# ---- design 1 ----
<file path="src/rtl/alu_operand_sequencer.sv">
// Stepped A/B/opcode entry for the lab-board ALU from one switch bank and two buttons.
// Buttons are synchronized and debounced; the ALU result is captured for display.
`timescale 1ns/1ps
module alu_operand_sequencer #(
    parameter int N               = 4,
    parameter int DEBOUNCE_CYCLES = 4
) (
    input  logic         clk,
    input  logic         rst_n,
    input  logic [N-1:0] data_sw,
    input  logic [2:0]   op_sw,
    input  logic [1:0]   arith_sw,
    input  logic         btn_next,
    input  logic         btn_clear,
    output logic [N-1:0] a,
    output logic [N-1:0] b,
    output logic [2:0]   op,
    output logic         op_sum,
    output logic         op_subt,
    input  logic [N-1:0] alu_result,
    input  logic [3:0]   alu_flags,
    output logic [N-1:0] result_q,
    output logic [3:0]   flags_q,
    output logic         done,
    output logic [2:0]   stage
);

    localparam int CW = (DEBOUNCE_CYCLES > 2) ? $clog2(DEBOUNCE_CYCLES) : 1;
    localparam logic [CW-1:0] CNT_LAST = CW'(DEBOUNCE_CYCLES - 1);

    localparam logic [2:0] S_A    = 3'd0;
    localparam logic [2:0] S_B    = 3'd1;
    localparam logic [2:0] S_OP   = 3'd2;
    localparam logic [2:0] S_EXEC = 3'd3;
    localparam logic [2:0] S_SHOW = 3'd4;

    // bit 0 = next, bit 1 = clear
    logic [1:0]    w_raw;
    logic [1:0]    r_sync1;
    logic [1:0]    r_sync2;
    logic [1:0]    r_stable;
    logic [1:0]    r_stable_q;
    logic [1:0]    r_press;
    logic [CW-1:0] r_cnt [2];
    logic          w_next_p;
    logic          w_clear_p;

    assign w_raw     = {btn_clear, btn_next};
    assign w_next_p  = r_press[0];
    assign w_clear_p = r_press[1];

    always_ff @(posedge clk or negedge rst_n) begin
        if (!rst_n) begin
            r_sync1    <= '0;
            r_sync2    <= '0;
            r_stable   <= '0;
            r_stable_q <= '0;
            r_press    <= '0;
            r_cnt[0]   <= '0;
            r_cnt[1]   <= '0;
        end else begin
            r_sync1    <= w_raw;
            r_sync2    <= r_sync1;
            r_stable_q <= r_stable;
            r_press    <= r_stable & ~r_stable_q;
            for (int i = 0; i < 2; i++) begin
                if (r_sync2[i] == r_stable[i]) begin
                    r_cnt[i] <= '0;
                end else if (r_cnt[i] == CNT_LAST) begin
                    r_stable[i] <= r_sync2[i];
                    r_cnt[i]    <= '0;
                end else begin
                    r_cnt[i] <= r_cnt[i] + 1'b1;
                end
            end
        end
    end

    logic [2:0]   r_state;
    logic [N-1:0] r_a;
    logic [N-1:0] r_b;
    logic [2:0]   r_op;
    logic         r_op_sum;
    logic         r_op_subt;
    logic [N-1:0] r_result;
    logic [3:0]   r_flags;
    logic         r_done;

    always_ff @(posedge clk or negedge rst_n) begin
        if (!rst_n) begin
            r_state   <= S_A;
            r_a       <= '0;
            r_b       <= '0;
            r_op      <= '0;
            r_op_sum  <= 1'b0;
            r_op_subt <= 1'b0;
            r_result  <= '0;
            r_flags   <= '0;
            r_done    <= 1'b0;
        end else begin
            r_done <= 1'b0;
            // clear has priority; a simultaneous next is dropped
            if (w_clear_p) begin
                r_state   <= S_A;
                r_a       <= '0;
                r_b       <= '0;
                r_op      <= '0;
                r_op_sum  <= 1'b0;
                r_op_subt <= 1'b0;
                r_result  <= '0;
                r_flags   <= '0;
            end else begin
                case (r_state)
                    S_A: if (w_next_p) begin
                        r_a     <= data_sw;
                        r_state <= S_B;
                    end
                    S_B: if (w_next_p) begin
                        r_b     <= data_sw;
                        r_state <= S_OP;
                    end
                    S_OP: if (w_next_p) begin
                        r_op      <= op_sw;
                        r_op_sum  <= arith_sw[0];
                        r_op_subt <= arith_sw[1];
                        r_state   <= S_EXEC;
                    end
                    S_EXEC: begin
                        r_result <= alu_result;
                        r_flags  <= alu_flags;
                        r_done   <= 1'b1;
                        r_state  <= S_SHOW;
                    end
                    S_SHOW: if (w_next_p) begin
                        r_state <= S_A;
                    end
                    default: r_state <= S_A;
                endcase
            end
        end
    end

    logic [2:0] w_stage;

    always_comb begin
        w_stage = 3'b000;
        case (r_state)
            S_A:     w_stage = 3'b001;
            S_B:     w_stage = 3'b010;
            S_OP:    w_stage = 3'b100;
            default: w_stage = 3'b000;
        endcase
    end

    assign a        = r_a;
    assign b        = r_b;
    assign op       = r_op;
    assign op_sum   = r_op_sum;
    assign op_subt  = r_op_subt;
    assign result_q = r_result;
    assign flags_q  = r_flags;
    assign done     = r_done;
    assign stage    = w_stage;

endmodule
</file>
<file path="config.mk">
export PLATFORM = sky130hd
export DESIGN_NAME = alu_operand_sequencer
export DESIGN_NICKNAME = d
export VERILOG_FILES = /design/src/rtl/alu_operand_sequencer.sv
export SDC_FILE = /design/constraint.sdc
export NUM_CORES = 1
export LEC_CHECK = 0
export ABC_AREA = 1
export CORE_ASPECT_RATIO = 0.75
export CORE_MARGIN = 1
export CORE_UTILIZATION = 30
export CTS_CLUSTER_DIAMETER = 150
export DETAILED_ROUTE_END_ITERATION = 10
export HOLD_SLACK_MARGIN = 0.03
export SYNTH_ARGS = -nofsm -noshare
export SYNTH_HDL_FRONTEND = slang
export SYNTH_SLANG_ARGS = --single-unit
</file>
<file path="constraint.sdc">
create_clock -name clk -period 1.3 [get_ports clk]
set_clock_uncertainty 0.1 [all_clocks]
set_input_delay 0.26 -clock clk [delete_from_list [all_inputs] [get_ports clk]]
set_output_delay 0.26 -clock clk [all_outputs]
set_load 0.05 [all_outputs]
</file>
Figure 1. Routing congestion (design 1).
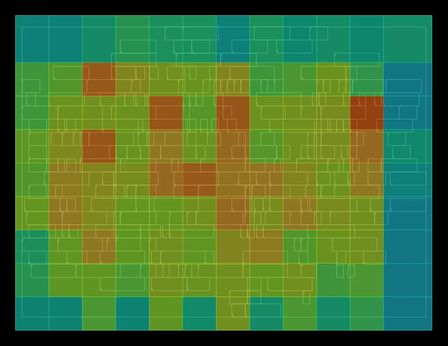
Final Core Density: 0.556
gr busiest metal: met2

Figure 2. Zoomed window (design 1).
Scale bar: 10 um. Window x 23 to 63, y 0 to 40 um. Cells in grey, sequential cells in the stronger grey; small squares are vias.
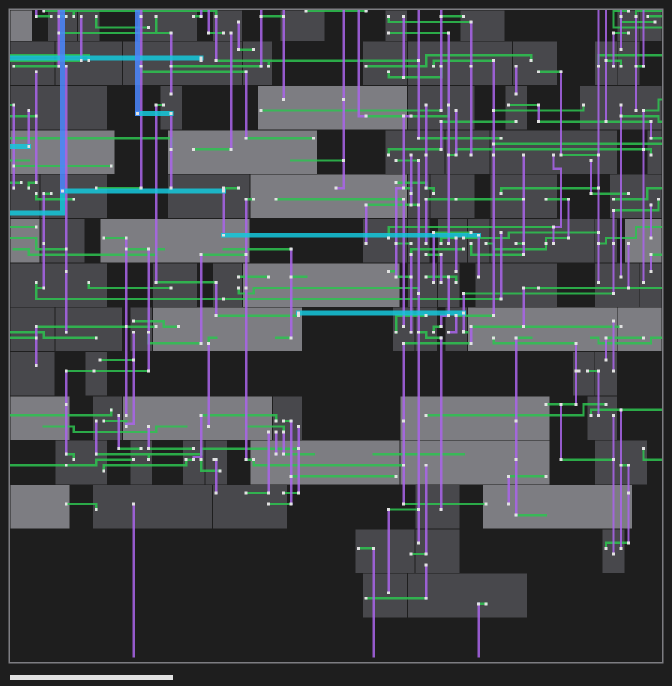
M3 -> cyan
M1 -> green
M4 -> blue
M2 -> purple
netlist names of flops here include = r_cnt (2), r_stable_q (2), r_state (2)
sequential cells in the window = 13
cells with their middle in the window = 87
most frequent = buf_4 (12), dfrtp_1 (11), nand2_1 (9)

==> run summary <==
Top Ports: 46
Avg Inst Size Synth: 9.59 um^2
Multiplexer area fraction after synthesis: 0
Worst-case vdd ir drop: 1300 uV
Flop count: 39
Placed Instances: 290
RePlAce Congestion: 0.724
Init Core Util: 0.318
Area growth, synth to finish: 75.1%
Crit-path most repeated cell: nor2_4
Overflow after GRT: 0
Clock network power share: 0.134
Root Driver: clkbuf_8
Sequential cell area: 981 um^2
Drt via density: 4.23
Tot Pwr: 6.76 mW
WL met3: 322 um
Final Max Slew Viols: 0
Inverters: 20
Cells after Synth: 165
Non-clock buffer count: 70
Synthesis Warnings: 0
Final setup violation count: 4
# clk buffers: 7
Internal Power: 3.90 mW
Ys flop type: dfrtp_1
Hold WC Path Type: reg2reg
Tool warnings: 29
CP top delay family: flip-flops
Setup ws final: -0.262 ns
Cell type with the largest total area: dfrtp_1
Worst skew pair latency: 0.29 ns
Status: finished with violations
Seq share, synth: 0.617
Top Layout Cells: nand2_1 (37), dfrtp_1 (35), buf_12 (26), clkdlybuf4s50_1 (19), nor2_1 (18)
TritonRoute pass-1 iters: 6
Clock transition at path regs: 0.07 ns
Violated checks: negative setup slack
Comb pwr: 3.77 mW
Core ar.: 4980 um^2
Final TNS setup: -0.722 ns
Worst Path Required: 0.94 ns
Slowest cell on the critical path: dfrtp_2
Worst-path fanout max: 4

# ---- design 2 ----
Figure 3. Cell sizes after repair (design 2).
Scale bar: 20 um.
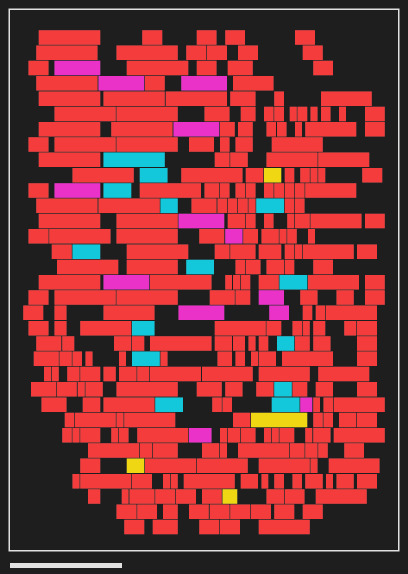
==> src/rtl/rx_noise_adder_pkg.sv <==
// Shared types and helpers for the Rx noise adder and its noise FIFO.
package rx_noise_pkg;

    typedef enum logic [1:0] {
        IDLE  = 2'd0,
        PRIME = 2'd1,
        RUN   = 2'd2
    } state_t;

    localparam int SAT_CNT_W = 16;

    // Largest value representable in a signed word of the given width.
    function automatic int sat_max(input int width);
        return (1 << (width - 1)) - 1;
    endfunction

    // Most negative value representable in a signed word of the given width.
    function automatic int sat_min(input int width);
        return -(1 << (width - 1));
    endfunction

endpackage

==> src/rtl/rx_noise_adder_fifo.sv <==
// Small synchronous FIFO with flush, used to buffer free-running noise
// samples until the bursty signal stream consumes them.
module noise_fifo #(
    parameter int WIDTH = 8,
    parameter int DEPTH = 4
) (
    input  logic                       clk,
    input  logic                       rst,
    input  logic                       flush,
    input  logic                       push,
    input  logic [WIDTH-1:0]           push_data,
    input  logic                       pop,
    output logic [WIDTH-1:0]           pop_data,
    output logic                       full,
    output logic                       empty,
    output logic [$clog2(DEPTH):0]     count
);

    localparam int PTR_W = $clog2(DEPTH);

    logic [WIDTH-1:0] mem [DEPTH];
    logic [PTR_W-1:0] wr_ptr;
    logic [PTR_W-1:0] rd_ptr;
    logic [PTR_W:0]   cnt;
    logic             do_push;
    logic             do_pop;

    assign full     = (cnt == (PTR_W + 1)'(DEPTH));
    assign empty    = (cnt == '0);
    assign count    = cnt;
    assign pop_data = mem[rd_ptr];
    assign do_push  = push && !full;
    assign do_pop   = pop && !empty;

    // Pointers wrap naturally because DEPTH is a power of two; flush wins over traffic.
    always_ff @(posedge clk or posedge rst) begin
        if (rst) begin
            wr_ptr <= '0;
            rd_ptr <= '0;
            cnt    <= '0;
        end else if (flush) begin
            wr_ptr <= '0;
            rd_ptr <= '0;
            cnt    <= '0;
        end else begin
            if (do_push) begin
                wr_ptr <= wr_ptr + PTR_W'(1);
            end
            if (do_pop) begin
                rd_ptr <= rd_ptr + PTR_W'(1);
            end
            case ({do_push, do_pop})
                2'b10:   cnt <= cnt + (PTR_W + 1)'(1);
                2'b01:   cnt <= cnt - (PTR_W + 1)'(1);
                default: cnt <= cnt;
            endcase
        end
    end

    // Storage needs no reset; occupancy alone decides what is valid.
    always_ff @(posedge clk) begin
        if (do_push) begin
            mem[wr_ptr] <= push_data;
        end
    end

endmodule

==> src/rtl/rx_noise_adder.sv <==
// Adds buffered channel noise to the signal stream, saturates the sum,
// registers it and counts how often clamping was needed.
module rx_noise_adder
    import rx_noise_pkg::*;
#(
    parameter int DATA_W      = 8,
    parameter int NOISE_W     = 8,
    parameter int FIFO_DEPTH  = 4,
    parameter int NOISE_SHIFT = 0,
    parameter int PRIME_LEVEL = 2
) (
    input  logic                 clk,
    input  logic                 rst,
    input  logic                 en,
    input  logic [NOISE_W-1:0]   noise_in,
    input  logic                 noise_in_valid,
    output logic                 noise_in_ready,
    input  logic [DATA_W-1:0]    signal_in,
    input  logic                 signal_in_valid,
    output logic                 signal_in_ready,
    output logic [DATA_W-1:0]    data_out,
    output logic                 data_out_valid,
    output logic [SAT_CNT_W-1:0] sat_count
);

    localparam int CNT_W = $clog2(FIFO_DEPTH) + 1;
    localparam logic signed [DATA_W:0] SAT_HI = (DATA_W + 1)'(sat_max(DATA_W));
    localparam logic signed [DATA_W:0] SAT_LO = (DATA_W + 1)'(sat_min(DATA_W));

    state_t                   state;
    state_t                   state_next;
    logic                     fifo_full;
    logic                     fifo_empty;
    logic [CNT_W-1:0]         fifo_count;
    logic [NOISE_W-1:0]       fifo_data;
    logic                     noise_push;
    logic                     signal_accept;
    logic signed [DATA_W:0]   signal_ext;
    logic signed [DATA_W:0]   noise_ext;
    logic signed [DATA_W:0]   noise_scaled;
    logic signed [DATA_W:0]   sum_wide;
    logic [DATA_W-1:0]        sum_sat;
    logic                     sat_hit;

    // Readies are forced low while reset is asserted so nothing is pushed.
    assign noise_in_ready  = en && !fifo_full && !rst;
    assign signal_in_ready = en && (state == RUN) && !fifo_empty;
    assign noise_push      = noise_in_valid && noise_in_ready;
    assign signal_accept   = signal_in_valid && signal_in_ready;

    noise_fifo #(
        .WIDTH (NOISE_W),
        .DEPTH (FIFO_DEPTH)
    ) u_noise_fifo (
        .clk       (clk),
        .rst       (rst),
        .flush     (!en),
        .push      (noise_push),
        .push_data (noise_in),
        .pop       (signal_accept),
        .pop_data  (fifo_data),
        .full      (fifo_full),
        .empty     (fifo_empty),
        .count     (fifo_count)
    );

    // State register.
    always_ff @(posedge clk or posedge rst) begin
        if (rst) begin
            state <= IDLE;
        end else begin
            state <= state_next;
        end
    end

    // Leave PRIME once enough noise is buffered; dropping en always returns to IDLE.
    always_comb begin
        state_next = state;
        if (!en) begin
            state_next = IDLE;
        end else begin
            case (state)
                IDLE:    state_next = PRIME;
                PRIME:   if (fifo_count >= CNT_W'(PRIME_LEVEL)) state_next = RUN;
                RUN:     state_next = RUN;
                default: state_next = IDLE;
            endcase
        end
    end

    // Sign-extend and scale the noise, add one guard bit, then clamp to DATA_W.
    always_comb begin
        signal_ext   = $signed({signal_in[DATA_W-1], signal_in});
        noise_ext    = (DATA_W + 1)'($signed(fifo_data));
        noise_scaled = noise_ext >>> NOISE_SHIFT;
        sum_wide     = signal_ext + noise_scaled;
        sum_sat      = sum_wide[DATA_W-1:0];
        sat_hit      = 1'b0;
        if (sum_wide > SAT_HI) begin
            sum_sat = SAT_HI[DATA_W-1:0];
            sat_hit = 1'b1;
        end else if (sum_wide < SAT_LO) begin
            sum_sat = SAT_LO[DATA_W-1:0];
            sat_hit = 1'b1;
        end
    end

    // Output register and sticky saturation counter; an accepted sample always completes.
    always_ff @(posedge clk or posedge rst) begin
        if (rst) begin
            data_out       <= '0;
            data_out_valid <= 1'b0;
            sat_count      <= '0;
        end else begin
            data_out_valid <= signal_accept;
            if (signal_accept) begin
                data_out <= sum_sat;
                if (sat_hit && (sat_count != '1)) begin
                    sat_count <= sat_count + SAT_CNT_W'(1);
                end
            end
        end
    end

endmodule
==> config.mk <==
export PLATFORM = sky130hd
export DESIGN_NAME = rx_noise_adder
export DESIGN_NICKNAME = d
export VERILOG_FILES = /design/src/rtl/rx_noise_adder_pkg.sv /design/src/rtl/rx_noise_adder_fifo.sv /design/src/rtl/rx_noise_adder.sv
export SDC_FILE = /design/constraint.sdc
export NUM_CORES = 1
export LEC_CHECK = 0
export CAP_MARGIN = 20
export CORE_AREA = 2 2 67 94
export DETAILED_ROUTE_END_ITERATION = 16
export DIE_AREA = 0 0 69 96
export PLACE_DENSITY_LB_ADDON = 0.3
export SKIP_LAST_GASP = 1
export SLEW_MARGIN = 5
export SYNTH_ARGS = -nofsm -noshare
export SYNTH_HDL_FRONTEND = slang
export SYNTH_SLANG_ARGS = --single-unit
==> constraint.sdc <==
create_clock -name clk -period 11.75 [get_ports clk]
set_clock_uncertainty 0.15 [all_clocks]
set_input_delay 2.35 -clock clk [delete_from_list [all_inputs] [get_ports clk]]
set_output_delay 2.35 -clock clk [all_outputs]
set_load 0.05 [all_outputs]
==> run summary <==
Async SR Flop Fraction: 0.515
GR Util met1: 0.225
Met2 Use GR: 0.342
Hold WC Path Type: reg2reg
Worst-margin pin slew: 0.579 ns
Number of inserted diodes: 0
Post-Layout Cell Count: 384
Reg2reg path depth: 8
Vias: 2132
Reg2reg end: sat_count[15]
Slowest cell on the critical path: clkdlybuf4s50_1
Final wirelength: 5800 um
Clock-cell share: 0.0522
# Taps: 70
Final Core Density: 0.693
WP data arrival: 4.37 ns
Pwr dens: 150 nW/um^2
Fill cell count: 440
RSZ-0062 raised after global routing: false
Detailed Route Iter0 Violations: 132
Flop count: 66
Final Max Slew Viols: 0
Leak: 1.65 nW
Post-synth EDFFs: 32
Cell type with the largest total area: edfxtp_1
Post-synth top cells: dfrtp_1 (34), edfxtp_1 (32), nand2_1 (21), a21oi_1 (19), o21ai_0 (18)
Most flops, register: u_noise_fifo.mem
Tmin final: 6.87 ns
Sequential power: 0.272 mW
Combinational gate area: 1380 um^2
Htree depth: 3
Rows: 33
Net Switching: 0.190 mW
Final setup violation count: 0
Setup ws final: 4.88 ns
Gr busiest metal: met2
CTS tree: built
Worst hold stages: 2
Sequential power share: 0.453
Num CTS Buffers: 9
WP buf/inv: 4
Top non-seq family: AND-OR/OR-AND gates
Status: complete, no violations
Hold path endpoint: data_out[7]
Crit start category: input pin
Xor/xnor share: 0.0670
Relative slew slack: 0.614
Tot Pwr: 0.601 mW
Clock network power share: 0.328
Hold_ws: 0.327 ns
Switching Fraction: 0.315
Avg Inst Size Synth: 12.7 um^2
Init Core Util: 0.565
Max-capacitance violation count: 0
RePlAce Congestion: 0.758
Drt via density: 5.55
FF-to-FF Start: u_noise_fifo.rd_ptr[0]
WP depth: 5
Signal buf overhead: 0.119
# Cells Yosys: 258
## Picture notes: Figure 3
x2 -> magenta  # cells 13, share 4.1%, most used mux4_2
x1 and smaller -> red  # cells 283, share 90%, most used clkdlybuf4s50_1
x6 and larger -> cyan  # cells 14, share 4.5%, most used clkbuf_8
x3 and x4 -> yellow  # cells 4, share 1.3%, most used clkinv_4
non-clock buffer count: 48
post-layout instance area: 4000 um^2
Area growth, synth to finish: 22.6%


# ---- design 3 ----
Figure 4. M1 wires (design 3).
Scale bar: 20 um. Supply wires on this layer in grey. Cells faint in the background.
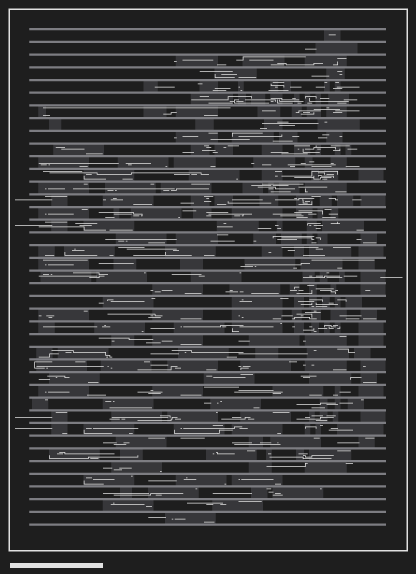
Figure 5. Cell sizes after repair (design 3).
Scale bar: 20 um.
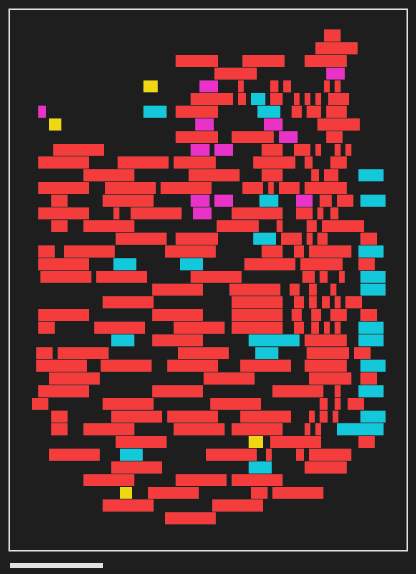
Figure 6. Zoomed window (design 3).
Scale bar: 10 um. Window x 22 to 62, y 15 to 55 um. Cells in grey, sequential cells in the stronger grey; small squares are vias.
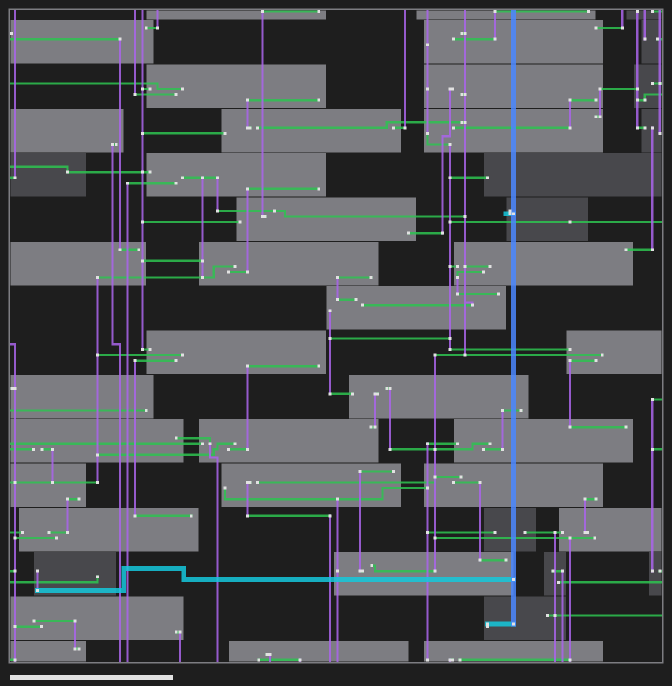
## config.mk

```make
export PLATFORM = sky130hd
export DESIGN_NAME = addepreamble_flat
export DESIGN_NICKNAME = d
export VERILOG_FILES = /design/src/rtl/addepreamble_pkg.sv /design/src/rtl/addepreamble_if.sv /design/src/rtl/addepreamble_octet_delay.sv /design/src/rtl/addepreamble.sv /design/src/flat_wrapper.sv
export SDC_FILE = /design/constraint.sdc
export NUM_CORES = 1
export LEC_CHECK = 0
export CAP_MARGIN = 40
export CELL_PAD_IN_SITES_DETAIL_PLACEMENT = 1
export CELL_PAD_IN_SITES_GLOBAL_PLACEMENT = 1
export CORE_ASPECT_RATIO = 1.4
export CORE_MARGIN = 4
export CORE_UTILIZATION = 37
export CTS_BUF_LIST = sky130_fd_sc_hd__clkbuf_8
export CTS_CLUSTER_DIAMETER = 80
export CTS_CLUSTER_SIZE = 40
export DETAILED_ROUTE_END_ITERATION = 16
export MAX_ROUTING_LAYER = met4
export PLACE_DENSITY = 0.59
export SETUP_SLACK_MARGIN = 0.1
export SKIP_CTS_REPAIR_TIMING = 1
export SYNTH_ARGS = -nofsm -noshare
export SYNTH_HDL_FRONTEND = slang
export SYNTH_SLANG_ARGS = --single-unit
```

## constraint.sdc

```tcl
create_clock -name i_clk -period 4.3 [get_ports i_clk]
set_input_delay 0.43 -clock i_clk [delete_from_list [all_inputs] [get_ports i_clk]]
set_output_delay 0.43 -clock i_clk [all_outputs]
set_load 0.1 [all_outputs]
```

## src/rtl/addepreamble_pkg.sv

```systemverilog
// Shared Ethernet framing constants and FSM state encoding for the preamble inserter.
package addepreamble_pkg;

  localparam int         ETH_OCTET_W        = 8;
  localparam logic [7:0] ETH_PREAMBLE_OCTET = 8'h55;
  localparam logic [7:0] ETH_SFD            = 8'hd5;
  localparam int         ETH_MIN_IFG        = 12;

  typedef enum logic [1:0] {
    ST_IDLE = 2'd0,
    ST_PRE  = 2'd1,
    ST_DATA = 2'd2,
    ST_GAP  = 2'd3
  } state_t;

endpackage

```

## src/rtl/addepreamble_if.sv

```systemverilog
// Octet-stream bus between the CRC appender, the preamble inserter and the nibble serializer.
interface addepreamble_if;
  import addepreamble_pkg::*;

  logic                   i_ce;
  logic                   i_v;
  logic [ETH_OCTET_W-1:0] i_d;
  logic                   o_v;
  logic [ETH_OCTET_W-1:0] o_d;
  logic                   o_busy;

  modport master (output i_ce, i_v, i_d, input o_v, o_d, o_busy);
  modport slave  (input i_ce, i_v, i_d, output o_v, o_d, o_busy);

endinterface

```

## src/rtl/addepreamble_octet_delay.sv

```systemverilog
// Fixed-depth {valid,octet} shift register advancing on the octet clock enable.
module addepreamble_octet_delay
  import addepreamble_pkg::*;
#(
  parameter int STAGES = 8,
  parameter int DATA_W = ETH_OCTET_W
) (
  input  logic              i_clk,
  input  logic              i_reset,
  input  logic              i_ce,
  input  logic              i_v,
  input  logic [DATA_W-1:0] i_d,
  output logic              o_v,
  output logic [DATA_W-1:0] o_d
);

  logic [STAGES-1:0] vld_p;
  logic [DATA_W-1:0] dat_p [STAGES];

  // Only the valid bits are cleared; octets behind an invalid flag are never observed.
  always_ff @(posedge i_clk or posedge i_reset) begin
    if (i_reset) begin
      vld_p <= '0;
    end else if (i_ce) begin
      vld_p[0] <= i_v;
      for (int s = 1; s < STAGES; s++) begin
        vld_p[s] <= vld_p[s-1];
      end
    end
  end

  always_ff @(posedge i_clk) begin
    if (i_ce) begin
      dat_p[0] <= i_d;
      for (int s = 1; s < STAGES; s++) begin
        dat_p[s] <= dat_p[s-1];
      end
    end
  end

  assign o_v = vld_p[STAGES-1];
  assign o_d = dat_p[STAGES-1];

endmodule

```

## src/rtl/addepreamble.sv

```systemverilog
// Prepends 55x PRE_BYTES + d5 to each framed octet stream and enforces the inter-frame gap.
// Define ADDEPREAMBLE_IFG_EN to build the GAP state and IFG counter; otherwise frames may abut.
module addepreamble
  import addepreamble_pkg::*;
#(
  parameter int PRE_BYTES = 7,
  parameter int IFG_BYTES = ETH_MIN_IFG,
  parameter int LGIFG     = 4
) (
  input  logic           i_clk,
  input  logic           i_reset,
  addepreamble_if.slave  bus
);

  localparam int PRE_W = $clog2(PRE_BYTES + 1);

  if (PRE_BYTES < 1 || IFG_BYTES < 1 || IFG_BYTES >= (1 << LGIFG)) begin : g_param_check
    $error("addepreamble: PRE_BYTES/IFG_BYTES out of range for LGIFG");
  end

  state_t                 state;
  logic [PRE_W-1:0]       pre_cnt;
  logic                   in_frame;
  logic                   push_v;
  logic                   tail_v;
  logic [ETH_OCTET_W-1:0] tail_d;
`ifdef ADDEPREAMBLE_IFG_EN
  logic [LGIFG-1:0]       ifg_cnt;
`endif

  // Once a frame's first idle octet is seen, anything offered before IDLE is dropped.
  assign push_v = bus.i_v && (state == ST_IDLE || in_frame);

  addepreamble_octet_delay #(
    .STAGES (PRE_BYTES + 1),
    .DATA_W (ETH_OCTET_W)
  ) u_delay (
    .i_clk   (i_clk),
    .i_reset (i_reset),
    .i_ce    (bus.i_ce),
    .i_v     (push_v),
    .i_d     (bus.i_d),
    .o_v     (tail_v),
    .o_d     (tail_d)
  );

  always_ff @(posedge i_clk or posedge i_reset) begin
    if (i_reset) begin
      state      <= ST_IDLE;
      pre_cnt    <= '0;
      in_frame   <= 1'b0;
      bus.o_v    <= 1'b0;
      bus.o_d    <= '0;
      bus.o_busy <= 1'b0;
`ifdef ADDEPREAMBLE_IFG_EN
      ifg_cnt    <= '0;
`endif
    end else if (bus.i_ce) begin
      if (in_frame && !bus.i_v) begin
        in_frame <= 1'b0;
      end
      case (state)
        ST_IDLE: begin
          bus.o_v    <= 1'b0;
          bus.o_d    <= '0;
          bus.o_busy <= 1'b0;
          if (bus.i_v) begin
            state      <= ST_PRE;
            pre_cnt    <= PRE_W'(1);
            in_frame   <= 1'b1;
            bus.o_v    <= 1'b1;
            bus.o_d    <= ETH_PREAMBLE_OCTET;
            bus.o_busy <= 1'b1;
          end
        end
        ST_PRE: begin
          if (pre_cnt == PRE_W'(PRE_BYTES)) begin
            bus.o_d <= ETH_SFD;
            state   <= ST_DATA;
          end else begin
            bus.o_d <= ETH_PREAMBLE_OCTET;
            pre_cnt <= pre_cnt + 1'b1;
          end
        end
        ST_DATA: begin
          if (tail_v) begin
            bus.o_v <= 1'b1;
            bus.o_d <= tail_d;
          end else begin
            bus.o_v <= 1'b0;
            bus.o_d <= '0;
`ifdef ADDEPREAMBLE_IFG_EN
            state   <= ST_GAP;
            ifg_cnt <= LGIFG'(IFG_BYTES - 1);
`else
            state      <= ST_IDLE;
            bus.o_busy <= 1'b0;
`endif
          end
        end
        ST_GAP: begin
`ifdef ADDEPREAMBLE_IFG_EN
          // Leaving on the 1->0 step gives exactly IFG_BYTES idle octets before o_v can rise.
          if (ifg_cnt <= LGIFG'(1)) begin
            ifg_cnt    <= '0;
            state      <= ST_IDLE;
            bus.o_busy <= 1'b0;
          end else begin
            ifg_cnt <= ifg_cnt - 1'b1;
          end
`else
          state      <= ST_IDLE;
          bus.o_busy <= 1'b0;
`endif
        end
        default: begin
          state <= ST_IDLE;
        end
      endcase
    end
  end

endmodule

```

## src/flat_wrapper.sv

```systemverilog
// flat-port wrapper written by rule: the top's interface ports become plain ports
module addepreamble_flat import addepreamble_pkg::*;
#(
  parameter int PRE_BYTES = 7,
  parameter int IFG_BYTES = ETH_MIN_IFG,
  parameter int LGIFG     = 4
)
  (i_clk, i_reset, bus_i_ce, bus_i_v, bus_i_d, bus_o_v, bus_o_d, bus_o_busy);
  addepreamble_if bus_i ();
  input  logic i_clk;
  input  logic i_reset;
  input wire logic [$bits(bus_i.i_ce)-1:0] bus_i_ce;
  input wire logic [$bits(bus_i.i_v)-1:0] bus_i_v;
  input wire logic [$bits(bus_i.i_d)-1:0] bus_i_d;
  output wire logic [$bits(bus_i.o_v)-1:0] bus_o_v;
  output wire logic [$bits(bus_i.o_d)-1:0] bus_o_d;
  output wire logic [$bits(bus_i.o_busy)-1:0] bus_o_busy;
  assign bus_i.i_ce = bus_i_ce;
  assign bus_i.i_v = bus_i_v;
  assign bus_i.i_d = bus_i_d;
  assign bus_o_v = bus_i.o_v;
  assign bus_o_d = bus_i.o_d;
  assign bus_o_busy = bus_i.o_busy;
  addepreamble #(.PRE_BYTES(PRE_BYTES), .IFG_BYTES(IFG_BYTES), .LGIFG(LGIFG)) u_core (.i_clk(i_clk), .i_reset(i_reset), .bus(bus_i));
endmodule
```

==> run summary <==
Xor/xnor share: 0
Fa+ha+maj area frac: 0.0327
Pre-CTS WS: 2.31 ns
Tmin final: 1.86 ns
Crit start category: register
# clk buffers: 9
Status: complete, no violations
CTS sink cnt: 88
Slowest cell on the critical path: clkdlybuf4s50_1
Seq share, synth: 0.824
Final Core Density: 0.465
Met2 wire len: 2360 um
Clock network power share: 0.241
Post-DR wirelength/cell: 14.3 um
Die ar.: 9810 um^2
Root Driver: clkbuf_8
Worst skew pair latency: 0.35 ns
Inverters: 8
First-pass GRT wire length: 7570 um
Ys flop type: edfxtp_1
Reg2reg setup slack: 2.55 ns
Tcrit/Tclk final: 0.433
Sequential cell area: 2520 um^2
Multiplexer area fraction after synthesis: 0.0433
CP Capture Point: bus_o_busy
Met1 WL: 1790 um
Sequential power share: 0.472
Placed Instances: 299
Detailed Route Iter0 Violations: 130
Post-layout instance area: 3770 um^2
Avg Inst Size Synth: 18.2 um^2
Hold_ws: 0.305 ns
Switching Fraction: 0.330
Tot Pwr: 2.36 mW
Flop count: 88
Commonest Layout Cell: edfxtp_1
Internal Power: 1.58 mW
Comb pwr: 0.677 mW
Post-Layout Cell Count: 315
Cell type with the largest total area: edfxtp_1
Clock skew: 0.00802 ns
Init Core Util: 0.378
About Figure 4:
wire length on this layer = 1790 um
main direction = horizontal
nets with wire on the layer = 203
share of all routed wire = 40%
vias: 1457
final wirelength: 4510 um
GR Util met1: 0.104

About Figure 5:
x1 and smaller -> red  # cells 174, share 82%, most used edfxtp_1
x6 and larger -> cyan  # cells 23, share 11%, most used buf_8
x3 and x4 -> yellow  # cells 4, share 1.9%, most used clkinv_4
x2 -> magenta  # cells 12, share 5.6%, most used mux2_2
non-clock buffer count: 33
setup ws final: 2.44 ns

About Figure 6:
M2 -> purple
M4 -> blue
M3 -> cyan
M1 -> green
netlist names of flops here include = u_core.u_delay.dat_p (26)
most frequent = edfxtp_1 (26), clkbuf_8 (4), a31oi_1 (2)
cells with their middle in the window = 36
sequential cells in the window = 26


# ---- design 4 ----
File: src/rtl/constants.svh
// Shared widths and write-back source indices for the register file write port.
`ifndef CONSTANTS_SVH
`define CONSTANTS_SVH

localparam int unsigned REG_SIZE      = 32;
localparam int unsigned REG_ADDR_SIZE = 5;
localparam int unsigned NUM_REGS      = 32;

// Write-back source indices; also the bit positions in the arbiter req/grant vectors.
localparam int unsigned WB_SRC_ALU = 0;
localparam int unsigned WB_SRC_MEM = 1;

`endif

File: src/rtl/regfile_wb_arbiter_pkg.sv
// Types and helpers shared by the write-back arbiter and its sub-modules.
package regfile_wb_arbiter_pkg;

`include "constants.svh"

    typedef logic [REG_ADDR_SIZE-1:0] reg_addr_t;
    typedef logic [REG_SIZE-1:0]      reg_data_t;

    // One-hot mask selecting a single register in the busy vector.
    function automatic logic [NUM_REGS-1:0] reg_mask(input reg_addr_t addr);
        logic [NUM_REGS-1:0] m;
        m       = '0;
        m[addr] = 1'b1;
        return m;
    endfunction

endpackage

File: src/rtl/rr_arbiter2.sv
// Two-way round-robin arbiter: on a tie, the requester not granted last wins.
module rr_arbiter2
    import regfile_wb_arbiter_pkg::*;
(
    input  logic       clk,
    input  logic       rst,
    input  logic [1:0] req_i,
    input  logic       advance_i,
    output logic [1:0] grant_o
);

    // 1 means src1 (MEM) was granted last; reset so src0 wins the first tie.
    logic last_q;

    // Grant is purely a function of the requests and the last-grant flop.
    always_comb begin
        grant_o = req_i;
        if (req_i == 2'b11) begin
            grant_o = last_q ? 2'b01 : 2'b10;
        end
    end

    // Remember the winner only when a grant actually turns into a transfer.
    always_ff @(posedge clk) begin
        if (rst) begin
            last_q <= 1'b1;
        end else if (advance_i && (grant_o != 2'b00)) begin
            last_q <= grant_o[WB_SRC_MEM];
        end
    end

endmodule

File: src/rtl/regfile_wb_arbiter.sv
// Write-back arbiter and busy scoreboard in front of the register file write port.
module regfile_wb_arbiter
    import regfile_wb_arbiter_pkg::*;
(
    input  logic                     clk,
    input  logic                     rst,
    input  logic                     Src0Valid,
    input  logic [REG_ADDR_SIZE-1:0] Src0Reg,
    input  logic [REG_SIZE-1:0]      Src0Data,
    output logic                     Src0Ready,
    input  logic                     Src1Valid,
    input  logic [REG_ADDR_SIZE-1:0] Src1Reg,
    input  logic [REG_SIZE-1:0]      Src1Data,
    output logic                     Src1Ready,
    input  logic                     AllocValid,
    input  logic [REG_ADDR_SIZE-1:0] AllocReg,
    output logic [NUM_REGS-1:0]      Busy,
    output logic                     WriteEnable,
    output logic [REG_ADDR_SIZE-1:0] WriteReg,
    output logic [REG_SIZE-1:0]      WriteData
);

    logic [1:0]          req;
    logic [1:0]          grant;
    logic                transfer;
    reg_addr_t           win_reg;
    reg_data_t           win_data;

    logic                we_d, we_q;
    reg_addr_t           wreg_d, wreg_q;
    reg_data_t           wdata_d, wdata_q;
    logic [NUM_REGS-1:0] busy_d, busy_q;

    assign req[WB_SRC_ALU] = Src0Valid;
    assign req[WB_SRC_MEM] = Src1Valid;

    rr_arbiter2 u_arb (
        .clk       (clk),
        .rst       (rst),
        .req_i     (req),
        .advance_i (transfer),
        .grant_o   (grant)
    );

    // A grant is only ever given to a valid source, so any grant is a transfer.
    assign transfer  = |grant;
    assign Src0Ready = grant[WB_SRC_ALU];
    assign Src1Ready = grant[WB_SRC_MEM];

    // Select the winner's destination and data, and build the next write command.
    always_comb begin
        win_reg  = grant[WB_SRC_MEM] ? Src1Reg  : Src0Reg;
        win_data = grant[WB_SRC_MEM] ? Src1Data : Src0Data;
        we_d     = 1'b0;
        wreg_d   = wreg_q;
        wdata_d  = wdata_q;
        if (transfer) begin
            // Writes to r0 are accepted but never reach the register file.
            we_d    = (win_reg != '0);
            wreg_d  = win_reg;
            wdata_d = win_data;
        end
    end

    // Scoreboard: clear on a committing write, then set on alloc so a new producer wins.
    always_comb begin
        busy_d = busy_q;
        if (we_q) begin
            busy_d = busy_d & ~reg_mask(wreg_q);
        end
        if (AllocValid && (AllocReg != '0)) begin
            busy_d = busy_d | reg_mask(AllocReg);
        end
    end

    // Registered write command and busy vector; reset drops any pending write.
    always_ff @(posedge clk) begin
        if (rst) begin
            we_q    <= 1'b0;
            wreg_q  <= '0;
            wdata_q <= '0;
            busy_q  <= '0;
        end else begin
            we_q    <= we_d;
            wreg_q  <= wreg_d;
            wdata_q <= wdata_d;
            busy_q  <= busy_d;
        end
    end

    assign WriteEnable = we_q;
    assign WriteReg    = wreg_q;
    assign WriteData   = wdata_q;
    assign Busy        = busy_q;

endmodule

File: config.mk
export PLATFORM = sky130hd
export DESIGN_NAME = regfile_wb_arbiter
export DESIGN_NICKNAME = d
export VERILOG_FILES = /design/src/rtl/regfile_wb_arbiter_pkg.sv /design/src/rtl/rr_arbiter2.sv /design/src/rtl/regfile_wb_arbiter.sv
export VERILOG_INCLUDE_DIRS = /design/src /design/src/rtl
export SDC_FILE = /design/constraint.sdc
export NUM_CORES = 1
export LEC_CHECK = 0
export ABC_AREA = 1
export CAP_MARGIN = 25
export CORE_ASPECT_RATIO = 0.5
export CORE_UTILIZATION = 40
export DETAILED_ROUTE_END_ITERATION = 8
export HOLD_SLACK_MARGIN = 0.03
export PLACE_DENSITY = 0.81
export SLEW_MARGIN = 10
export SYNTH_ARGS = -nofsm -noshare
export SYNTH_HDL_FRONTEND = slang
export SYNTH_SLANG_ARGS = --single-unit
export TNS_END_PERCENT = 20
File: constraint.sdc
create_clock -name clk -period 1.4 [get_ports clk]
set_input_delay 0.14 -clock clk [delete_from_list [all_inputs] [get_ports clk]]
set_output_delay 0.14 -clock clk [all_outputs]
set_load 0.01 [all_outputs]
Figure 7. M1 wires (design 4).
Scale bar: 50 um. Supply wires on this layer in grey. Cells faint in the background.
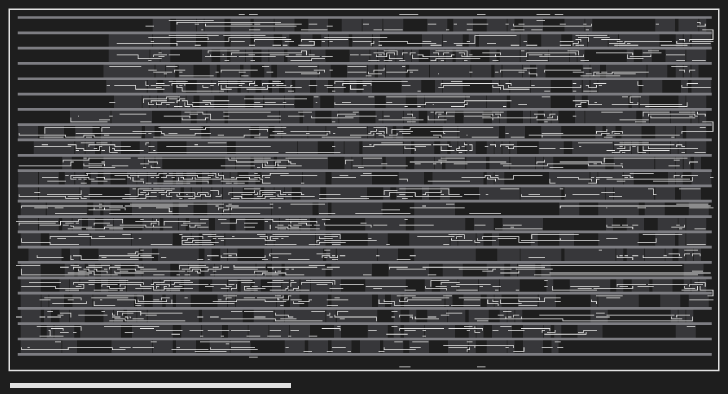
main direction = horizontal
longest straight run = 29.0 um
final wirelength: 9390 um
GR Util met1: 0.278
vias: 3395

Figure 8. Cell sizes after repair (design 4).
Scale bar: 50 um.
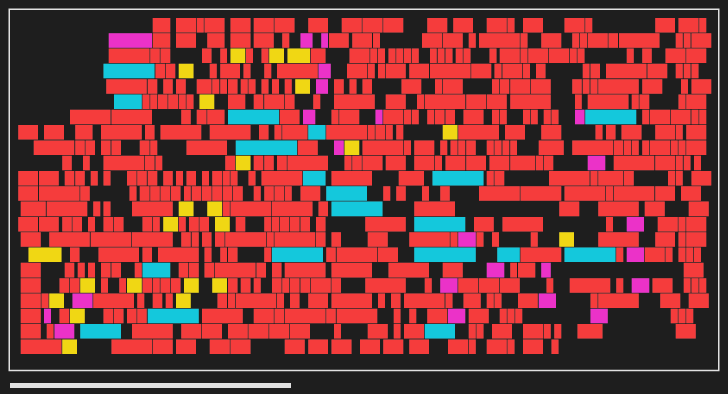
x6 and larger -> cyan  # cells 19, share 3.2%, most used clkbuf_16
x3 and x4 -> yellow  # cells 23, share 3.8%, most used buf_4
x1 and smaller -> red  # cells 537, share 89%, most used clkdlybuf4s50_1
x2 -> magenta  # cells 23, share 3.8%, most used a21oi_2
setup ws final: 0.0336 ns
non-clock buffer count: 179

==> run summary <==
GRT Total Usage: 0.234
Netlist cell types: 22
Crit start category: register
Tot Pwr: 5.70 mW
DP Area: 4810 um^2
Reg2reg end: WriteData[26]
Simple share: 0.276
Status: complete, no violations
Signal buf overhead: 0.343
Avg Inst Size Synth: 7.23 um^2
First-pass GRT wire length: 14800 um
CP Launch Point: Busy[15]
Routed Antenna Nets: 0
Relative slew slack: 0.748
Hpwl dp: 6720 um
Flops out of synthesis: 71
RePlAce Congestion: 0.867
Comb/total area: 0.276
Gr busiest metal: met2
# clk buffers: 11
Layout cells sized above 1: 0.108
Number of inserted diodes: 0
Hold_ws: 0.188 ns
Multiplexer area fraction after synthesis: 0
Cells after Synth: 424
Count leader, synth: nand2_1
Clock skew: 0.00431 ns
Reg2reg path depth: 8
AO/OA Area Share: 0.189
FF-to-FF Start: u_arb.last_q
Chip Area, Yosys: 3060 um^2
Post-Layout Cell Count: 698
Die Ht: 63.9 um
Fraction of area in registers: 0.276
Post-CTS setup buffer count: 0
Internal Power: 4.32 mW
Overflow after GRT: 0
CP Capture Point: Busy[15]
RSZ-0062 raised after global routing: true
Number of global-route vias before repair: 3059
Placed Instances: 682
Clock network power share: 0.436
# Taps: 96
Seq share, synth: 0.464
Sequential power share: 0.386

# ---- design 5 ----
==> config.mk <==
export PLATFORM = sky130hd
export DESIGN_NAME = datapath_control_fsm
export DESIGN_NICKNAME = d
export VERILOG_FILES = /design/src/rtl/datapath_control_fsm.sv
export SDC_FILE = /design/constraint.sdc
export NUM_CORES = 1
export LEC_CHECK = 0
export ABC_AREA = 1
export CAP_MARGIN = 20
export CORE_MARGIN = 1.5
export CORE_UTILIZATION = 55
export CTS_BUF_LIST = sky130_fd_sc_hd__clkbuf_4 sky130_fd_sc_hd__clkbuf_8
export DETAILED_ROUTE_END_ITERATION = 8
export GPL_TIMING_DRIVEN = 1
export PLACE_DENSITY = 0.88
export SETUP_SLACK_MARGIN = 0.1
export SLEW_MARGIN = 20
export SYNTH_ARGS = -nofsm -noshare
export SYNTH_HDL_FRONTEND = slang
export SYNTH_SLANG_ARGS = --single-unit
==> constraint.sdc <==
create_clock -name CLK -period 2.4 [get_ports CLK]
set_clock_uncertainty 0.1 [all_clocks]
set_input_delay 0.24 -clock CLK [delete_from_list [all_inputs] [get_ports CLK]]
set_output_delay 0.24 -clock CLK [all_outputs]
set_load 0.005 [all_outputs]
==> src/rtl/datapath_control_fsm.sv <==
// Multicycle control unit for an RV32I load-store datapath.
// Steps every instruction through FETCH/DECODE/EXEC/(MEM)/WB and drives the
// datapath selects and write enables from the IR fields.
// Keeps a wrapping retired-instruction counter.
// Parks in HALT on any opcode outside the supported set.
module datapath_control_fsm #(
  parameter int CNT_W = 32
) (
  input  logic             CLK,
  input  logic             reset_n,
  input  logic             stall,
  input  logic [6:0]       opcode,
  input  logic [2:0]       funct3,
  input  logic             funct7_5,
  input  logic             ula_zero,
  output logic             ULA_din2_sel,
  output logic [1:0]       ULA_op,
  output logic [1:0]       RF_din_sel,
  output logic             WE_RF,
  output logic             WE_MEM,
  output logic             load_pc,
  output logic             reset_pc,
  output logic             pc_next_sel,
  output logic             pc_adder_sel,
  output logic             load_ir,
  output logic             reset_ir,
  output logic             halted,
  output logic [CNT_W-1:0] retired
);

  localparam logic [6:0] OPC_LOAD   = 7'b0000011;
  localparam logic [6:0] OPC_STORE  = 7'b0100011;
  localparam logic [6:0] OPC_OP     = 7'b0110011;
  localparam logic [6:0] OPC_OPIMM  = 7'b0010011;
  localparam logic [6:0] OPC_AUIPC  = 7'b0010111;
  localparam logic [6:0] OPC_JAL    = 7'b1101111;
  localparam logic [6:0] OPC_JALR   = 7'b1100111;
  localparam logic [6:0] OPC_BRANCH = 7'b1100011;

  typedef enum logic [2:0] {
    S_INIT   = 3'd0,
    S_FETCH  = 3'd1,
    S_DECODE = 3'd2,
    S_EXEC   = 3'd3,
    S_MEM    = 3'd4,
    S_WB     = 3'd5,
    S_HALT   = 3'd6
  } state_t;

  state_t           state_r;
  logic [CNT_W-1:0] retired_r;

  logic       is_load_s, is_store_s, is_op_s, is_opimm_s;
  logic       is_auipc_s, is_jal_s, is_jalr_s, is_branch_s;
  logic       legal_s, rf_write_s, br_taken_s, sel_active_s;
  logic       sel_din2_s, sel_pc_next_s, sel_pc_adder_s;
  logic [1:0] sel_ula_op_s, sel_rf_din_s;

  // funct7_5 only matters to the ALU decoder fed by ULA_op=10, not to sequencing.
  logic unused_funct7_5_s;
  assign unused_funct7_5_s = funct7_5;

  // Opcode classification and the per-opcode select values.
  always_comb begin
    is_load_s      = (opcode == OPC_LOAD);
    is_store_s     = (opcode == OPC_STORE);
    is_op_s        = (opcode == OPC_OP);
    is_opimm_s     = (opcode == OPC_OPIMM);
    is_auipc_s     = (opcode == OPC_AUIPC);
    is_jal_s       = (opcode == OPC_JAL);
    is_jalr_s      = (opcode == OPC_JALR);
    is_branch_s    = (opcode == OPC_BRANCH);
    legal_s        = is_load_s | is_store_s | is_op_s | is_opimm_s |
                     is_auipc_s | is_jal_s | is_jalr_s | is_branch_s;
    rf_write_s     = is_load_s | is_op_s | is_opimm_s | is_auipc_s | is_jal_s | is_jalr_s;
    // Only BEQ and BNE are recognised; any other funct3 falls through untaken.
    br_taken_s     = is_branch_s & (((funct3 == 3'b000) & ula_zero) |
                                    ((funct3 == 3'b001) & ~ula_zero));
    sel_din2_s     = is_load_s | is_store_s | is_opimm_s | is_jalr_s;
    sel_pc_next_s  = is_jalr_s;
    sel_pc_adder_s = is_jal_s | is_auipc_s | br_taken_s;
    if (is_branch_s) begin
      sel_ula_op_s = 2'b01;
    end else if (is_op_s | is_opimm_s) begin
      sel_ula_op_s = 2'b10;
    end else begin
      sel_ula_op_s = 2'b00;
    end
    if (is_op_s | is_opimm_s) begin
      sel_rf_din_s = 2'd1;
    end else if (is_jal_s | is_jalr_s) begin
      sel_rf_din_s = 2'd2;
    end else if (is_auipc_s) begin
      sel_rf_din_s = 2'd3;
    end else begin
      sel_rf_din_s = 2'd0;
    end
  end

  // Sequencer and retired counter; stall freezes everything except INIT.
  always_ff @(posedge CLK or negedge reset_n) begin
    if (!reset_n) begin
      state_r   <= S_INIT;
      retired_r <= {CNT_W{1'b0}};
    end else begin
      case (state_r)
        S_INIT:   state_r <= S_FETCH;
        S_FETCH:  state_r <= stall ? S_FETCH : S_DECODE;
        S_DECODE: begin
          if (stall) begin
            state_r <= S_DECODE;
          end else begin
            state_r <= legal_s ? S_EXEC : S_HALT;
          end
        end
        S_EXEC: begin
          if (stall) begin
            state_r <= S_EXEC;
          end else begin
            state_r <= (is_load_s | is_store_s) ? S_MEM : S_WB;
          end
        end
        S_MEM:    state_r <= stall ? S_MEM : S_WB;
        S_WB: begin
          if (stall) begin
            state_r <= S_WB;
          end else begin
            state_r   <= S_FETCH;
            retired_r <= retired_r + {{(CNT_W-1){1'b0}}, 1'b1};
          end
        end
        S_HALT:   state_r <= S_HALT;
        default:  state_r <= S_INIT;
      endcase
    end
  end

  // Output decode from state and IR fields; stall masks only the enables.
  always_comb begin
    ULA_din2_sel = 1'b0;
    ULA_op       = 2'b00;
    RF_din_sel   = 2'd0;
    WE_RF        = 1'b0;
    WE_MEM       = 1'b0;
    load_pc      = 1'b0;
    reset_pc     = 1'b0;
    pc_next_sel  = 1'b0;
    pc_adder_sel = 1'b0;
    load_ir      = 1'b0;
    reset_ir     = 1'b0;
    halted       = 1'b0;
    sel_active_s = 1'b0;
    case (state_r)
      S_INIT: begin
        reset_pc = 1'b1;
        reset_ir = 1'b1;
      end
      S_FETCH:  load_ir = ~stall;
      S_DECODE: sel_active_s = 1'b0;
      S_EXEC:   sel_active_s = 1'b1;
      S_MEM: begin
        sel_active_s = 1'b1;
        WE_MEM       = is_store_s & ~stall;
      end
      S_WB: begin
        sel_active_s = 1'b1;
        load_pc      = ~stall;
        WE_RF        = rf_write_s & ~stall;
      end
      S_HALT:   halted = 1'b1;
      default:  sel_active_s = 1'b0;
    endcase
    if (sel_active_s) begin
      ULA_din2_sel = sel_din2_s;
      ULA_op       = sel_ula_op_s;
      RF_din_sel   = sel_rf_din_s;
      pc_next_sel  = sel_pc_next_s;
      pc_adder_sel = sel_pc_adder_s;
    end else begin
      ULA_din2_sel = 1'b0;
      ULA_op       = 2'b00;
      RF_din_sel   = 2'd0;
      pc_next_sel  = 1'b0;
      pc_adder_sel = 1'b0;
    end
  end

  assign retired = retired_r;

endmodule

Figure 9. M1 wires (design 5).
Scale bar: 20 um. Supply wires on this layer in grey. Cells faint in the background.
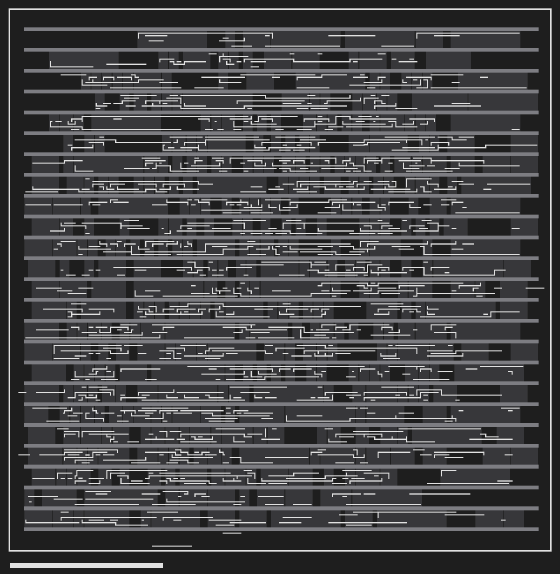
longest straight run = 23.0 um
wire length on this layer = 2780 um
main direction = horizontal
share of all routed wire = 41%
nets with wire on the layer = 421
final wirelength: 6800 um
GR Util met1: 0.352

Figure 10. Cell sizes after repair (design 5).
Scale bar: 20 um.
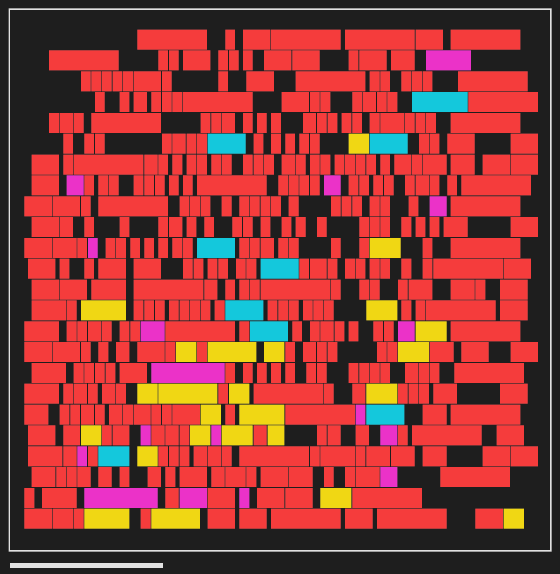
x3 and x4 -> yellow  # cells 24, share 5.2%, most used buf_4
x2 -> magenta  # cells 17, share 3.7%, most used inv_2
x6 and larger -> cyan  # cells 9, share 2.0%, most used clkbuf_8
x1 and smaller -> red  # cells 410, share 89%, most used nand2_1
setup ws final: 0.150 ns
post-layout instance area: 3380 um^2
Area growth, synth to finish: 35.0%

==> run summary <==
Status: complete, no violations
CP Launch Point: opcode[0]
Non-clock buffer count: 69
Worst-path cell chain: clkdlybuf4s50_1 -> nand2_2 -> nor2_1 -> nand2_1 -> nand2_1 -> nor2_1 -> a21oi_2 -> clkdlybuf4s50_1
Signal buf overhead: 0.202
Largest net degree at the start of global routing: 36
Drt via density: 5.27
CP Capture Point: WE_RF
Internal Power: 1.21 mW
Initial antenna violation count: 0
DP Area: 3160 um^2
Slowest cell on the critical path: clkdlybuf4s50_1
Post-CTS Hold Buffers: 0
FF-to-FF Start: state_r[2]
CTS sink cnt: 35
Largest class: combinational gates
Fmax: 444 MHz
Layout cells sized above 1: 0.109
Combinational power share: 0.351
Core ar.: 4380 um^2
Post-synth EDFFs: 0
# clk buffers: 8
Seq share, synth: 0.349
Relative slew slack: 0.695
RePlAce Congestion: 0.922
Met2 wire len: 3460 um
Die ar.: 4970 um^2
Async SR Flop Fraction: 1.00
WP buf/inv: 2
Die Ht: 70.5 um
Max incr delay on CP: 0.51 ns
Reg2reg end: retired[18]
Net Switching: 0.660 mW
Crit path capture type: primary output
Htree depth: 2
Comb/total area: 0.441
Fa+ha+maj area frac: 0.00499
Detailed Route Iter0 Violations: 173
Top Layout Cells: nand2_1 (168), nor2_1 (55), clkdlybuf4s50_1 (50), inv_1 (35), dfrtp_1 (33)
Commonest Layout Cell: nand2_1
Largest register FFs: 32
Pre-CTS WS: 0.00930 ns
Xor/xnor share: 0.0624
Top cells by area: dfrtp_1 (35%), nand2_1 (25%), nor2_1 (8.2%)
Fill cell count: 344
Count leader, synth: nand2_1
Worst Path Required: 2.06 ns
Top non-seq family: simple AND/OR/NAND/NOR gates
Layout Nets: 475
Tot Pwr: 1.87 mW
Post-Syn Nets: 404
Tool warnings: 29
Cells after Synth: 388
Sequential power share: 0.387
Drt drc: 0
Worst setup path category: in2out
Post-DR wirelength/cell: 13.3 um
Synthesis Warnings: 0
Figure 11. Routing congestion (design 5).
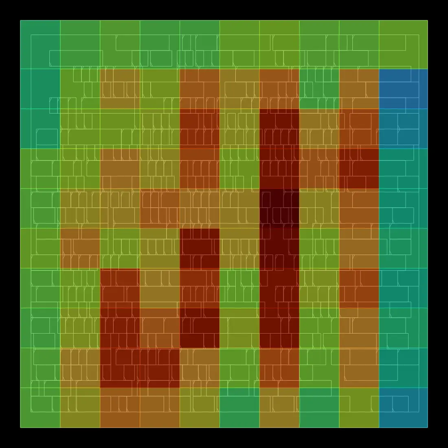
Final Core Density: 0.772
gr busiest metal: met2
met2 Use GR: 0.493
GRT Total Usage: 0.280
met3 usage: 0.0433


# ---- design 6 ----
Figure 12. Zoomed window (design 6).
Scale bar: 10 um. Window x 206 to 246, y 149 to 189 um. Cells in grey, sequential cells in the stronger grey; small squares are vias.
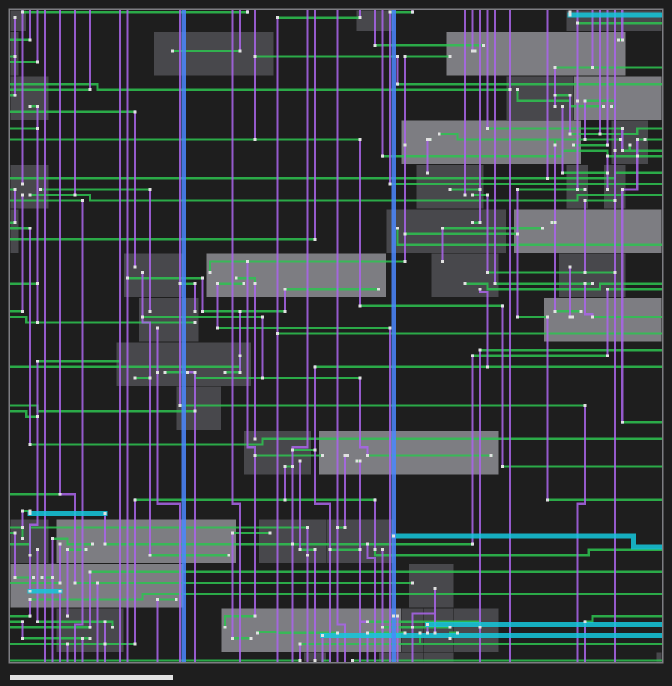
Figure 13. The metal 2 layer (design 6).
Scale bar: 100 um. Cells faint in the background.
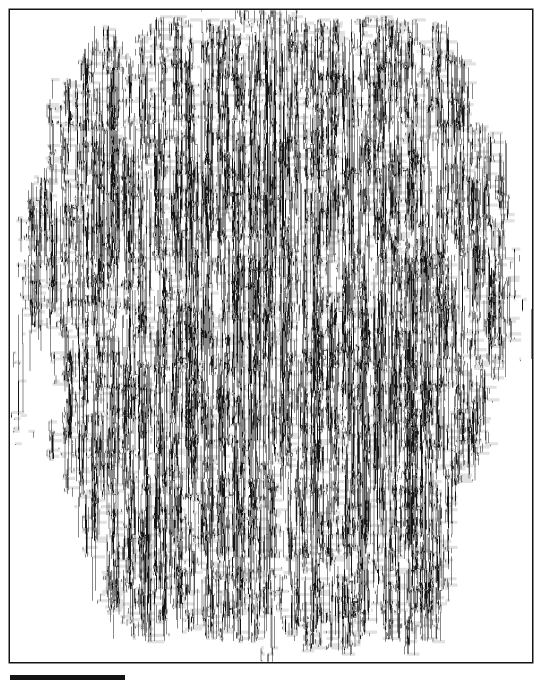
[config.mk]
export PLATFORM = sky130hd
export DESIGN_NAME = dual_port_ram_param
export DESIGN_NICKNAME = d
export VERILOG_FILES = /design/src/rtl/dual_port_ram_param.sv
export SDC_FILE = /design/constraint.sdc
export NUM_CORES = 2
export LEC_CHECK = 0
export CORE_ASPECT_RATIO = 1.25
export CORE_UTILIZATION = 25
export CTS_CLUSTER_DIAMETER = 150
export CTS_CLUSTER_SIZE = 20
export DETAILED_ROUTE_END_ITERATION = 16
export PLACE_DENSITY_LB_ADDON = 0.08
export SYNTH_ARGS = -nofsm -noshare
export SYNTH_HDL_FRONTEND = slang
export SYNTH_SLANG_ARGS = --single-unit
[constraint.sdc]
create_clock -name clk -period 2.7 [get_ports clk]
set_input_delay 0.27 -clock clk [delete_from_list [all_inputs] [get_ports clk]]
set_output_delay 0.27 -clock clk [all_outputs]
set_load 0.1 [all_outputs]
[src/rtl/dual_port_ram_param.sv]
// ============================================================================
// Module      : dual_port_ram_param
// Description : True dual-port synchronous RAM with selectable read-during-
//               write behaviour, optional output register, per-port read-valid
//               strobes and same-address write collision flag.
// Revision    : 1.0 - initial release
// ============================================================================
`default_nettype none

module dual_port_ram_param #(
    parameter int DATA_W   = 4,
    parameter int ADDR_W   = 8,
    parameter int RDW_MODE = 0,
    parameter int OUT_REG  = 0
) (
    input  logic              clk,
    input  logic              rst_n,
    input  logic              cs_a,
    input  logic              wr_a,
    input  logic              rd_a,
    input  logic [ADDR_W-1:0] addr_a,
    input  logic [DATA_W-1:0] dataIn_a,
    output logic [DATA_W-1:0] dataOut_a,
    output logic              valid_a,
    input  logic              cs_b,
    input  logic              wr_b,
    input  logic              rd_b,
    input  logic [ADDR_W-1:0] addr_b,
    input  logic [DATA_W-1:0] dataIn_b,
    output logic [DATA_W-1:0] dataOut_b,
    output logic              valid_b,
    output logic              collision
);

    localparam int c_DEPTH = 1 << ADDR_W;

    logic [DATA_W-1:0] r_mem [c_DEPTH];

    logic              w_we_a, w_we_b, w_we_b_eff;
    logic              w_rd_a, w_rd_b;
    logic              w_same, w_collide;
    logic [DATA_W-1:0] w_rdata_a, w_rdata_b;
    logic [DATA_W-1:0] r_dout_a, r_dout_b;
    logic              r_valid_a, r_valid_b, r_collision;

    assign w_we_a     = cs_a & wr_a;
    assign w_we_b     = cs_b & wr_b;
    assign w_rd_a     = cs_a & rd_a;
    assign w_rd_b     = cs_b & rd_b;
    assign w_same     = (addr_a == addr_b);
    assign w_collide  = w_we_a & w_we_b & w_same;
    // Port A owns the word when both ports write the same address.
    assign w_we_b_eff = w_we_b & ~w_collide;

    always_ff @(posedge clk) begin
        if (w_we_b_eff) r_mem[addr_b] <= dataIn_b;
        if (w_we_a)     r_mem[addr_a] <= dataIn_a;
    end

    generate
        if (RDW_MODE != 0) begin : g_rdw_new
            // Write-through: a same-cycle write to the read address forwards its data.
            always_comb begin
                w_rdata_a = r_mem[addr_a];
                if (w_we_a)                   w_rdata_a = dataIn_a;
                else if (w_we_b_eff && w_same) w_rdata_a = dataIn_b;
                w_rdata_b = r_mem[addr_b];
                if (w_we_a && w_same)         w_rdata_b = dataIn_a;
                else if (w_we_b)              w_rdata_b = dataIn_b;
            end
        end else begin : g_rdw_old
            assign w_rdata_a = r_mem[addr_a];
            assign w_rdata_b = r_mem[addr_b];
        end
    endgenerate

    generate
        if (OUT_REG != 0) begin : g_out_reg
            logic              r_pvld_a, r_pvld_b;
            logic [DATA_W-1:0] r_pdat_a, r_pdat_b;

            always_ff @(posedge clk or negedge rst_n) begin
                if (!rst_n) begin
                    r_pvld_a  <= 1'b0;
                    r_pvld_b  <= 1'b0;
                    r_pdat_a  <= '0;
                    r_pdat_b  <= '0;
                    r_valid_a <= 1'b0;
                    r_valid_b <= 1'b0;
                    r_dout_a  <= '0;
                    r_dout_b  <= '0;
                end else begin
                    r_pvld_a  <= w_rd_a;
                    r_pvld_b  <= w_rd_b;
                    if (w_rd_a) r_pdat_a <= w_rdata_a;
                    if (w_rd_b) r_pdat_b <= w_rdata_b;
                    r_valid_a <= r_pvld_a;
                    r_valid_b <= r_pvld_b;
                    if (r_pvld_a) r_dout_a <= r_pdat_a;
                    if (r_pvld_b) r_dout_b <= r_pdat_b;
                end
            end
        end else begin : g_no_out_reg
            always_ff @(posedge clk or negedge rst_n) begin
                if (!rst_n) begin
                    r_valid_a <= 1'b0;
                    r_valid_b <= 1'b0;
                    r_dout_a  <= '0;
                    r_dout_b  <= '0;
                end else begin
                    r_valid_a <= w_rd_a;
                    r_valid_b <= w_rd_b;
                    if (w_rd_a) r_dout_a <= w_rdata_a;
                    if (w_rd_b) r_dout_b <= w_rdata_b;
                end
            end
        end
    endgenerate

    always_ff @(posedge clk or negedge rst_n) begin
        if (!rst_n) r_collision <= 1'b0;
        else        r_collision <= w_collide;
    end

    assign dataOut_a = r_dout_a;
    assign dataOut_b = r_dout_b;
    assign valid_a   = r_valid_a;
    assign valid_b   = r_valid_b;
    assign collision = r_collision;

endmodule

`default_nettype wire

==> run summary <==
Top non-seq family: multiplexers
Routed Antenna Nets: 0
Status: complete, no violations
Post-synth EDFFs: 1024
Highest metal used: met4
Cells after Synth: 4432
Clock network power share: 0.304
Leak: 25.6 nW
DP Area: 75900 um^2
Largest net degree at the start of global routing: 83
CP Launch Point: r_mem[156][1]
Sequential power share: 0.524
Syn Std Cell Area: 63400 um^2
Multiplexer area fraction after synthesis: 0.373
Initial antenna violation count: 21
Async SR Flop Fraction: 0.0106
Min-delay src: dataIn_b[0]
AO/OA Area Share: 0.0590
CP top delay family: multiplexers
Resized cells post-CTS: 13
Tool warnings: 28
About Figure 12:
M4 -> blue
M2 -> purple
M3 -> cyan
M1 -> green
netlist names of flops here include = r_mem (9)
most frequent = mux2_2 (9), edfxtp_1 (9), buf_4 (4)
cells with their middle in the window = 33
sequential cells in the window = 9

About Figure 13:
longest straight run = 185 um
nets with wire on the layer = 4483
final wirelength: 316000 um
met2 Use GR: 0.424
vias: 45296


# ---- design 7 ----
Figure 14. Zoomed window (design 7).
Scale bar: 10 um. Window x 49 to 89, y 21 to 61 um. Cells in grey, sequential cells in the stronger grey; small squares are vias.
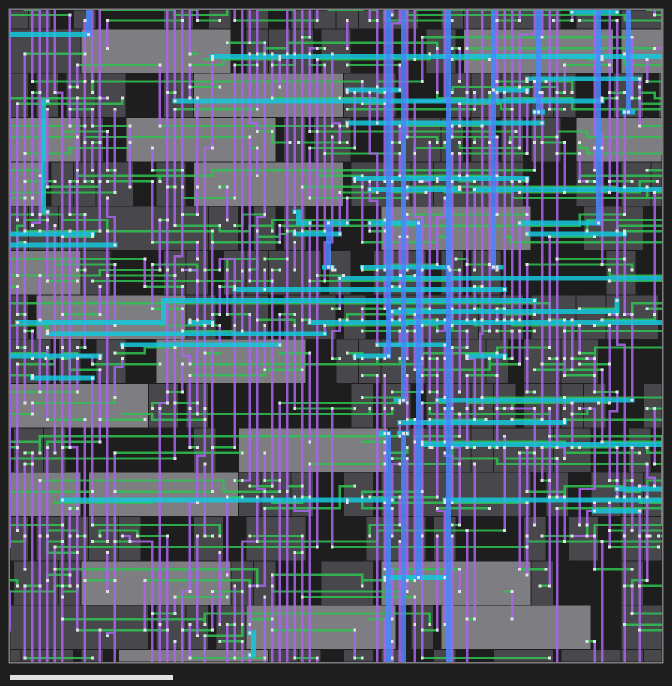
Figure 15. Routing congestion (design 7).
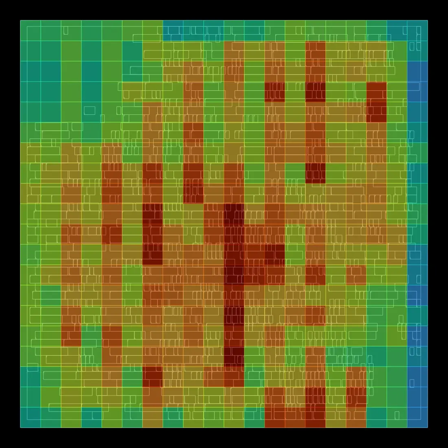
Figure 16. The metal 2 layer (design 7).
Scale bar: 50 um. Cells faint in the background.
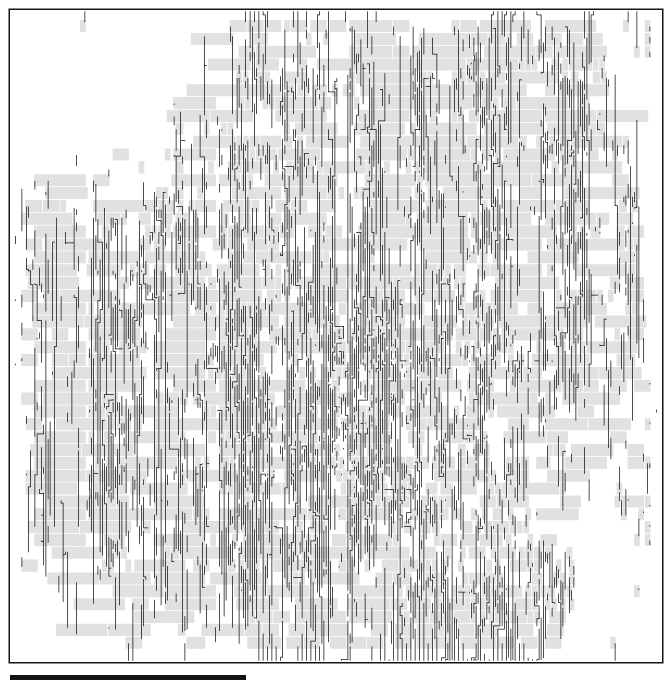
`src/rtl/spi_pkg.sv`:
```
// Shared register map, field positions and APB FSM encoding for the SPI FIFO register block.
package spi_pkg;

  // Word offsets within the 256-byte register window
  localparam logic [7:0] OFF_CR1 = 8'h00;
  localparam logic [7:0] OFF_CR2 = 8'h04;
  localparam logic [7:0] OFF_BR  = 8'h08;
  localparam logic [7:0] OFF_SR  = 8'h0C;
  localparam logic [7:0] OFF_DR  = 8'h10;
  localparam logic [7:0] OFF_LVL = 8'h14;
  localparam logic [7:0] OFF_ISR = 8'h18;
  localparam logic [7:0] OFF_IER = 8'h1C;
  localparam logic [7:0] OFF_THR = 8'h20;
  localparam logic [7:0] OFF_MAX = OFF_THR;

  // Reset values and implemented-bit masks
  localparam logic [7:0] CR1_RST  = 8'h10;
  localparam logic [7:0] CR2_MASK = 8'hE3;
  localparam logic [7:0] BR_MASK  = 8'h77;
  localparam logic [7:0] RX_THR_RST = 8'h01;

  // CR2 / BR fields
  localparam int CR2_SPIE    = 7;
  localparam int CR2_SPTIE   = 6;
  localparam int CR2_ERRIE   = 5;
  localparam int CR2_BIDIROE = 1;
  localparam int CR2_SPC0    = 0;
  localparam int BR_SPPR_LSB = 4;
  localparam int BR_SPR_LSB  = 0;

  // SR fields
  localparam int SR_TX_EMPTY = 0;
  localparam int SR_TX_FULL  = 1;
  localparam int SR_RX_EMPTY = 2;
  localparam int SR_RX_FULL  = 3;

  // LVL / THR field LSBs
  localparam int LVL_TX_LSB = 0;
  localparam int LVL_RX_LSB = 16;
  localparam int THR_TX_LSB = 0;
  localparam int THR_RX_LSB = 16;

  // ISR bits: [1:0] live levels, [5:2] sticky events
  localparam int ISR_TX_LVL = 0;
  localparam int ISR_RX_LVL = 1;
  localparam int ISR_RX_OVR = 2;
  localparam int ISR_TX_OVF = 3;
  localparam int ISR_RX_UDF = 4;
  localparam int ISR_MODF   = 5;

  typedef enum logic [1:0] {
    ST_IDLE   = 2'd0,
    ST_SETUP  = 2'd1,
    ST_ACCESS = 2'd2,
    ST_DONE   = 2'd3
  } apb_state_e;

  // Response computed at the access edge, registered onto the APB outputs
  typedef struct packed {
    logic [31:0] rdata;
    logic        slverr;
  } apb_rsp_t;

endpackage

```
`src/rtl/spi_sync_fifo.sv`:
```
// Single-clock FIFO; head is read combinationally from storage.
// A push while full is accepted only when a pop happens on the same edge.
module spi_sync_fifo #(
  parameter int WIDTH = 8,
  parameter int DEPTH = 8
) (
  input  logic                     apb_clk_in,
  input  logic                     apb_rstn_in,
  input  logic                     push,
  input  logic [WIDTH-1:0]         wr_data,
  input  logic                     pop,
  output logic [WIDTH-1:0]         data,
  output logic                     full,
  output logic                     empty,
  output logic [$clog2(DEPTH):0]   count
);
  localparam int AW = $clog2(DEPTH);

  logic [WIDTH-1:0] mem [DEPTH];
  logic [AW:0]      wr_ptr, rd_ptr;
  logic             do_push, do_pop;

  assign do_pop  = pop & ~empty;
  assign do_push = push & (~full | do_pop);

  // Pointers carry one extra wrap bit so full/empty fall out of the difference
  always_ff @(posedge apb_clk_in or negedge apb_rstn_in) begin
    if (!apb_rstn_in) begin
      wr_ptr <= '0;
      rd_ptr <= '0;
    end else begin
      if (do_push) wr_ptr <= wr_ptr + 1'b1;
      if (do_pop)  rd_ptr <= rd_ptr + 1'b1;
    end
  end

  // Storage is not reset; validity is tracked by the pointers
  always_ff @(posedge apb_clk_in) begin
    if (do_push) mem[wr_ptr[AW-1:0]] <= wr_data;
  end

  assign count = wr_ptr - rd_ptr;
  assign full  = (count == (AW+1)'(DEPTH));
  assign empty = (count == '0);
  assign data  = mem[rd_ptr[AW-1:0]];

endmodule

```
`src/rtl/spi_fifo_reg.sv`:
```
// APB register front-end for an SPI core: config registers, TX/RX FIFOs,
// sticky/live interrupt status and a registered level interrupt.
module spi_fifo_reg
  import spi_pkg::*;
#(
  parameter int          APB_DATA_WIDTH = 32,
  parameter int          APB_ADDR_WIDTH = 32,
  parameter logic [31:0] SPI_REG_BASE   = 32'ha0300000,
  parameter int          FIFO_DEPTH     = 8,
  parameter int          DATA_BITS      = 8
) (
  input  logic                      apb_clk_in,
  input  logic                      apb_rstn_in,
  input  logic [APB_ADDR_WIDTH-1:0] apb_addr_in,
  input  logic                      apb_psel_in,
  input  logic                      apb_penable_in,
  input  logic                      apb_write_in,
  input  logic [APB_DATA_WIDTH-1:0] apb_wdata_in,
`ifdef APB_WSTRB
  input  logic [APB_DATA_WIDTH/8-1:0] apb_strb_in,
`endif
  input  logic                      apb_slverr_in,
  output logic [APB_DATA_WIDTH-1:0] apb_rdata_out,
  output logic                      apb_ready_out,
  output logic                      apb_slverr_out,
  output logic [7:0]                spi_cr1_out,
  output logic                      spie_out,
  output logic                      sptie_out,
  output logic                      errie_out,
  output logic                      bidiroe_out,
  output logic                      spc0_out,
  output logic [2:0]                sppr_out,
  output logic [2:0]                spr_out,
  output logic [DATA_BITS-1:0]      tx_data_out,
  output logic                      tx_valid_out,
  input  logic                      tx_ready_in,
  input  logic [DATA_BITS-1:0]      rx_data_in,
  input  logic                      rx_valid_in,
  input  logic                      modf_in,
  output logic                      irq_out
);
  localparam int CW = $clog2(FIFO_DEPTH) + 1;
  localparam logic [APB_ADDR_WIDTH-1:0] BASE = APB_ADDR_WIDTH'(SPI_REG_BASE);

  apb_state_e state_q, state_d;
  logic       rsp_fire, setup_err, acc;

  logic [7:0] cr1, cr2, br, tx_thr, rx_thr;
  logic [5:0] ier, isr;
  logic [5:2] isr_st;
  logic       modf_q;

  logic [7:0]  off;
  logic [31:0] wd32, rd32;
  logic        strb_bad, addr_bad, ok, is_dr, reg_wr, dr_wr, dr_rd;
  logic        tx_push, tx_pop, tx_full, tx_empty, tx_ovf;
  logic        rx_push, rx_pop, rx_full, rx_empty, rx_ovr, rx_udf;
  logic [CW-1:0]        tx_cnt, rx_cnt;
  logic [DATA_BITS-1:0] rx_head;
  logic [8:0]           tx_cnt9, rx_cnt9;
  apb_rsp_t             rsp;
  logic                 unused_bits;

  // APB state register
  always_ff @(posedge apb_clk_in or negedge apb_rstn_in) begin
    if (!apb_rstn_in) state_q <= ST_IDLE;
    else              state_q <= state_d;
  end

  // Next state; a response fires on leaving ACCESS, or early out of a broken SETUP
  always_comb begin
    state_d   = state_q;
    rsp_fire  = 1'b0;
    setup_err = 1'b0;
    case (state_q)
      ST_IDLE:   if (apb_psel_in && !apb_penable_in) state_d = ST_SETUP;
      ST_SETUP: begin
        if (apb_psel_in && apb_penable_in) state_d = ST_ACCESS;
        else begin
          state_d   = ST_DONE;
          rsp_fire  = 1'b1;
          setup_err = 1'b1;
        end
      end
      ST_ACCESS: begin
        state_d  = ST_DONE;
        rsp_fire = 1'b1;
      end
      ST_DONE:   state_d = ST_IDLE;
      default:   state_d = ST_IDLE;
    endcase
  end

`ifdef APB_WSTRB
  assign strb_bad = apb_write_in & ~apb_strb_in[0];
  assign unused_bits = ^{apb_strb_in, wd32};
`else
  assign strb_bad = 1'b0;
  assign unused_bits = ^wd32;
`endif

  assign acc  = (state_q == ST_ACCESS);
  assign off  = apb_addr_in[7:0];
  assign wd32 = 32'(apb_wdata_in);

  assign addr_bad = (apb_addr_in[APB_ADDR_WIDTH-1:8] != BASE[APB_ADDR_WIDTH-1:8]) |
                    (off > OFF_MAX) | (off[1:0] != 2'b00) |
                    (apb_write_in & ((off == OFF_SR) | (off == OFF_LVL))) |
                    apb_slverr_in | strb_bad;

  assign ok     = acc & ~addr_bad;
  assign is_dr  = (off == OFF_DR);
  assign reg_wr = ok & apb_write_in;
  assign dr_wr  = reg_wr & is_dr;
  assign dr_rd  = ok & ~apb_write_in & is_dr;

  // FIFO handshakes; a full FIFO still accepts a push when it pops on the same edge
  assign tx_pop  = tx_valid_out & tx_ready_in;
  assign tx_ovf  = dr_wr & tx_full & ~tx_pop;
  assign tx_push = dr_wr & ~tx_ovf;
  assign rx_pop  = dr_rd & ~rx_empty;
  assign rx_udf  = dr_rd & rx_empty;
  assign rx_ovr  = rx_valid_in & rx_full & ~rx_pop;
  assign rx_push = rx_valid_in & ~rx_ovr;

  spi_sync_fifo #(.WIDTH(DATA_BITS), .DEPTH(FIFO_DEPTH)) u_tx_fifo (
    .apb_clk_in(apb_clk_in), .apb_rstn_in(apb_rstn_in),
    .push(tx_push), .wr_data(wd32[DATA_BITS-1:0]), .pop(tx_pop),
    .data(tx_data_out), .full(tx_full), .empty(tx_empty), .count(tx_cnt)
  );

  spi_sync_fifo #(.WIDTH(DATA_BITS), .DEPTH(FIFO_DEPTH)) u_rx_fifo (
    .apb_clk_in(apb_clk_in), .apb_rstn_in(apb_rstn_in),
    .push(rx_push), .wr_data(rx_data_in), .pop(rx_pop),
    .data(rx_head), .full(rx_full), .empty(rx_empty), .count(rx_cnt)
  );

  assign tx_valid_out = ~tx_empty;
  assign tx_cnt9 = 9'(tx_cnt);
  assign rx_cnt9 = 9'(rx_cnt);

  // Live level bits are recomputed every cycle; only [5:2] are stored
  assign isr[ISR_TX_LVL] = (tx_cnt9 <= {1'b0, tx_thr});
  assign isr[ISR_RX_LVL] = (rx_cnt9 >= {1'b0, rx_thr}) && (rx_cnt9 != 9'd0);
  assign isr[5:2]        = isr_st;

  // Read mux over a 32-bit view; unimplemented bits read as zero
  always_comb begin
    rd32 = '0;
    case (off)
      OFF_CR1: rd32[7:0] = cr1;
      OFF_CR2: rd32[7:0] = cr2;
      OFF_BR:  rd32[7:0] = br;
      OFF_SR: begin
        rd32[SR_TX_EMPTY] = tx_empty;
        rd32[SR_TX_FULL]  = tx_full;
        rd32[SR_RX_EMPTY] = rx_empty;
        rd32[SR_RX_FULL]  = rx_full;
      end
      OFF_DR:  rd32[DATA_BITS-1:0] = rx_head;
      OFF_LVL: begin
        rd32[LVL_TX_LSB +: 9] = tx_cnt9;
        rd32[LVL_RX_LSB +: 9] = rx_cnt9;
      end
      OFF_ISR: rd32[5:0] = isr;
      OFF_IER: rd32[5:0] = ier;
      OFF_THR: begin
        rd32[THR_TX_LSB +: 8] = tx_thr;
        rd32[THR_RX_LSB +: 8] = rx_thr;
      end
      default: rd32 = '0;
    endcase
  end

  // Response for the access completing at this edge
  always_comb begin
    rsp.slverr = setup_err | (acc & addr_bad) | tx_ovf | rx_udf;
    rsp.rdata  = (ok && !apb_write_in && !rx_udf) ? rd32 : 32'h0;
  end

  // Registered APB response, held for the single DONE cycle
  always_ff @(posedge apb_clk_in or negedge apb_rstn_in) begin
    if (!apb_rstn_in) begin
      apb_ready_out  <= 1'b0;
      apb_slverr_out <= 1'b0;
      apb_rdata_out  <= '0;
    end else begin
      apb_ready_out  <= rsp_fire;
      apb_slverr_out <= rsp_fire & rsp.slverr;
      apb_rdata_out  <= rsp_fire ? APB_DATA_WIDTH'(rsp.rdata) : '0;
    end
  end

  // Config register writes
  always_ff @(posedge apb_clk_in or negedge apb_rstn_in) begin
    if (!apb_rstn_in) begin
      cr1    <= CR1_RST;
      cr2    <= '0;
      br     <= '0;
      ier    <= '0;
      tx_thr <= '0;
      rx_thr <= RX_THR_RST;
    end else if (reg_wr) begin
      case (off)
        OFF_CR1: cr1 <= wd32[7:0];
        OFF_CR2: cr2 <= wd32[7:0] & CR2_MASK;
        OFF_BR:  br  <= wd32[7:0] & BR_MASK;
        OFF_IER: ier <= wd32[5:0];
        OFF_THR: begin
          tx_thr <= wd32[THR_TX_LSB +: 8];
          rx_thr <= wd32[THR_RX_LSB +: 8];
        end
        default: ;
      endcase
    end
  end

  // Sticky status: W1C clears, but a same-edge set event wins
  always_ff @(posedge apb_clk_in or negedge apb_rstn_in) begin
    if (!apb_rstn_in) begin
      isr_st <= '0;
      modf_q <= 1'b0;
    end else begin
      modf_q <= modf_in;
      isr_st <= (isr_st & ~((reg_wr && off == OFF_ISR) ? wd32[5:2] : 4'h0)) |
                {modf_in & ~modf_q, rx_udf, tx_ovf, rx_ovr};
    end
  end

  // Level interrupt, one cycle behind the masked status
  always_ff @(posedge apb_clk_in or negedge apb_rstn_in) begin
    if (!apb_rstn_in) irq_out <= 1'b0;
    else              irq_out <= |(isr & ier);
  end

  assign spi_cr1_out = cr1;
  assign spie_out    = cr2[CR2_SPIE];
  assign sptie_out   = cr2[CR2_SPTIE];
  assign errie_out   = cr2[CR2_ERRIE];
  assign bidiroe_out = cr2[CR2_BIDIROE];
  assign spc0_out    = cr2[CR2_SPC0];
  assign sppr_out    = br[BR_SPPR_LSB +: 3];
  assign spr_out     = br[BR_SPR_LSB +: 3];

endmodule

```
`config.mk`:
```
export PLATFORM = sky130hd
export DESIGN_NAME = spi_fifo_reg
export DESIGN_NICKNAME = d
export VERILOG_FILES = /design/src/rtl/spi_pkg.sv /design/src/rtl/spi_sync_fifo.sv /design/src/rtl/spi_fifo_reg.sv
export SDC_FILE = /design/constraint.sdc
export NUM_CORES = 1
export LEC_CHECK = 0
export ABC_AREA = 1
export CAP_MARGIN = 5
export CORE_MARGIN = 2
export CORE_UTILIZATION = 55
export CTS_CLUSTER_DIAMETER = 120
export DETAILED_ROUTE_END_ITERATION = 8
export PLACE_DENSITY = 0.81
export SLEW_MARGIN = 20
export SYNTH_ARGS = -nofsm -noshare
export SYNTH_HDL_FRONTEND = slang
export SYNTH_SLANG_ARGS = --single-unit
```
`constraint.sdc`:
```
create_clock -name apb_clk_in -period 4.1 [get_ports apb_clk_in]
set_input_delay 0.82 -clock apb_clk_in [delete_from_list [all_inputs] [get_ports apb_clk_in]]
set_output_delay 0.82 -clock apb_clk_in [all_outputs]
set_load 0.01 [all_outputs]
```
==> run summary <==
Final Max Slew Viols: 0
Fmax: 266 MHz
Multiplexer area fraction after synthesis: 0
FF-to-FF Start: u_rx_fifo.rd_ptr[2]
Internal Power: 4.32 mW
# Cells Yosys: 1020
Drt via density: 5.55
Worst-case vdd ir drop: 514 uV
Post-CTS Hold Buffers: 0
Sequential power: 2.51 mW
Worst setup path category: reg2out
Reg2reg path depth: 10
Top non-seq family: simple AND/OR/NAND/NOR gates
Setup ws final: 0.336 ns
Largest net degree at the start of global routing: 84
Gr busiest metal: met2
Worst-path cell chain: inv_1 -> o21ai_0 -> o22ai_1 -> nor2_1 -> a31oi_1 -> clkdlybuf4s50_1
I/O Buffers: 111
Clock-cell share: 0.0640
Fraction of area in registers: 0.492
Clock skew: 0.0108 ns
Signal buf overhead: 0.109
# Taps: 229
Hold_ws: 0.355 ns
Max-capacitance violation count: 0
Final setup violation count: 0
Final Hold Viols: 0
WP buf/inv: 2
Max incr delay on CP: 0.74 ns
Fill cell count: 1357
Resized cells post-CTS: 0
RePlAce Congestion: 1.04
Status: complete, no violations
Init Core Util: 0.556
WL met3: 1600 um
Notes on Figure 14 above:
M3 -> cyan
M1 -> green
M2 -> purple
M4 -> blue
sequential cells in the window = 16
netlist names of flops here include = ier (5), tx_thr (4), cr2 (2)
cells with their middle in the window = 148
most frequent = nand2_1 (43), o21ai_0 (17), dfrtp_1 (16)

Notes on Figure 15 above:
post-DR wirelength/cell: 17.3 um
Final Core Density: 0.677
GR Util met1: 0.337

Notes on Figure 16 above:
wire length on this layer = 11700 um
nets with wire on the layer = 994
met2 Use GR: 0.419
final wirelength: 24100 um
vias: 7728


# ---- design 8 ----
Figure 17. The metal 2 layer (design 8).
Scale bar: 50 um. Cells faint in the background.
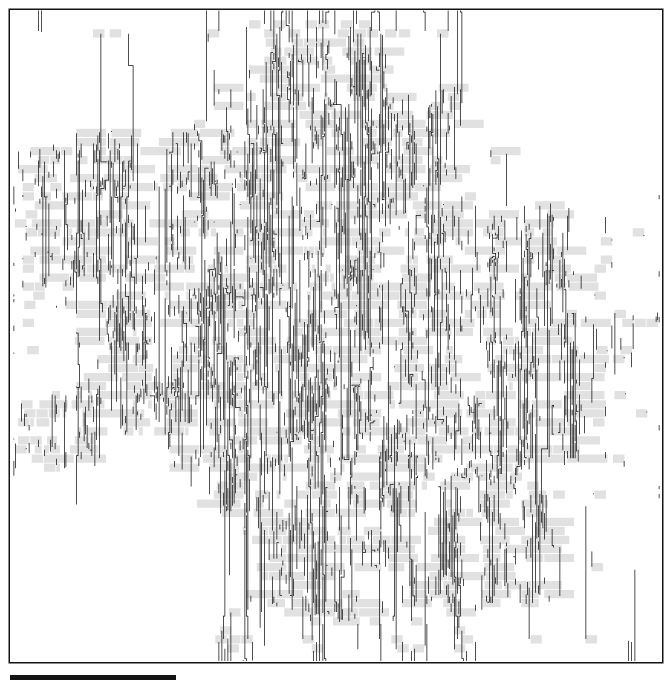
Figure 18. Cell sizes after repair (design 8).
Scale bar: 50 um.
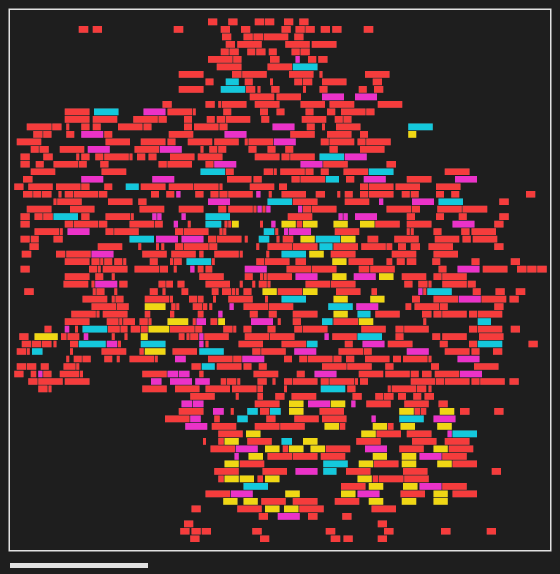
[config.mk]
export PLATFORM = sky130hd
export DESIGN_NAME = instr_fetch_assembler
export DESIGN_NICKNAME = d
export VERILOG_FILES = /design/src/rtl/instr_fetch_assembler_pkg.sv /design/src/rtl/instr_fetch_assembler_fifo.sv /design/src/rtl/instr_fetch_assembler.sv
export SDC_FILE = /design/constraint.sdc
export NUM_CORES = 1
export LEC_CHECK = 0
export CORE_UTILIZATION = 30
export DETAILED_ROUTE_END_ITERATION = 10
export GPL_TIMING_DRIVEN = 0
export PLACE_DENSITY_LB_ADDON = 0.3
export SLEW_MARGIN = 0
export SYNTH_ARGS = -nofsm -noshare
export SYNTH_HDL_FRONTEND = slang
export SYNTH_SLANG_ARGS = --single-unit
[constraint.sdc]
create_clock -name clk -period 23.4 [get_ports clk]
set_input_delay 4.68 -clock clk [delete_from_list [all_inputs] [get_ports clk]]
set_output_delay 4.68 -clock clk [all_outputs]
set_load 0.05 [all_outputs]
[src/rtl/instr_fetch_assembler_pkg.sv]
// instr_fetch_assembler_pkg: instruction groups, fetch FSM states, entry layout and classifier
package instr_fetch_assembler_pkg;

    typedef enum logic [2:0] {
        instr_grp_unknown = 3'd0,
        instr_grp_1       = 3'd1,
        instr_grp_2       = 3'd2,
        instr_grp_3       = 3'd3,
        instr_grp_4       = 3'd4,
        instr_grp_5       = 3'd5
    } instr_group;

    typedef enum logic {S_HI, S_LO} ifa_fsm_state;

    // Address is appended outside the struct so its width can follow ADDR_WIDTH
    typedef struct packed {
        instr_group  group;
        logic [15:0] hi;
        logic [15:0] lo;
        logic        len2;
    } ifa_body;

    localparam int IFA_BODY_W = $bits(ifa_body);

    localparam logic       GRP1_PAT = 1'b0;
    localparam logic [1:0] GRP2_PAT = 2'b10;
    localparam logic [3:0] GRP3_PAT = 4'b1100;
    localparam logic [3:0] GRP4_PAT = 4'b1101;
    localparam logic [5:0] GRP5_PAT = 6'b111000;

    function automatic instr_group classify(input logic [15:0] w);
        return w[15] == GRP1_PAT       ? instr_grp_1 :
               w[15:14] == GRP2_PAT    ? instr_grp_2 :
               w[15:12] == GRP3_PAT    ? instr_grp_3 :
               w[15:12] == GRP4_PAT    ? instr_grp_4 :
               w[15:10] == GRP5_PAT    ? instr_grp_5 : instr_grp_unknown;
    endfunction

endpackage

[src/rtl/instr_fetch_assembler_fifo.sv]
// ifa_fifo: DEPTH-entry circular buffer with push/pop/flush and occupancy count
module ifa_fifo #(
    parameter int DEPTH = 4,
    parameter int W     = 8
) (
    input  logic                     clk,
    input  logic                     reset,
    input  logic                     flush,
    input  logic                     push,
    input  logic                     pop,
    input  logic [W-1:0]             din,
    output logic [W-1:0]             dout,
    output logic [$clog2(DEPTH):0]   count
);
    localparam int AW = $clog2(DEPTH);
    localparam int CW = AW + 1;

    logic [W-1:0]  mem [DEPTH];
    logic [AW-1:0] wr_ptr;
    logic [AW-1:0] rd_ptr;
    logic          do_pop;

    assign do_pop = pop && count != '0;
    assign dout   = mem[rd_ptr];

    // Pointers are exactly AW bits, so wrap modulo DEPTH comes for free
    always_ff @(posedge clk or posedge reset) begin
        if (reset) begin
            wr_ptr <= '0;
            rd_ptr <= '0;
            count  <= '0;
            for (int i = 0; i < DEPTH; i++) mem[i] <= '0;
        end else if (flush) begin
            wr_ptr <= '0;
            rd_ptr <= '0;
            count  <= '0;
        end else begin
            if (push) begin
                mem[wr_ptr] <= din;
                wr_ptr      <= wr_ptr + 1'b1;
            end
            if (do_pop) rd_ptr <= rd_ptr + 1'b1;
            count <= count + CW'(push) - CW'(do_pop);
        end
    end

    assert property (@(posedge clk) disable iff (reset) count <= CW'(DEPTH));

endmodule

[src/rtl/instr_fetch_assembler.sv]
// instr_fetch_assembler: classifies fetched words, joins group-5 pairs and queues whole instructions
module instr_fetch_assembler
    import instr_fetch_assembler_pkg::*;
#(
    parameter int DEPTH      = 4,
    parameter int ADDR_WIDTH = 16
) (
    input  logic                    clk,
    input  logic                    reset,
    input  logic                    flush,
    input  logic                    in_valid,
    output logic                    in_ready,
    input  logic [15:0]             in_word,
    input  logic [ADDR_WIDTH-1:0]   in_addr,
    output logic                    out_valid,
    input  logic                    out_ready,
    output instr_group              out_group,
    output logic [15:0]             out_instr_hi,
    output logic [15:0]             out_instr_lo,
    output logic                    out_len2,
    output logic [ADDR_WIDTH-1:0]   out_addr,
    output logic [$clog2(DEPTH):0]  count
);
    localparam int EW = IFA_BODY_W + ADDR_WIDTH;

    ifa_fsm_state          state;
    logic [15:0]           hi_q;
    logic [ADDR_WIDTH-1:0] addr_q;
    instr_group            grp;
    logic                  accept;
    logic                  push;
    logic [EW-1:0]         din;
    logic [EW-1:0]         dout;
    ifa_body               head;

    assign grp      = classify(in_word);
    assign in_ready = count < ($clog2(DEPTH)+1)'(DEPTH) && !reset;
    assign accept   = in_valid && in_ready && !flush;
    assign push     = accept && (state == S_LO || grp != instr_grp_5);
    // In S_LO the incoming word is the immediate and is never classified
    assign din      = state == S_LO ? {instr_grp_5, hi_q, in_word, 1'b1, addr_q}
                                    : {grp, in_word, 16'h0000, 1'b0, in_addr};

    assign {head, out_addr} = dout;
    assign out_group    = head.group;
    assign out_instr_hi = head.hi;
    assign out_instr_lo = head.lo;
    assign out_len2     = head.len2;
    assign out_valid    = count != '0;

    always_ff @(posedge clk or posedge reset) begin
        if (reset) begin
            state  <= S_HI;
            hi_q   <= '0;
            addr_q <= '0;
        end else if (flush) begin
            state  <= S_HI;
            hi_q   <= '0;
            addr_q <= '0;
        end else if (accept) begin
            if (state == S_HI && grp == instr_grp_5) begin
                state  <= S_LO;
                hi_q   <= in_word;
                addr_q <= in_addr;
            end else begin
                state <= S_HI;
            end
        end
    end

    ifa_fifo #(.DEPTH(DEPTH), .W(EW)) u_fifo (
        .clk   (clk),
        .reset (reset),
        .flush (flush),
        .push  (push),
        .pop   (out_ready),
        .din   (din),
        .dout  (dout),
        .count (count)
    );

    assert property (@(posedge clk) disable iff (reset)
        in_valid && !in_ready && !flush |=> in_valid && $stable(in_word) && $stable(in_addr));

endmodule

==> run summary <==
Tmin final: 10.91 ns
Simple share: 0.0369
Detailed Route Iter0 Violations: 538
CP Launch Point: reset
Tcrit/Tclk final: 0.466
Worst setup path category: in2out
Crit path capture type: primary output
Top power group: registers
Htree depth: 1
Core ar.: 36900 um^2
Status: complete, no violations
TritonRoute pass-1 iters: 4
Overflow after GRT: 0
RSZ-0062 raised after global routing: false
Clock network power share: 0.289
Synthesis Warnings: 0
Routed Antenna Nets: 0
Resized cells post-CTS: 0
Worst Path Required: 18.72 ns
Final Max Slew Viols: 0
Count leader, synth: dfrtp_1
Top Registers: u_fifo.mem (208), addr_q (16), hi_q (16)
Inverters: 16
Netlist cell types: 46
Die ar.: 38500 um^2
Fill cell count: 3481
AO/OA Area Share: 0.149
Met3 usage: 0.0248
Top non-seq family: multiplexers
Slowest cell on the critical path: clkdlybuf4s50_1
Clock-cell share: 0.0648
Max-capacitance violation count: 0
Die Ht: 196 um
Sequential power share: 0.367
Placed Instances: 1357
Largest class: registers
Min-delay src: hi_q[10]
Hold path endpoint: hi_q[10]
Fa+ha+maj area frac: 0.00841
Avg Inst Size Synth: 14.9 um^2
Drt via density: 5.09
Tot Pwr: 1.46 mW
Top cells by area: dfrtp_1 (55%), a22o_1 (12%), mux4_2 (10%)
Layout cells sized above 1: 0.226
Pwr dens: 106 nW/um^2
CP Capture Point: in_ready
Flop count: 248
Max incr delay on CP: 0.81 ns
Number of inserted diodes: 0
Seq share, synth: 0.549
Top Ports: 94
First-pass GRT wire length: 48700 um
Commonest Layout Cell: dfrtp_1
Hold WC Path Type: reg2reg
Net Switching: 0.519 mW
## Picture notes: Figure 17
nets with wire on the layer = 829
share of all routed wire = 46%
wire length on this layer = 14200 um
main direction = vertical
met2 Use GR: 0.257
vias: 7162
final wirelength: 30900 um

## Picture notes: Figure 18
x1 and smaller -> red  # cells 699, share 77%, most used dfrtp_1
x6 and larger -> cyan  # cells 47, share 5.2%, most used clkbuf_16
x2 -> magenta  # cells 92, share 10%, most used mux4_2
x3 and x4 -> yellow  # cells 65, share 7.2%, most used mux2_4
post-layout instance area: 13800 um^2
setup ws final: 12.49 ns


# ---- design 9 ----
Figure 19. Zoomed window (design 9).
Scale bar: 10 um. Window x 46 to 86, y 24 to 64 um. Cells in grey, sequential cells in the stronger grey; small squares are vias.
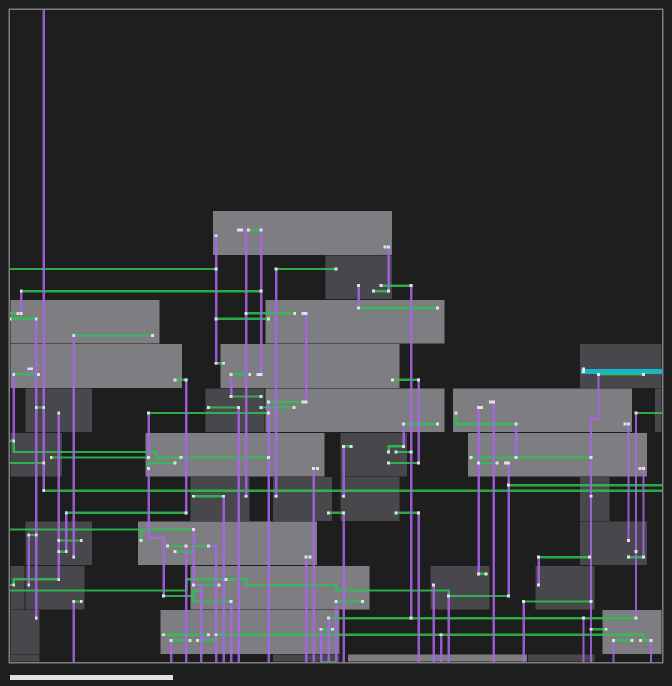
Figure 20. Cell sizes after repair (design 9).
Scale bar: 50 um.
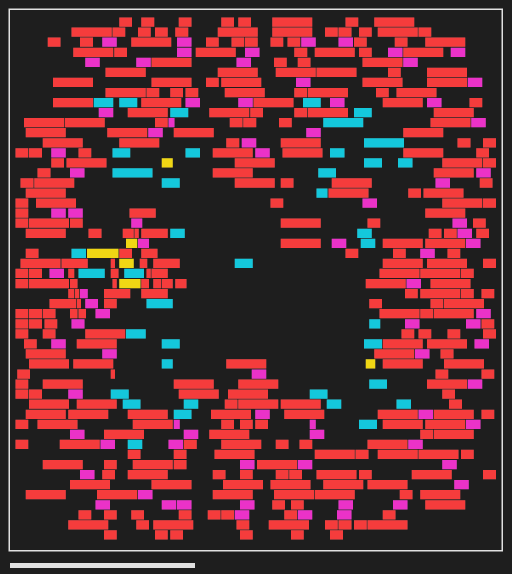
`src/rtl/bp_common_pkg.sv`:
```
// Core interface types shared between the front end and back end: configuration
// selector, front-end queue message encodings and the bp_fe_queue_s payload.
package bp_common_pkg;

  typedef enum logic [1:0] {
    e_bp_default_cfg     = 2'd0,
    e_bp_unicore_cfg     = 2'd1,
    e_bp_multicore_1_cfg = 2'd2
  } bp_params_e;

  localparam int vaddr_width_gp = 39;
  localparam int instr_width_gp = 32;

  typedef enum logic [1:0] {
    e_instr_fetch      = 2'b00,
    e_itlb_miss        = 2'b01,
    e_instr_page_fault = 2'b10,
    e_icache_miss      = 2'b11
  } bp_fe_msg_type_e;

  typedef struct packed {
    bp_fe_msg_type_e             msg_type;
    logic [vaddr_width_gp-1:0]   pc;
    logic [instr_width_gp-1:0]   instr;
  } bp_fe_queue_s;

  // Every supported configuration shares the same front-end message layout.
  function automatic int bp_fe_queue_width(bp_params_e cfg);
    case (cfg)
      e_bp_unicore_cfg:     return $bits(bp_fe_queue_s);
      e_bp_multicore_1_cfg: return $bits(bp_fe_queue_s);
      default:              return $bits(bp_fe_queue_s);
    endcase
  endfunction

endpackage

```
`src/rtl/bp_fe_pkg.sv`:
```
// Front-end local types.
package bp_fe_pkg;

  typedef enum logic {
    e_run  = 1'b0,
    e_hold = 1'b1
  } bp_fe_queue_sender_state_e;

endpackage

```
`src/rtl/bp_fe_queue_sender_buffer.sv`:
```
// Clearable two-entry 1r1w FIFO. Head data and full/empty flags come straight
// from registers, so nothing on the write side reaches the read side in-cycle.
module bp_fe_queue_sender_buffer #(
  parameter int width_p = 1
) (
  input  logic               clk_i,
  input  logic               reset_i,
  input  logic               clear_i,
  input  logic               v_i,
  input  logic [width_p-1:0] data_i,
  input  logic               yumi_i,
  output logic [width_p-1:0] data_o,
  output logic               empty_o,
  output logic               full_o
);

  logic [width_p-1:0] mem_r [2];
  logic               wptr_r;
  logic               rptr_r;
  logic [1:0]         count_r;

  always_ff @(posedge clk_i) begin
    if (reset_i || clear_i) begin
      wptr_r  <= 1'b0;
      rptr_r  <= 1'b0;
      count_r <= 2'd0;
    end else begin
      if (v_i)
        wptr_r <= ~wptr_r;
      if (yumi_i)
        rptr_r <= ~rptr_r;
      count_r <= count_r + 2'(v_i) - 2'(yumi_i);
    end
  end

  // Storage needs no reset; count and pointers define which entries are live.
  always_ff @(posedge clk_i) begin
    if (v_i && !reset_i && !clear_i)
      mem_r[wptr_r] <= data_i;
  end

  assign data_o  = mem_r[rptr_r];
  assign empty_o = (count_r == 2'd0);
  assign full_o  = (count_r == 2'd2);

endmodule

```
`src/rtl/bp_fe_queue_sender.sv`:
```
// Front-end to back-end issue queue sender with exception hold.
// Optional BP_FE_QUEUE_SENDER_COUNTERS_EN adds saturating sent/stall counters.
//
//   state  | meaning
//   e_run  | accepting fetch messages while buffer has room
//   e_hold | an exception/miss message was accepted; refuse input until redirect
module bp_fe_queue_sender
  import bp_common_pkg::*;
  import bp_fe_pkg::*;
#(
  parameter bp_params_e bp_params_p = e_bp_default_cfg
) (
  input  logic                         clk_i,
  input  logic                         reset_i,
  input  logic                         redirect_v_i,
  input  logic [$bits(bp_fe_queue_s)-1:0] fetch_pkt_i,
  input  logic                         fetch_v_i,
  output logic                         fetch_ready_and_o,
  output logic [$bits(bp_fe_queue_s)-1:0] fe_queue_o,
  output logic                         fe_queue_v_o,
  input  logic                         fe_queue_ready_and_i,
  output logic                         hold_o
`ifdef BP_FE_QUEUE_SENDER_COUNTERS_EN
  , output logic [31:0]                sent_count_o
  , output logic [31:0]                stall_count_o
`endif
);

  localparam int fe_queue_width_lp = bp_fe_queue_width(bp_params_p);
  localparam int msg_type_width_lp = $bits(bp_fe_msg_type_e);

  bp_fe_queue_sender_state_e state_r;
  bp_fe_msg_type_e           fetch_msg_type;
  logic                      buf_empty;
  logic                      buf_full;
  logic                      fetch_xfer;
  logic                      fe_queue_xfer;

  assign fetch_msg_type = bp_fe_msg_type_e'(
    fetch_pkt_i[$bits(bp_fe_queue_s)-1 -: msg_type_width_lp]);

  assign fetch_ready_and_o = ~buf_full & ~hold_o & ~redirect_v_i;
  assign fe_queue_v_o      = ~buf_empty & ~redirect_v_i;
  assign fetch_xfer        = fetch_v_i & fetch_ready_and_o;
  assign fe_queue_xfer     = fe_queue_v_o & fe_queue_ready_and_i;

  bp_fe_queue_sender_buffer #(
    .width_p (fe_queue_width_lp)
  ) buffer (
    .clk_i   (clk_i),
    .reset_i (reset_i),
    .clear_i (redirect_v_i),
    .v_i     (fetch_xfer),
    .data_i  (fetch_pkt_i),
    .yumi_i  (fe_queue_xfer),
    .data_o  (fe_queue_o),
    .empty_o (buf_empty),
    .full_o  (buf_full)
  );

  always_ff @(posedge clk_i) begin
    if (reset_i) begin
      state_r <= e_run;
      hold_o  <= 1'b0;
    end else begin
      case (state_r)
        e_run: begin
          if (fetch_xfer && (fetch_msg_type != e_instr_fetch)) begin
            state_r <= e_hold;
            hold_o  <= 1'b1;
          end
        end
        e_hold: begin
          if (redirect_v_i) begin
            state_r <= e_run;
            hold_o  <= 1'b0;
          end
        end
      endcase
    end
  end

`ifdef BP_FE_QUEUE_SENDER_COUNTERS_EN
  logic [31:0] sent_count_r;
  logic [31:0] stall_count_r;

  always_ff @(posedge clk_i) begin
    if (reset_i) begin
      sent_count_r  <= 32'd0;
      stall_count_r <= 32'd0;
    end else begin
      if (fe_queue_xfer && (sent_count_r != 32'hFFFF_FFFF))
        sent_count_r <= sent_count_r + 32'd1;
      if (fe_queue_v_o && !fe_queue_ready_and_i && (stall_count_r != 32'hFFFF_FFFF))
        stall_count_r <= stall_count_r + 32'd1;
    end
  end

  assign sent_count_o  = sent_count_r;
  assign stall_count_o = stall_count_r;
`endif

endmodule

```
`config.mk`:
```
export PLATFORM = sky130hd
export DESIGN_NAME = bp_fe_queue_sender
export DESIGN_NICKNAME = d
export VERILOG_FILES = /design/src/rtl/bp_common_pkg.sv /design/src/rtl/bp_fe_pkg.sv /design/src/rtl/bp_fe_queue_sender_buffer.sv /design/src/rtl/bp_fe_queue_sender.sv
export SDC_FILE = /design/constraint.sdc
export NUM_CORES = 1
export LEC_CHECK = 0
export CAP_MARGIN = 10
export CELL_PAD_IN_SITES_DETAIL_PLACEMENT = 0
export CELL_PAD_IN_SITES_GLOBAL_PLACEMENT = 1
export CORE_ASPECT_RATIO = 1.1
export CORE_UTILIZATION = 30
export CTS_BUF_LIST = sky130_fd_sc_hd__clkbuf_2 sky130_fd_sc_hd__clkbuf_4 sky130_fd_sc_hd__clkbuf_8
export DETAILED_ROUTE_END_ITERATION = 8
export GPL_TIMING_DRIVEN = 0
export PLACE_DENSITY = 0.67
export SYNTH_ARGS = -nofsm -noshare
export SYNTH_HDL_FRONTEND = slang
export SYNTH_SLANG_ARGS = --single-unit
```
`constraint.sdc`:
```
create_clock -name clk_i -period 12.65 [get_ports clk_i]
set_input_delay 2.53 -clock clk_i [delete_from_list [all_inputs] [get_ports clk_i]]
set_output_delay 2.53 -clock clk_i [all_outputs]
set_load 0.1 [all_outputs]
```
==> run summary <==
# Taps: 243
Worst setup path category: in2out
Multiplexer area fraction after synthesis: 0.147
Top Registers: buffer.mem_r (146), buffer.count_r (2)
Met3 usage: 0.0375
Maximum clock path buffer count: 2
Net Switching: 0.233 mW
Combinational power share: 0.090
Cells after Synth: 264
RePlAce Congestion: 0.690
Final Core Density: 0.435
First-pass GRT wire length: 17600 um
Pwr dens: 127 nW/um^2
Tot Pwr: 1.02 mW
TritonRoute pass-1 iters: 4
Worst-margin pin slew: 1.02 ns
Crit-path most repeated cell: clkdlybuf4s50_1
Synthesis Warnings: 0
Slowest cell on the critical path: clkdlybuf4s50_1
Final setup violation count: 0
Worst Path Required: 10.12 ns
Worst-path cell chain: clkdlybuf4s50_1 -> nor2_2 -> and2_1 -> clkdlybuf4s50_1
Hold_ws: 0.498 ns
# Cells Yosys: 264
Rows: 52
Highest metal used: met4
Sequential cell area: 4520 um^2
Inverters: 1
Ys flop type: edfxtp_1
Root Driver: clkbuf_8
Init Core Util: 0.307
Netlist cell types: 23
# clk buffers: 17
Detailed Route Iter0 Violations: 119
Post-Layout Cell Count: 697
Status: complete, no violations
Hold WC Path Type: reg2reg
Final Hold Viols: 0
Async SR Flop Fraction: 0
Placed Instances: 668
Largest class: registers
Hold path endpoint: buffer.wptr_r
FF-to-FF Start: buffer.count_r[0]
Clock distribution power: 0.368 mW
Post-synth EDFFs: 146
Xor/xnor share: 0.00309
I/O Buffers: 153
Notes on Figure 19 above:
M2 -> purple
M3 -> cyan
M1 -> green
cells with their middle in the window = 28
most frequent = edfxtp_1 (12), clkdlybuf4s50_1 (8), mux2_2 (4)
sequential cells in the window = 12
netlist names of flops here include = buffer.mem_r (12)

Notes on Figure 20 above:
x6 and larger -> cyan  # cells 39, share 8.6%, most used clkbuf_8
x1 and smaller -> red  # cells 328, share 72%, most used clkdlybuf4s50_1
x2 -> magenta  # cells 81, share 18%, most used mux2_2
x3 and x4 -> yellow  # cells 6, share 1.3%
post-layout instance area: 8020 um^2
Area growth, synth to finish: 41.6%
setup ws final: 5.52 ns


# ---- design 10 ----
Figure 21. The metal 2 layer (design 10).
Scale bar: 50 um. Cells faint in the background.
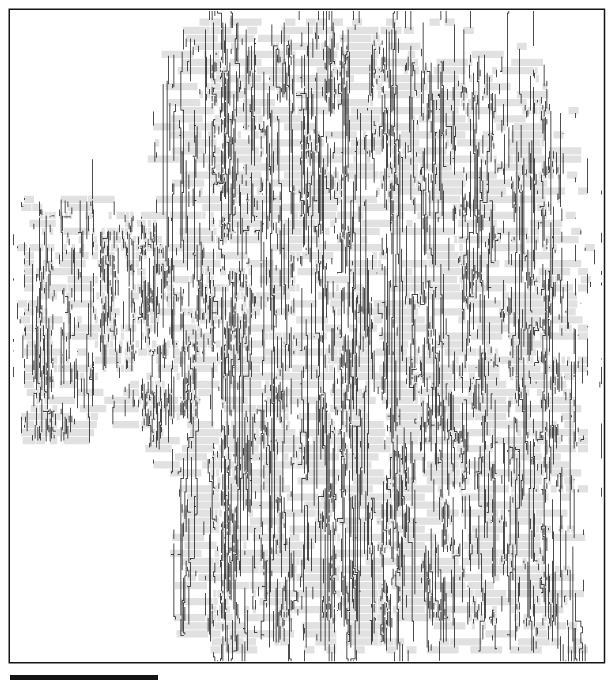
==> config.mk <==
export PLATFORM = sky130hd
export DESIGN_NAME = path_terminal_capture
export DESIGN_NICKNAME = d
export VERILOG_FILES = /design/src/rtl/path_pkg.sv /design/src/rtl/ptc_fifo.sv /design/src/rtl/path_terminal_capture.sv
export SDC_FILE = /design/constraint.sdc
export NUM_CORES = 1
export LEC_CHECK = 0
export ABC_AREA = 1
export CAP_MARGIN = 20
export CORE_ASPECT_RATIO = 1.1
export CORE_MARGIN = 2
export CORE_UTILIZATION = 45
export DETAILED_ROUTE_END_ITERATION = 12
export PLACE_DENSITY = 0.66
export SYNTH_ARGS = -nofsm -noshare
export SYNTH_HDL_FRONTEND = slang
export SYNTH_SLANG_ARGS = --single-unit
==> constraint.sdc <==
create_clock -name clk -period 5.8 [get_ports clk]
set_clock_uncertainty 0.2 [all_clocks]
set_input_delay 1.16 -clock clk [delete_from_list [all_inputs] [get_ports clk]]
set_output_delay 1.16 -clock clk [all_outputs]
set_load 0.05 [all_outputs]
==> src/rtl/path_pkg.sv <==
// Shared types and helpers for the path-engine terminal capture block.
// Holds the FSM state enum and the FIFO entry layout.
package path_pkg;

  localparam int FP_W    = 32;
  localparam int LANE_FW = 8;
  localparam int GRP_FW  = 16;

  function automatic int clog2(input int n);
    int r;
    r = 0;
    for (int i = 0; i < 31; i++) begin
      if ((1 << i) < n) r = i + 1;
    end
    return r;
  endfunction

  typedef enum logic [2:0] {
    IDLE,
    LAUNCH,
    FILL,
    RUN,
    FIN
  } ptc_state_t;

  typedef struct packed {
    logic [FP_W-1:0]    price;
    logic [LANE_FW-1:0] lane;
    logic [GRP_FW-1:0]  group;
  } ptc_entry_t;

endpackage

==> src/rtl/ptc_fifo.sv <==
// First-word-fall-through FIFO for captured terminal prices.
// Callers only push when space exists (or a pop frees it this edge).
module ptc_fifo
  import path_pkg::*;
#(
  parameter int WIDTH = 8,
  parameter int DEPTH = 8
) (
  input  logic             clk,
  input  logic             rst,
  input  logic             push,
  input  logic             pop,
  input  logic [WIDTH-1:0] din,
  output logic             full,
  output logic             empty,
  output logic [WIDTH-1:0] head
);

  localparam int AW = clog2(DEPTH);

  logic [WIDTH-1:0] mem_q [DEPTH];
  logic [AW:0]      wr_q;
  logic [AW:0]      rd_q;

  // Extra pointer bit separates full from empty.
  assign empty = (wr_q == rd_q);
  assign full  = (wr_q[AW] != rd_q[AW]) &&
                 (wr_q[AW-1:0] == rd_q[AW-1:0]);
  assign head  = mem_q[rd_q[AW-1:0]];

  always_ff @(posedge clk) begin
    if (push) mem_q[wr_q[AW-1:0]] <= din;
  end

  always_ff @(posedge clk or posedge rst) begin
    if (rst) begin
      wr_q <= '0;
      rd_q <= '0;
    end else begin
      if (push) wr_q <= wr_q + (AW+1)'(1);
      if (pop)  rd_q <= rd_q + (AW+1)'(1);
    end
  end

endmodule

==> src/rtl/path_terminal_capture.sv <==
// Run controller for Path_pipe: launches a run, walks the interleaved
// price stream and queues each path's terminal price.
module path_terminal_capture
  import path_pkg::*;
#(
  parameter int W          = 32,
  parameter int LANES      = 4,
  parameter int STEPS      = 365,
  parameter int START_LAT  = 7,
  parameter int FIFO_DEPTH = 8,
  parameter int GW         = 16,
  localparam int LW = (LANES > 1) ? clog2(LANES) : 1
) (
  input  logic          clk,
  input  logic          rst,
  input  logic          start,
  input  logic [GW-1:0] path_groups,
  output logic          pipe_en,
  input  logic [W-1:0]  price_in,
  output logic          out_valid,
  input  logic          out_ready,
  output logic [W-1:0]  out_price,
  output logic [LW-1:0] out_lane,
  output logic [GW-1:0] out_group,
  output logic          busy,
  output logic          done,
  output logic          overflow
);

  localparam int SW = (STEPS > 0) ? clog2(STEPS + 1) : 1;
  localparam int FW = clog2(START_LAT + 1) + 1;
  localparam int EW = $bits(ptc_entry_t);

  ptc_state_t    state_q, state_d;
  logic [LW-1:0] lane_q, lane_d;
  logic [SW-1:0] step_q, step_d;
  logic [GW-1:0] group_q, group_d;
  logic [GW-1:0] ngrp_q, ngrp_d;
  logic [FW-1:0] fill_q, fill_d;
  logic          ovf_q, ovf_d;

  logic       push, push_ok, pop;
  logic       full, empty;
  logic       term, lane_end, last;
  ptc_entry_t wr_e, hd_e;

  assign term     = (step_q == SW'(STEPS));
  assign lane_end = (lane_q == LW'(LANES - 1));
  assign last     = term && lane_end &&
                    (group_q == ngrp_q - GW'(1));

  always_comb begin
    state_d = state_q;
    lane_d  = lane_q;
    step_d  = step_q;
    group_d = group_q;
    ngrp_d  = ngrp_q;
    fill_d  = fill_q;
    ovf_d   = ovf_q;
    push    = 1'b0;
    unique case (state_q)
      IDLE: begin
        if (start) begin
          ngrp_d  = path_groups;
          ovf_d   = 1'b0;
          lane_d  = '0;
          step_d  = '0;
          group_d = '0;
          fill_d  = '0;
          state_d = (path_groups == '0) ? FIN : LAUNCH;
        end
      end
      LAUNCH: begin
        fill_d  = '0;
        state_d = (START_LAT > 1) ? FILL : RUN;
      end
      FILL: begin
        if (fill_q == FW'(START_LAT - 2)) state_d = RUN;
        else fill_d = fill_q + FW'(1);
      end
      RUN: begin
        push = term;
        if (lane_end) begin
          lane_d = '0;
          if (term) begin
            step_d  = '0;
            group_d = group_q + GW'(1);
          end else begin
            step_d = step_q + SW'(1);
          end
        end else begin
          lane_d = lane_q + LW'(1);
        end
        if (last) state_d = FIN;
      end
      FIN: state_d = IDLE;
      default: state_d = IDLE;
    endcase
    // A pop on the same edge frees the slot for a full-FIFO push.
    if (push && full && !pop) ovf_d = 1'b1;
  end

  always_ff @(posedge clk or posedge rst) begin
    if (rst) begin
      state_q <= IDLE;
      lane_q  <= '0;
      step_q  <= '0;
      group_q <= '0;
      ngrp_q  <= '0;
      fill_q  <= '0;
      ovf_q   <= 1'b0;
    end else begin
      state_q <= state_d;
      lane_q  <= lane_d;
      step_q  <= step_d;
      group_q <= group_d;
      ngrp_q  <= ngrp_d;
      fill_q  <= fill_d;
      ovf_q   <= ovf_d;
    end
  end

  assign pop     = out_valid && out_ready;
  assign push_ok = push && (!full || pop);

  assign wr_e.price = FP_W'(price_in);
  assign wr_e.lane  = LANE_FW'(lane_q);
  assign wr_e.group = GRP_FW'(group_q);

  ptc_fifo #(
    .WIDTH(EW),
    .DEPTH(FIFO_DEPTH)
  ) u_fifo (
    .clk  (clk),
    .rst  (rst),
    .push (push_ok),
    .pop  (pop),
    .din  (wr_e),
    .full (full),
    .empty(empty),
    .head (hd_e)
  );

  assign out_valid = !empty;
  assign out_price = empty ? '0 : W'(hd_e.price);
  assign out_lane  = empty ? '0 : LW'(hd_e.lane);
  assign out_group = empty ? '0 : GW'(hd_e.group);
  assign pipe_en   = (state_q == LAUNCH);
  assign busy      = (state_q == LAUNCH) || (state_q == FILL) ||
                     (state_q == RUN);
  assign done      = (state_q == FIN);
  assign overflow  = ovf_q;

endmodule

==> run summary <==
Final setup violation count: 0
Netlist cell types: 45
Commonest Layout Cell: edfxtp_1
Syn Std Cell Area: 19200 um^2
Die ar.: 44200 um^2
Avg Inst Size Synth: 11.7 um^2
Leak: 7.76 nW
Met1 WL: 18700 um
WL met3: 2480 um
Clock network power share: 0.279
Area growth, synth to finish: 16.6%
WP buf/inv: 3
Non-clock buffer count: 132
Clock-cell share: 0.0675
Chip Area, Yosys: 19200 um^2
CTS tree: built
Maximum clock path buffer count: 3
Overflow after GRT: 0
Drt drc: 0
Comb/total area: 0.226
Htree depth: 2
Crit start category: register
Worst-path fanout max: 64
Combinational power share: 0.377
Num CTS Buffers: 47
Post-CTS Hold Buffers: 0
Worst setup path category: reg2out
Crit path capture type: primary output
Reg2reg setup slack: 1.94 ns
# Taps: 567
Switching Fraction: 0.388
Count leader, synth: edfxtp_1
CP Launch Point: u_fifo.rd_q[0]
Post-CTS setup buffer count: 0
DP Area: 20800 um^2
Max-capacitance violation count: 0
Largest net degree at the start of global routing: 68
Tool warnings: 28
Post-Layout Cell Count: 2335
Initial antenna violation count: 1
I/O Buffers: 106
CP Capture Point: out_lane[1]
Clock distribution power: 2.95 mW
Flops out of synthesis: 459
Top Layout Cells: edfxtp_1 (400), nor2_1 (347), o21ai_0 (264), nand2_1 (135), clkdlybuf4s50_1 (106)
Reg2reg path depth: 9
Final Core Density: 0.531
Core ar.: 42100 um^2
Hold WC Path Type: reg2reg
Top non-seq family: simple AND/OR/NAND/NOR gates
Post-synth top cells: edfxtp_1 (400), nor2_1 (347), o21ai_0 (264), nand2_1 (135), inv_1 (65)
# Cells Yosys: 1641
Number of global-route vias before repair: 12439
Final Hold Viols: 0
Placed Instances: 2247
Sequential cell area: 13500 um^2
Routed Antenna Nets: 0
First-pass GRT wire length: 68500 um
Seq share, synth: 0.704
Status: complete, no violations
Simple share: 0.126
Die Ht: 220 um
Slowest cell on the critical path: clkdlybuf4s50_1
Final Max Slew Viols: 0
Worst-margin pin slew: 0.893 ns
Min-delay src: u_fifo.wr_q[3]
Highest metal used: met4
Layout Nets: 1790
Multi-In Gates: 1017
Net Switching: 4.11 mW
About Figure 21:
nets with wire on the layer = 1364
wire length on this layer = 20.9 mm
main direction = vertical
share of all routed wire = 49%
final wirelength: 43000 um
vias: 12622


# ---- design 11 ----
Figure 22. Cell sizes after repair (design 11).
Scale bar: 20 um.
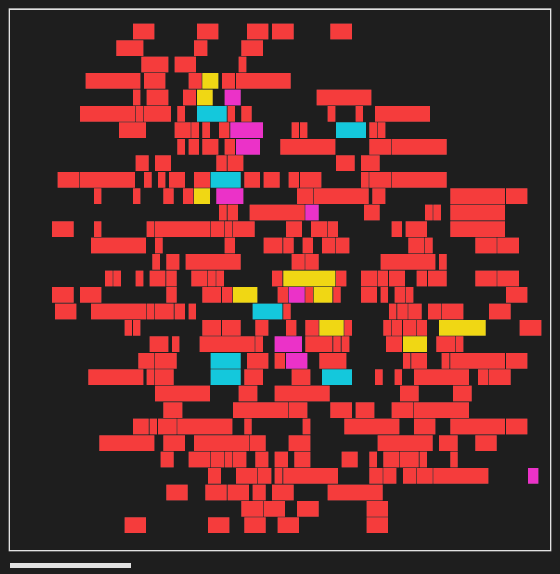
### src/rtl/tick_timer.sv
// Programmable down-timer driven by prescaler overflow ticks.
// Counts a loaded period and pulses expired once per expiry, one-shot or periodic.
module tick_timer #(
  parameter int WIDTH = 16
) (
  input  logic             clk,
  input  logic             rst,
  input  logic             tick,
  input  logic             load_valid,
  output logic             load_ready,
  input  logic [WIDTH-1:0] load_period,
  input  logic             load_mode,
  input  logic             start,
  input  logic             stop,
  output logic             busy,
  output logic             expired,
  output logic [WIDTH-1:0] count
);

  typedef enum logic [1:0] {
    S_IDLE  = 2'd0,
    S_ARMED = 2'd1,
    S_RUN   = 2'd2
  } state_t;

  localparam logic [WIDTH-1:0] CNT_ZERO = {WIDTH{1'b0}};
  localparam logic [WIDTH-1:0] CNT_ONE  = {{(WIDTH-1){1'b0}}, 1'b1};

  state_t           state_q, state_d;
  logic [WIDTH-1:0] period_q, period_d;
  logic             mode_q, mode_d;
  logic [WIDTH-1:0] count_q, count_d;
  logic             expired_q, expired_d;
  logic             load_fire_s;

  assign load_fire_s = load_valid & (state_q != S_RUN);

  // State and datapath registers
  always_ff @(posedge clk or negedge rst) begin
    if (!rst) begin
      state_q   <= S_IDLE;
      period_q  <= CNT_ZERO;
      mode_q    <= 1'b0;
      count_q   <= CNT_ZERO;
      expired_q <= 1'b0;
    end else begin
      state_q   <= state_d;
      period_q  <= period_d;
      mode_q    <= mode_d;
      count_q   <= count_d;
      expired_q <= expired_d;
    end
  end

  // Next-state logic; a load outranks start/stop, and in RUN stop outranks tick
  always_comb begin
    state_d   = state_q;
    period_d  = period_q;
    mode_d    = mode_q;
    count_d   = count_q;
    expired_d = 1'b0;
    if (load_fire_s) begin
      period_d = load_period;
      count_d  = load_period;
      mode_d   = load_mode;
      if (load_period != CNT_ZERO) begin
        state_d = S_ARMED;
      end else begin
        state_d = S_IDLE;
      end
    end else begin
      case (state_q)
        S_IDLE: begin
          state_d = S_IDLE;
        end
        S_ARMED: begin
          if (stop) begin
            count_d = period_q;
          end else if (start) begin
            state_d = S_RUN;
          end else begin
            state_d = S_ARMED;
          end
        end
        S_RUN: begin
          if (stop) begin
            state_d = S_ARMED;
            count_d = period_q;
          end else if (tick) begin
            if (count_q > CNT_ONE) begin
              count_d = count_q - CNT_ONE;
            end else if (mode_q) begin
              // Periodic reload: the expiring tick also starts the next period
              count_d   = period_q;
              expired_d = 1'b1;
            end else begin
              count_d   = CNT_ZERO;
              state_d   = S_IDLE;
              expired_d = 1'b1;
            end
          end else begin
            count_d = count_q;
          end
        end
        default: begin
          state_d = S_IDLE;
          count_d = CNT_ZERO;
        end
      endcase
    end
  end

  assign busy       = (state_q == S_RUN);
  assign load_ready = (state_q != S_RUN);
  assign expired    = expired_q;
  assign count      = count_q;

endmodule

### config.mk
export PLATFORM = sky130hd
export DESIGN_NAME = tick_timer
export DESIGN_NICKNAME = d
export VERILOG_FILES = /design/src/rtl/tick_timer.sv
export SDC_FILE = /design/constraint.sdc
export NUM_CORES = 1
export LEC_CHECK = 0
export CAP_MARGIN = 20
export CORE_UTILIZATION = 30
export CTS_CLUSTER_DIAMETER = 60
export DETAILED_ROUTE_END_ITERATION = 7
export PLACE_DENSITY_LB_ADDON = 0.25
export SYNTH_ARGS = -nofsm -noshare
export SYNTH_HDL_FRONTEND = slang
export SYNTH_SLANG_ARGS = --single-unit
### constraint.sdc
create_clock -name clk -period 4.49 [get_ports clk]
set_input_delay 0.898 -clock clk [delete_from_list [all_inputs] [get_ports clk]]
set_output_delay 0.898 -clock clk [all_outputs]
set_load 0.02 [all_outputs]
==> run summary <==
Clock distribution power: 0.253 mW
Pre-CTS WS: 1.41 ns
Combinational gate area: 1270 um^2
Worst-margin pin slew: 0.846 ns
Fill cell count: 770
Pwr dens: 436 nW/um^2
Crit path capture type: register
Ys flop type: dfrtp_1
TritonRoute pass-1 iters: 4
Met1 WL: 2820 um
Syn Std Cell Area: 2280 um^2
Drt via density: 5.37
# Taps: 99
Reg2reg path depth: 8
Post-synth EDFFs: 0
Seq share, synth: 0.395
Status: complete, no violations
Synthesis Warnings: 0
Clock-cell share: 0.0333
Relative slew slack: 0.436
FF-to-FF Start: state_q[0]
Gr busiest metal: met2
CTS tree: built
Max incr delay on CP: 0.60 ns
Signal buf overhead: 0.148
Clock transition at path regs: 0.07 ns
Sequential power share: 0.373
Max-capacitance violation count: 0
Async SR Flop Fraction: 1.00
Inverters: 19
GR Util met1: 0.232
CP top delay family: AND-OR/OR-AND gates
Top Ports: 42
Worst-path cell chain: clkdlybuf4s50_1 -> nand2b_1 -> buf_4 -> a21oi_1 -> o21a_1 -> o31ai_1 -> a221o_1
Reg2reg end: count[2]
Xor/xnor share: 0.0230
Final setup violation count: 0
Drt drc: 0
Flops out of synthesis: 36
Vias: 2100
Placed Instances: 384
AO/OA Area Share: 0.212
GRT Total Usage: 0.181
RePlAce Congestion: 0.807
Hold path endpoint: period_q[15]
Crit start category: input pin
Post-DR wirelength/cell: 16.6 um
CTS sink cnt: 36
Net Switching: 0.500 mW
Initial antenna violation count: 0
Post-synth top cells: dfrtp_1 (36), nand2_1 (34), inv_1 (19), a21oi_1 (14)
About Figure 22:
x2 -> magenta  # cells 9, share 3.1%, most used and3_2
x1 and smaller -> red  # cells 267, share 91%, most used clkdlybuf4s50_1
x3 and x4 -> yellow  # cells 9, share 3.1%
x6 and larger -> cyan  # cells 7, share 2.4%, most used clkbuf_8
Area growth, synth to finish: 26.8%
setup ws final: 1.71 ns
post-layout instance area: 2900 um^2
non-clock buffer count: 44



==> layout pictures side by side <==
Zoomed window.
panel A
Scale bar: 10 um. Window x 78 to 118, y 39 to 79 um. Cells in grey, sequential cells in the stronger grey; small squares are vias.
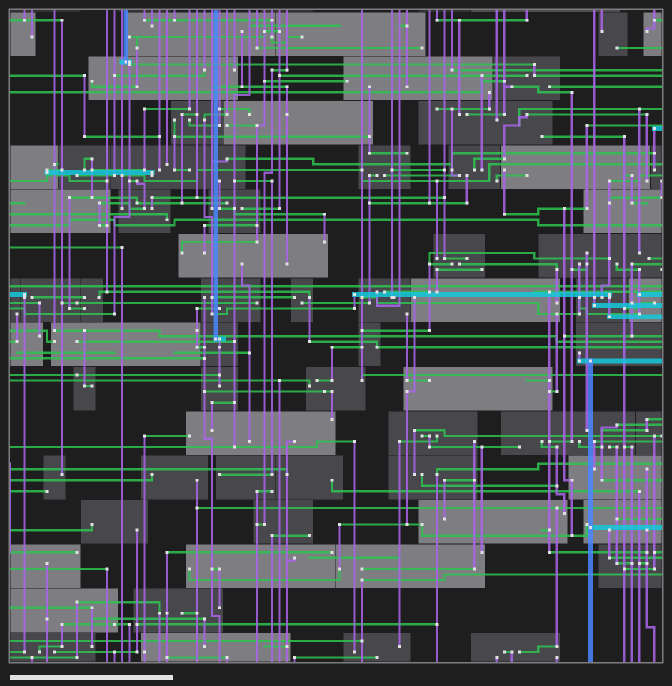
panel B
Scale bar: 10 um. Window x 15 to 55, y 1 to 41 um. Cells in grey, sequential cells in the stronger grey; small squares are vias.
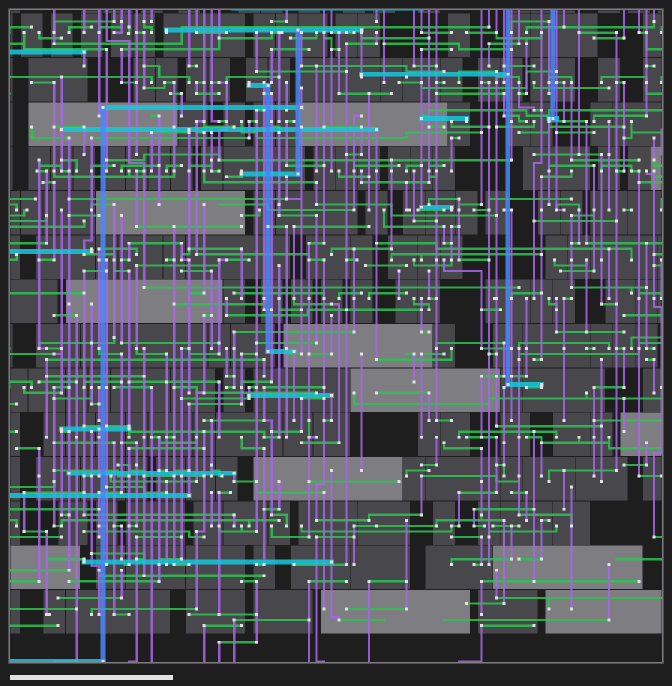
panel C
Scale bar: 10 um. Window x 43 to 83, y 0 to 40 um. Cells in grey, sequential cells in the stronger grey; small squares are vias.
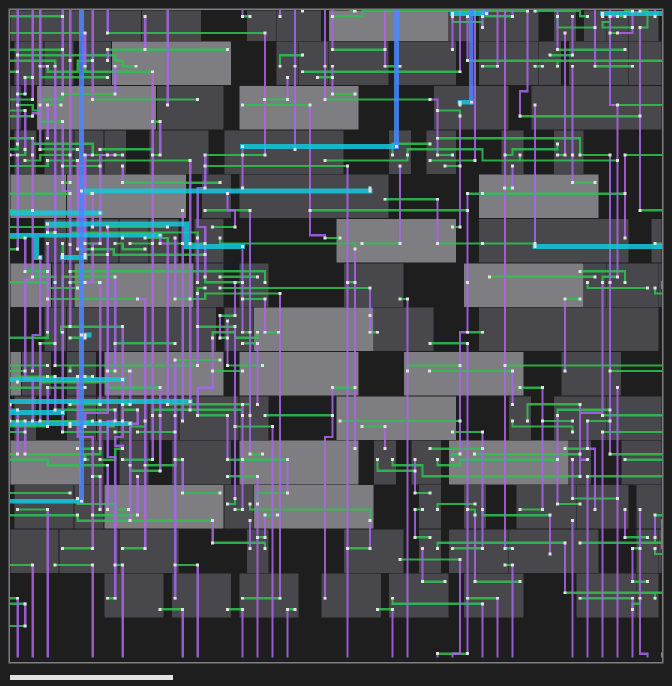
panel D
Scale bar: 10 um. Window x 14 to 54, y 9 to 49 um. Cells in grey, sequential cells in the stronger grey; small squares are vias.
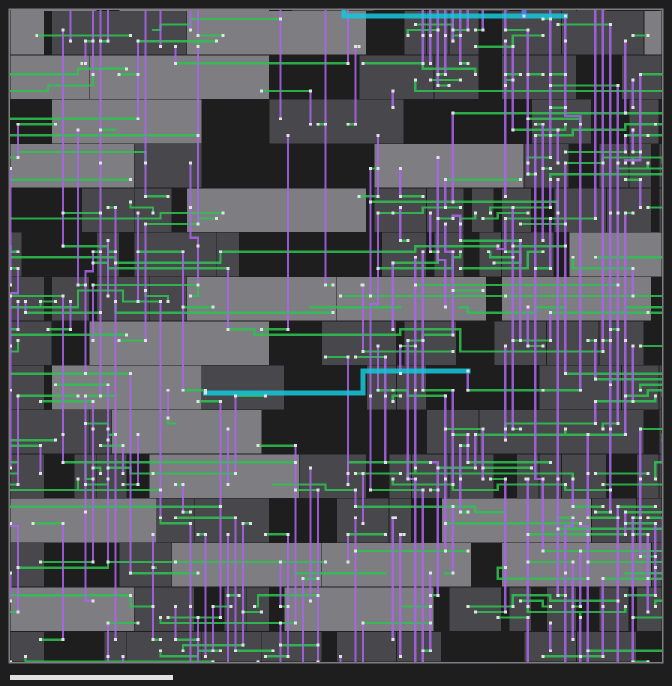
panel E
Scale bar: 10 um. Window x 80 to 120, y 46 to 86 um. Cells in grey, sequential cells in the stronger grey; small squares are vias.
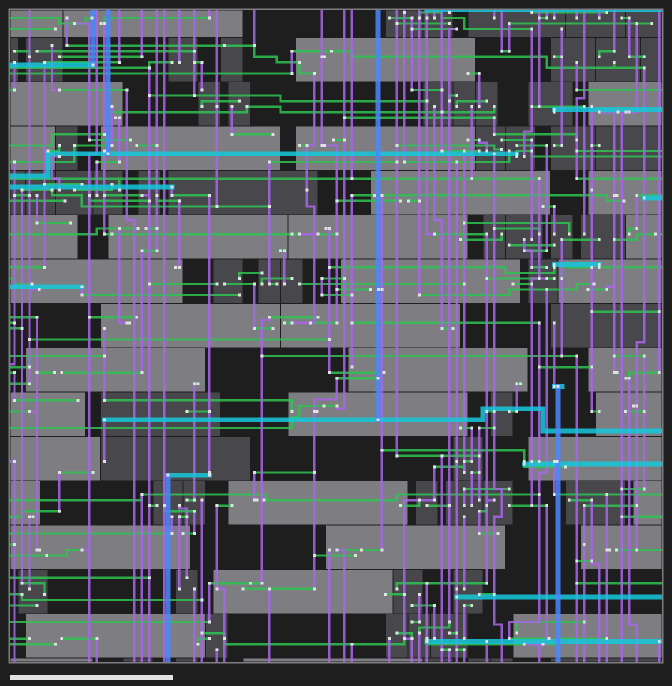
panel F
Scale bar: 10 um. Window x 25 to 65, y 7 to 47 um. Cells in grey, sequential cells in the stronger grey; small squares are vias.
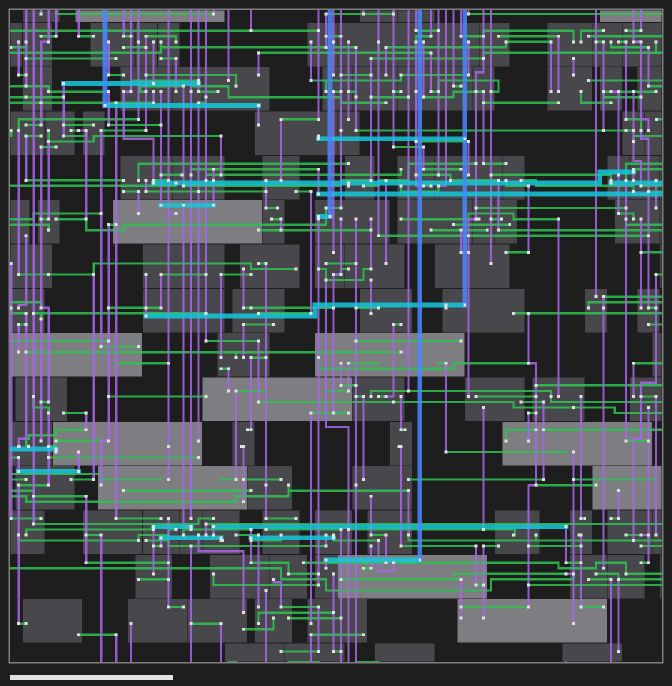
- largest die: panel E
- smallest die: panel B
- design 2 = panel D
- design 11 = panel F
- design 8 = panel A
- design 5 = panel B
- design 10 = panel E
- design 4 = panel C


==> notes/layouts.md <==
Pictures saved along the way, in no particular order.

M1 wires.
picture 1
Scale bar: 50 um. Supply wires on this layer in grey. Cells faint in the background.
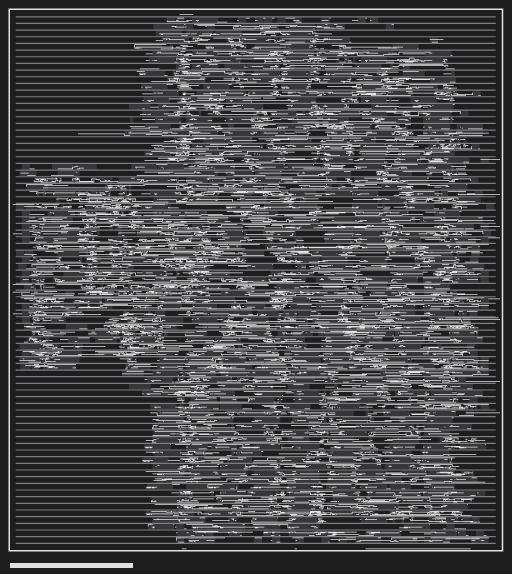
picture 2
Scale bar: 20 um. Supply wires on this layer in grey. Cells faint in the background.
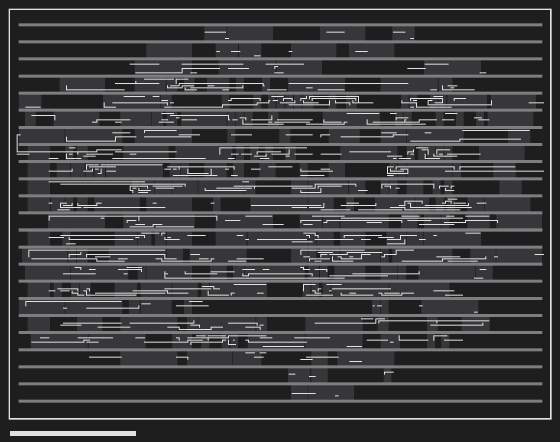
- largest die: picture 1
design 1 -> picture 2
design 10 -> picture 1

Key to picture 2:
longest straight run = 28.5 um
wire length on this layer = 1710 um
main direction = horizontal
nets with wire on the layer = 210
share of all routed wire = 47%

No activity file was given, so power comes from the tool's default toggle rates.
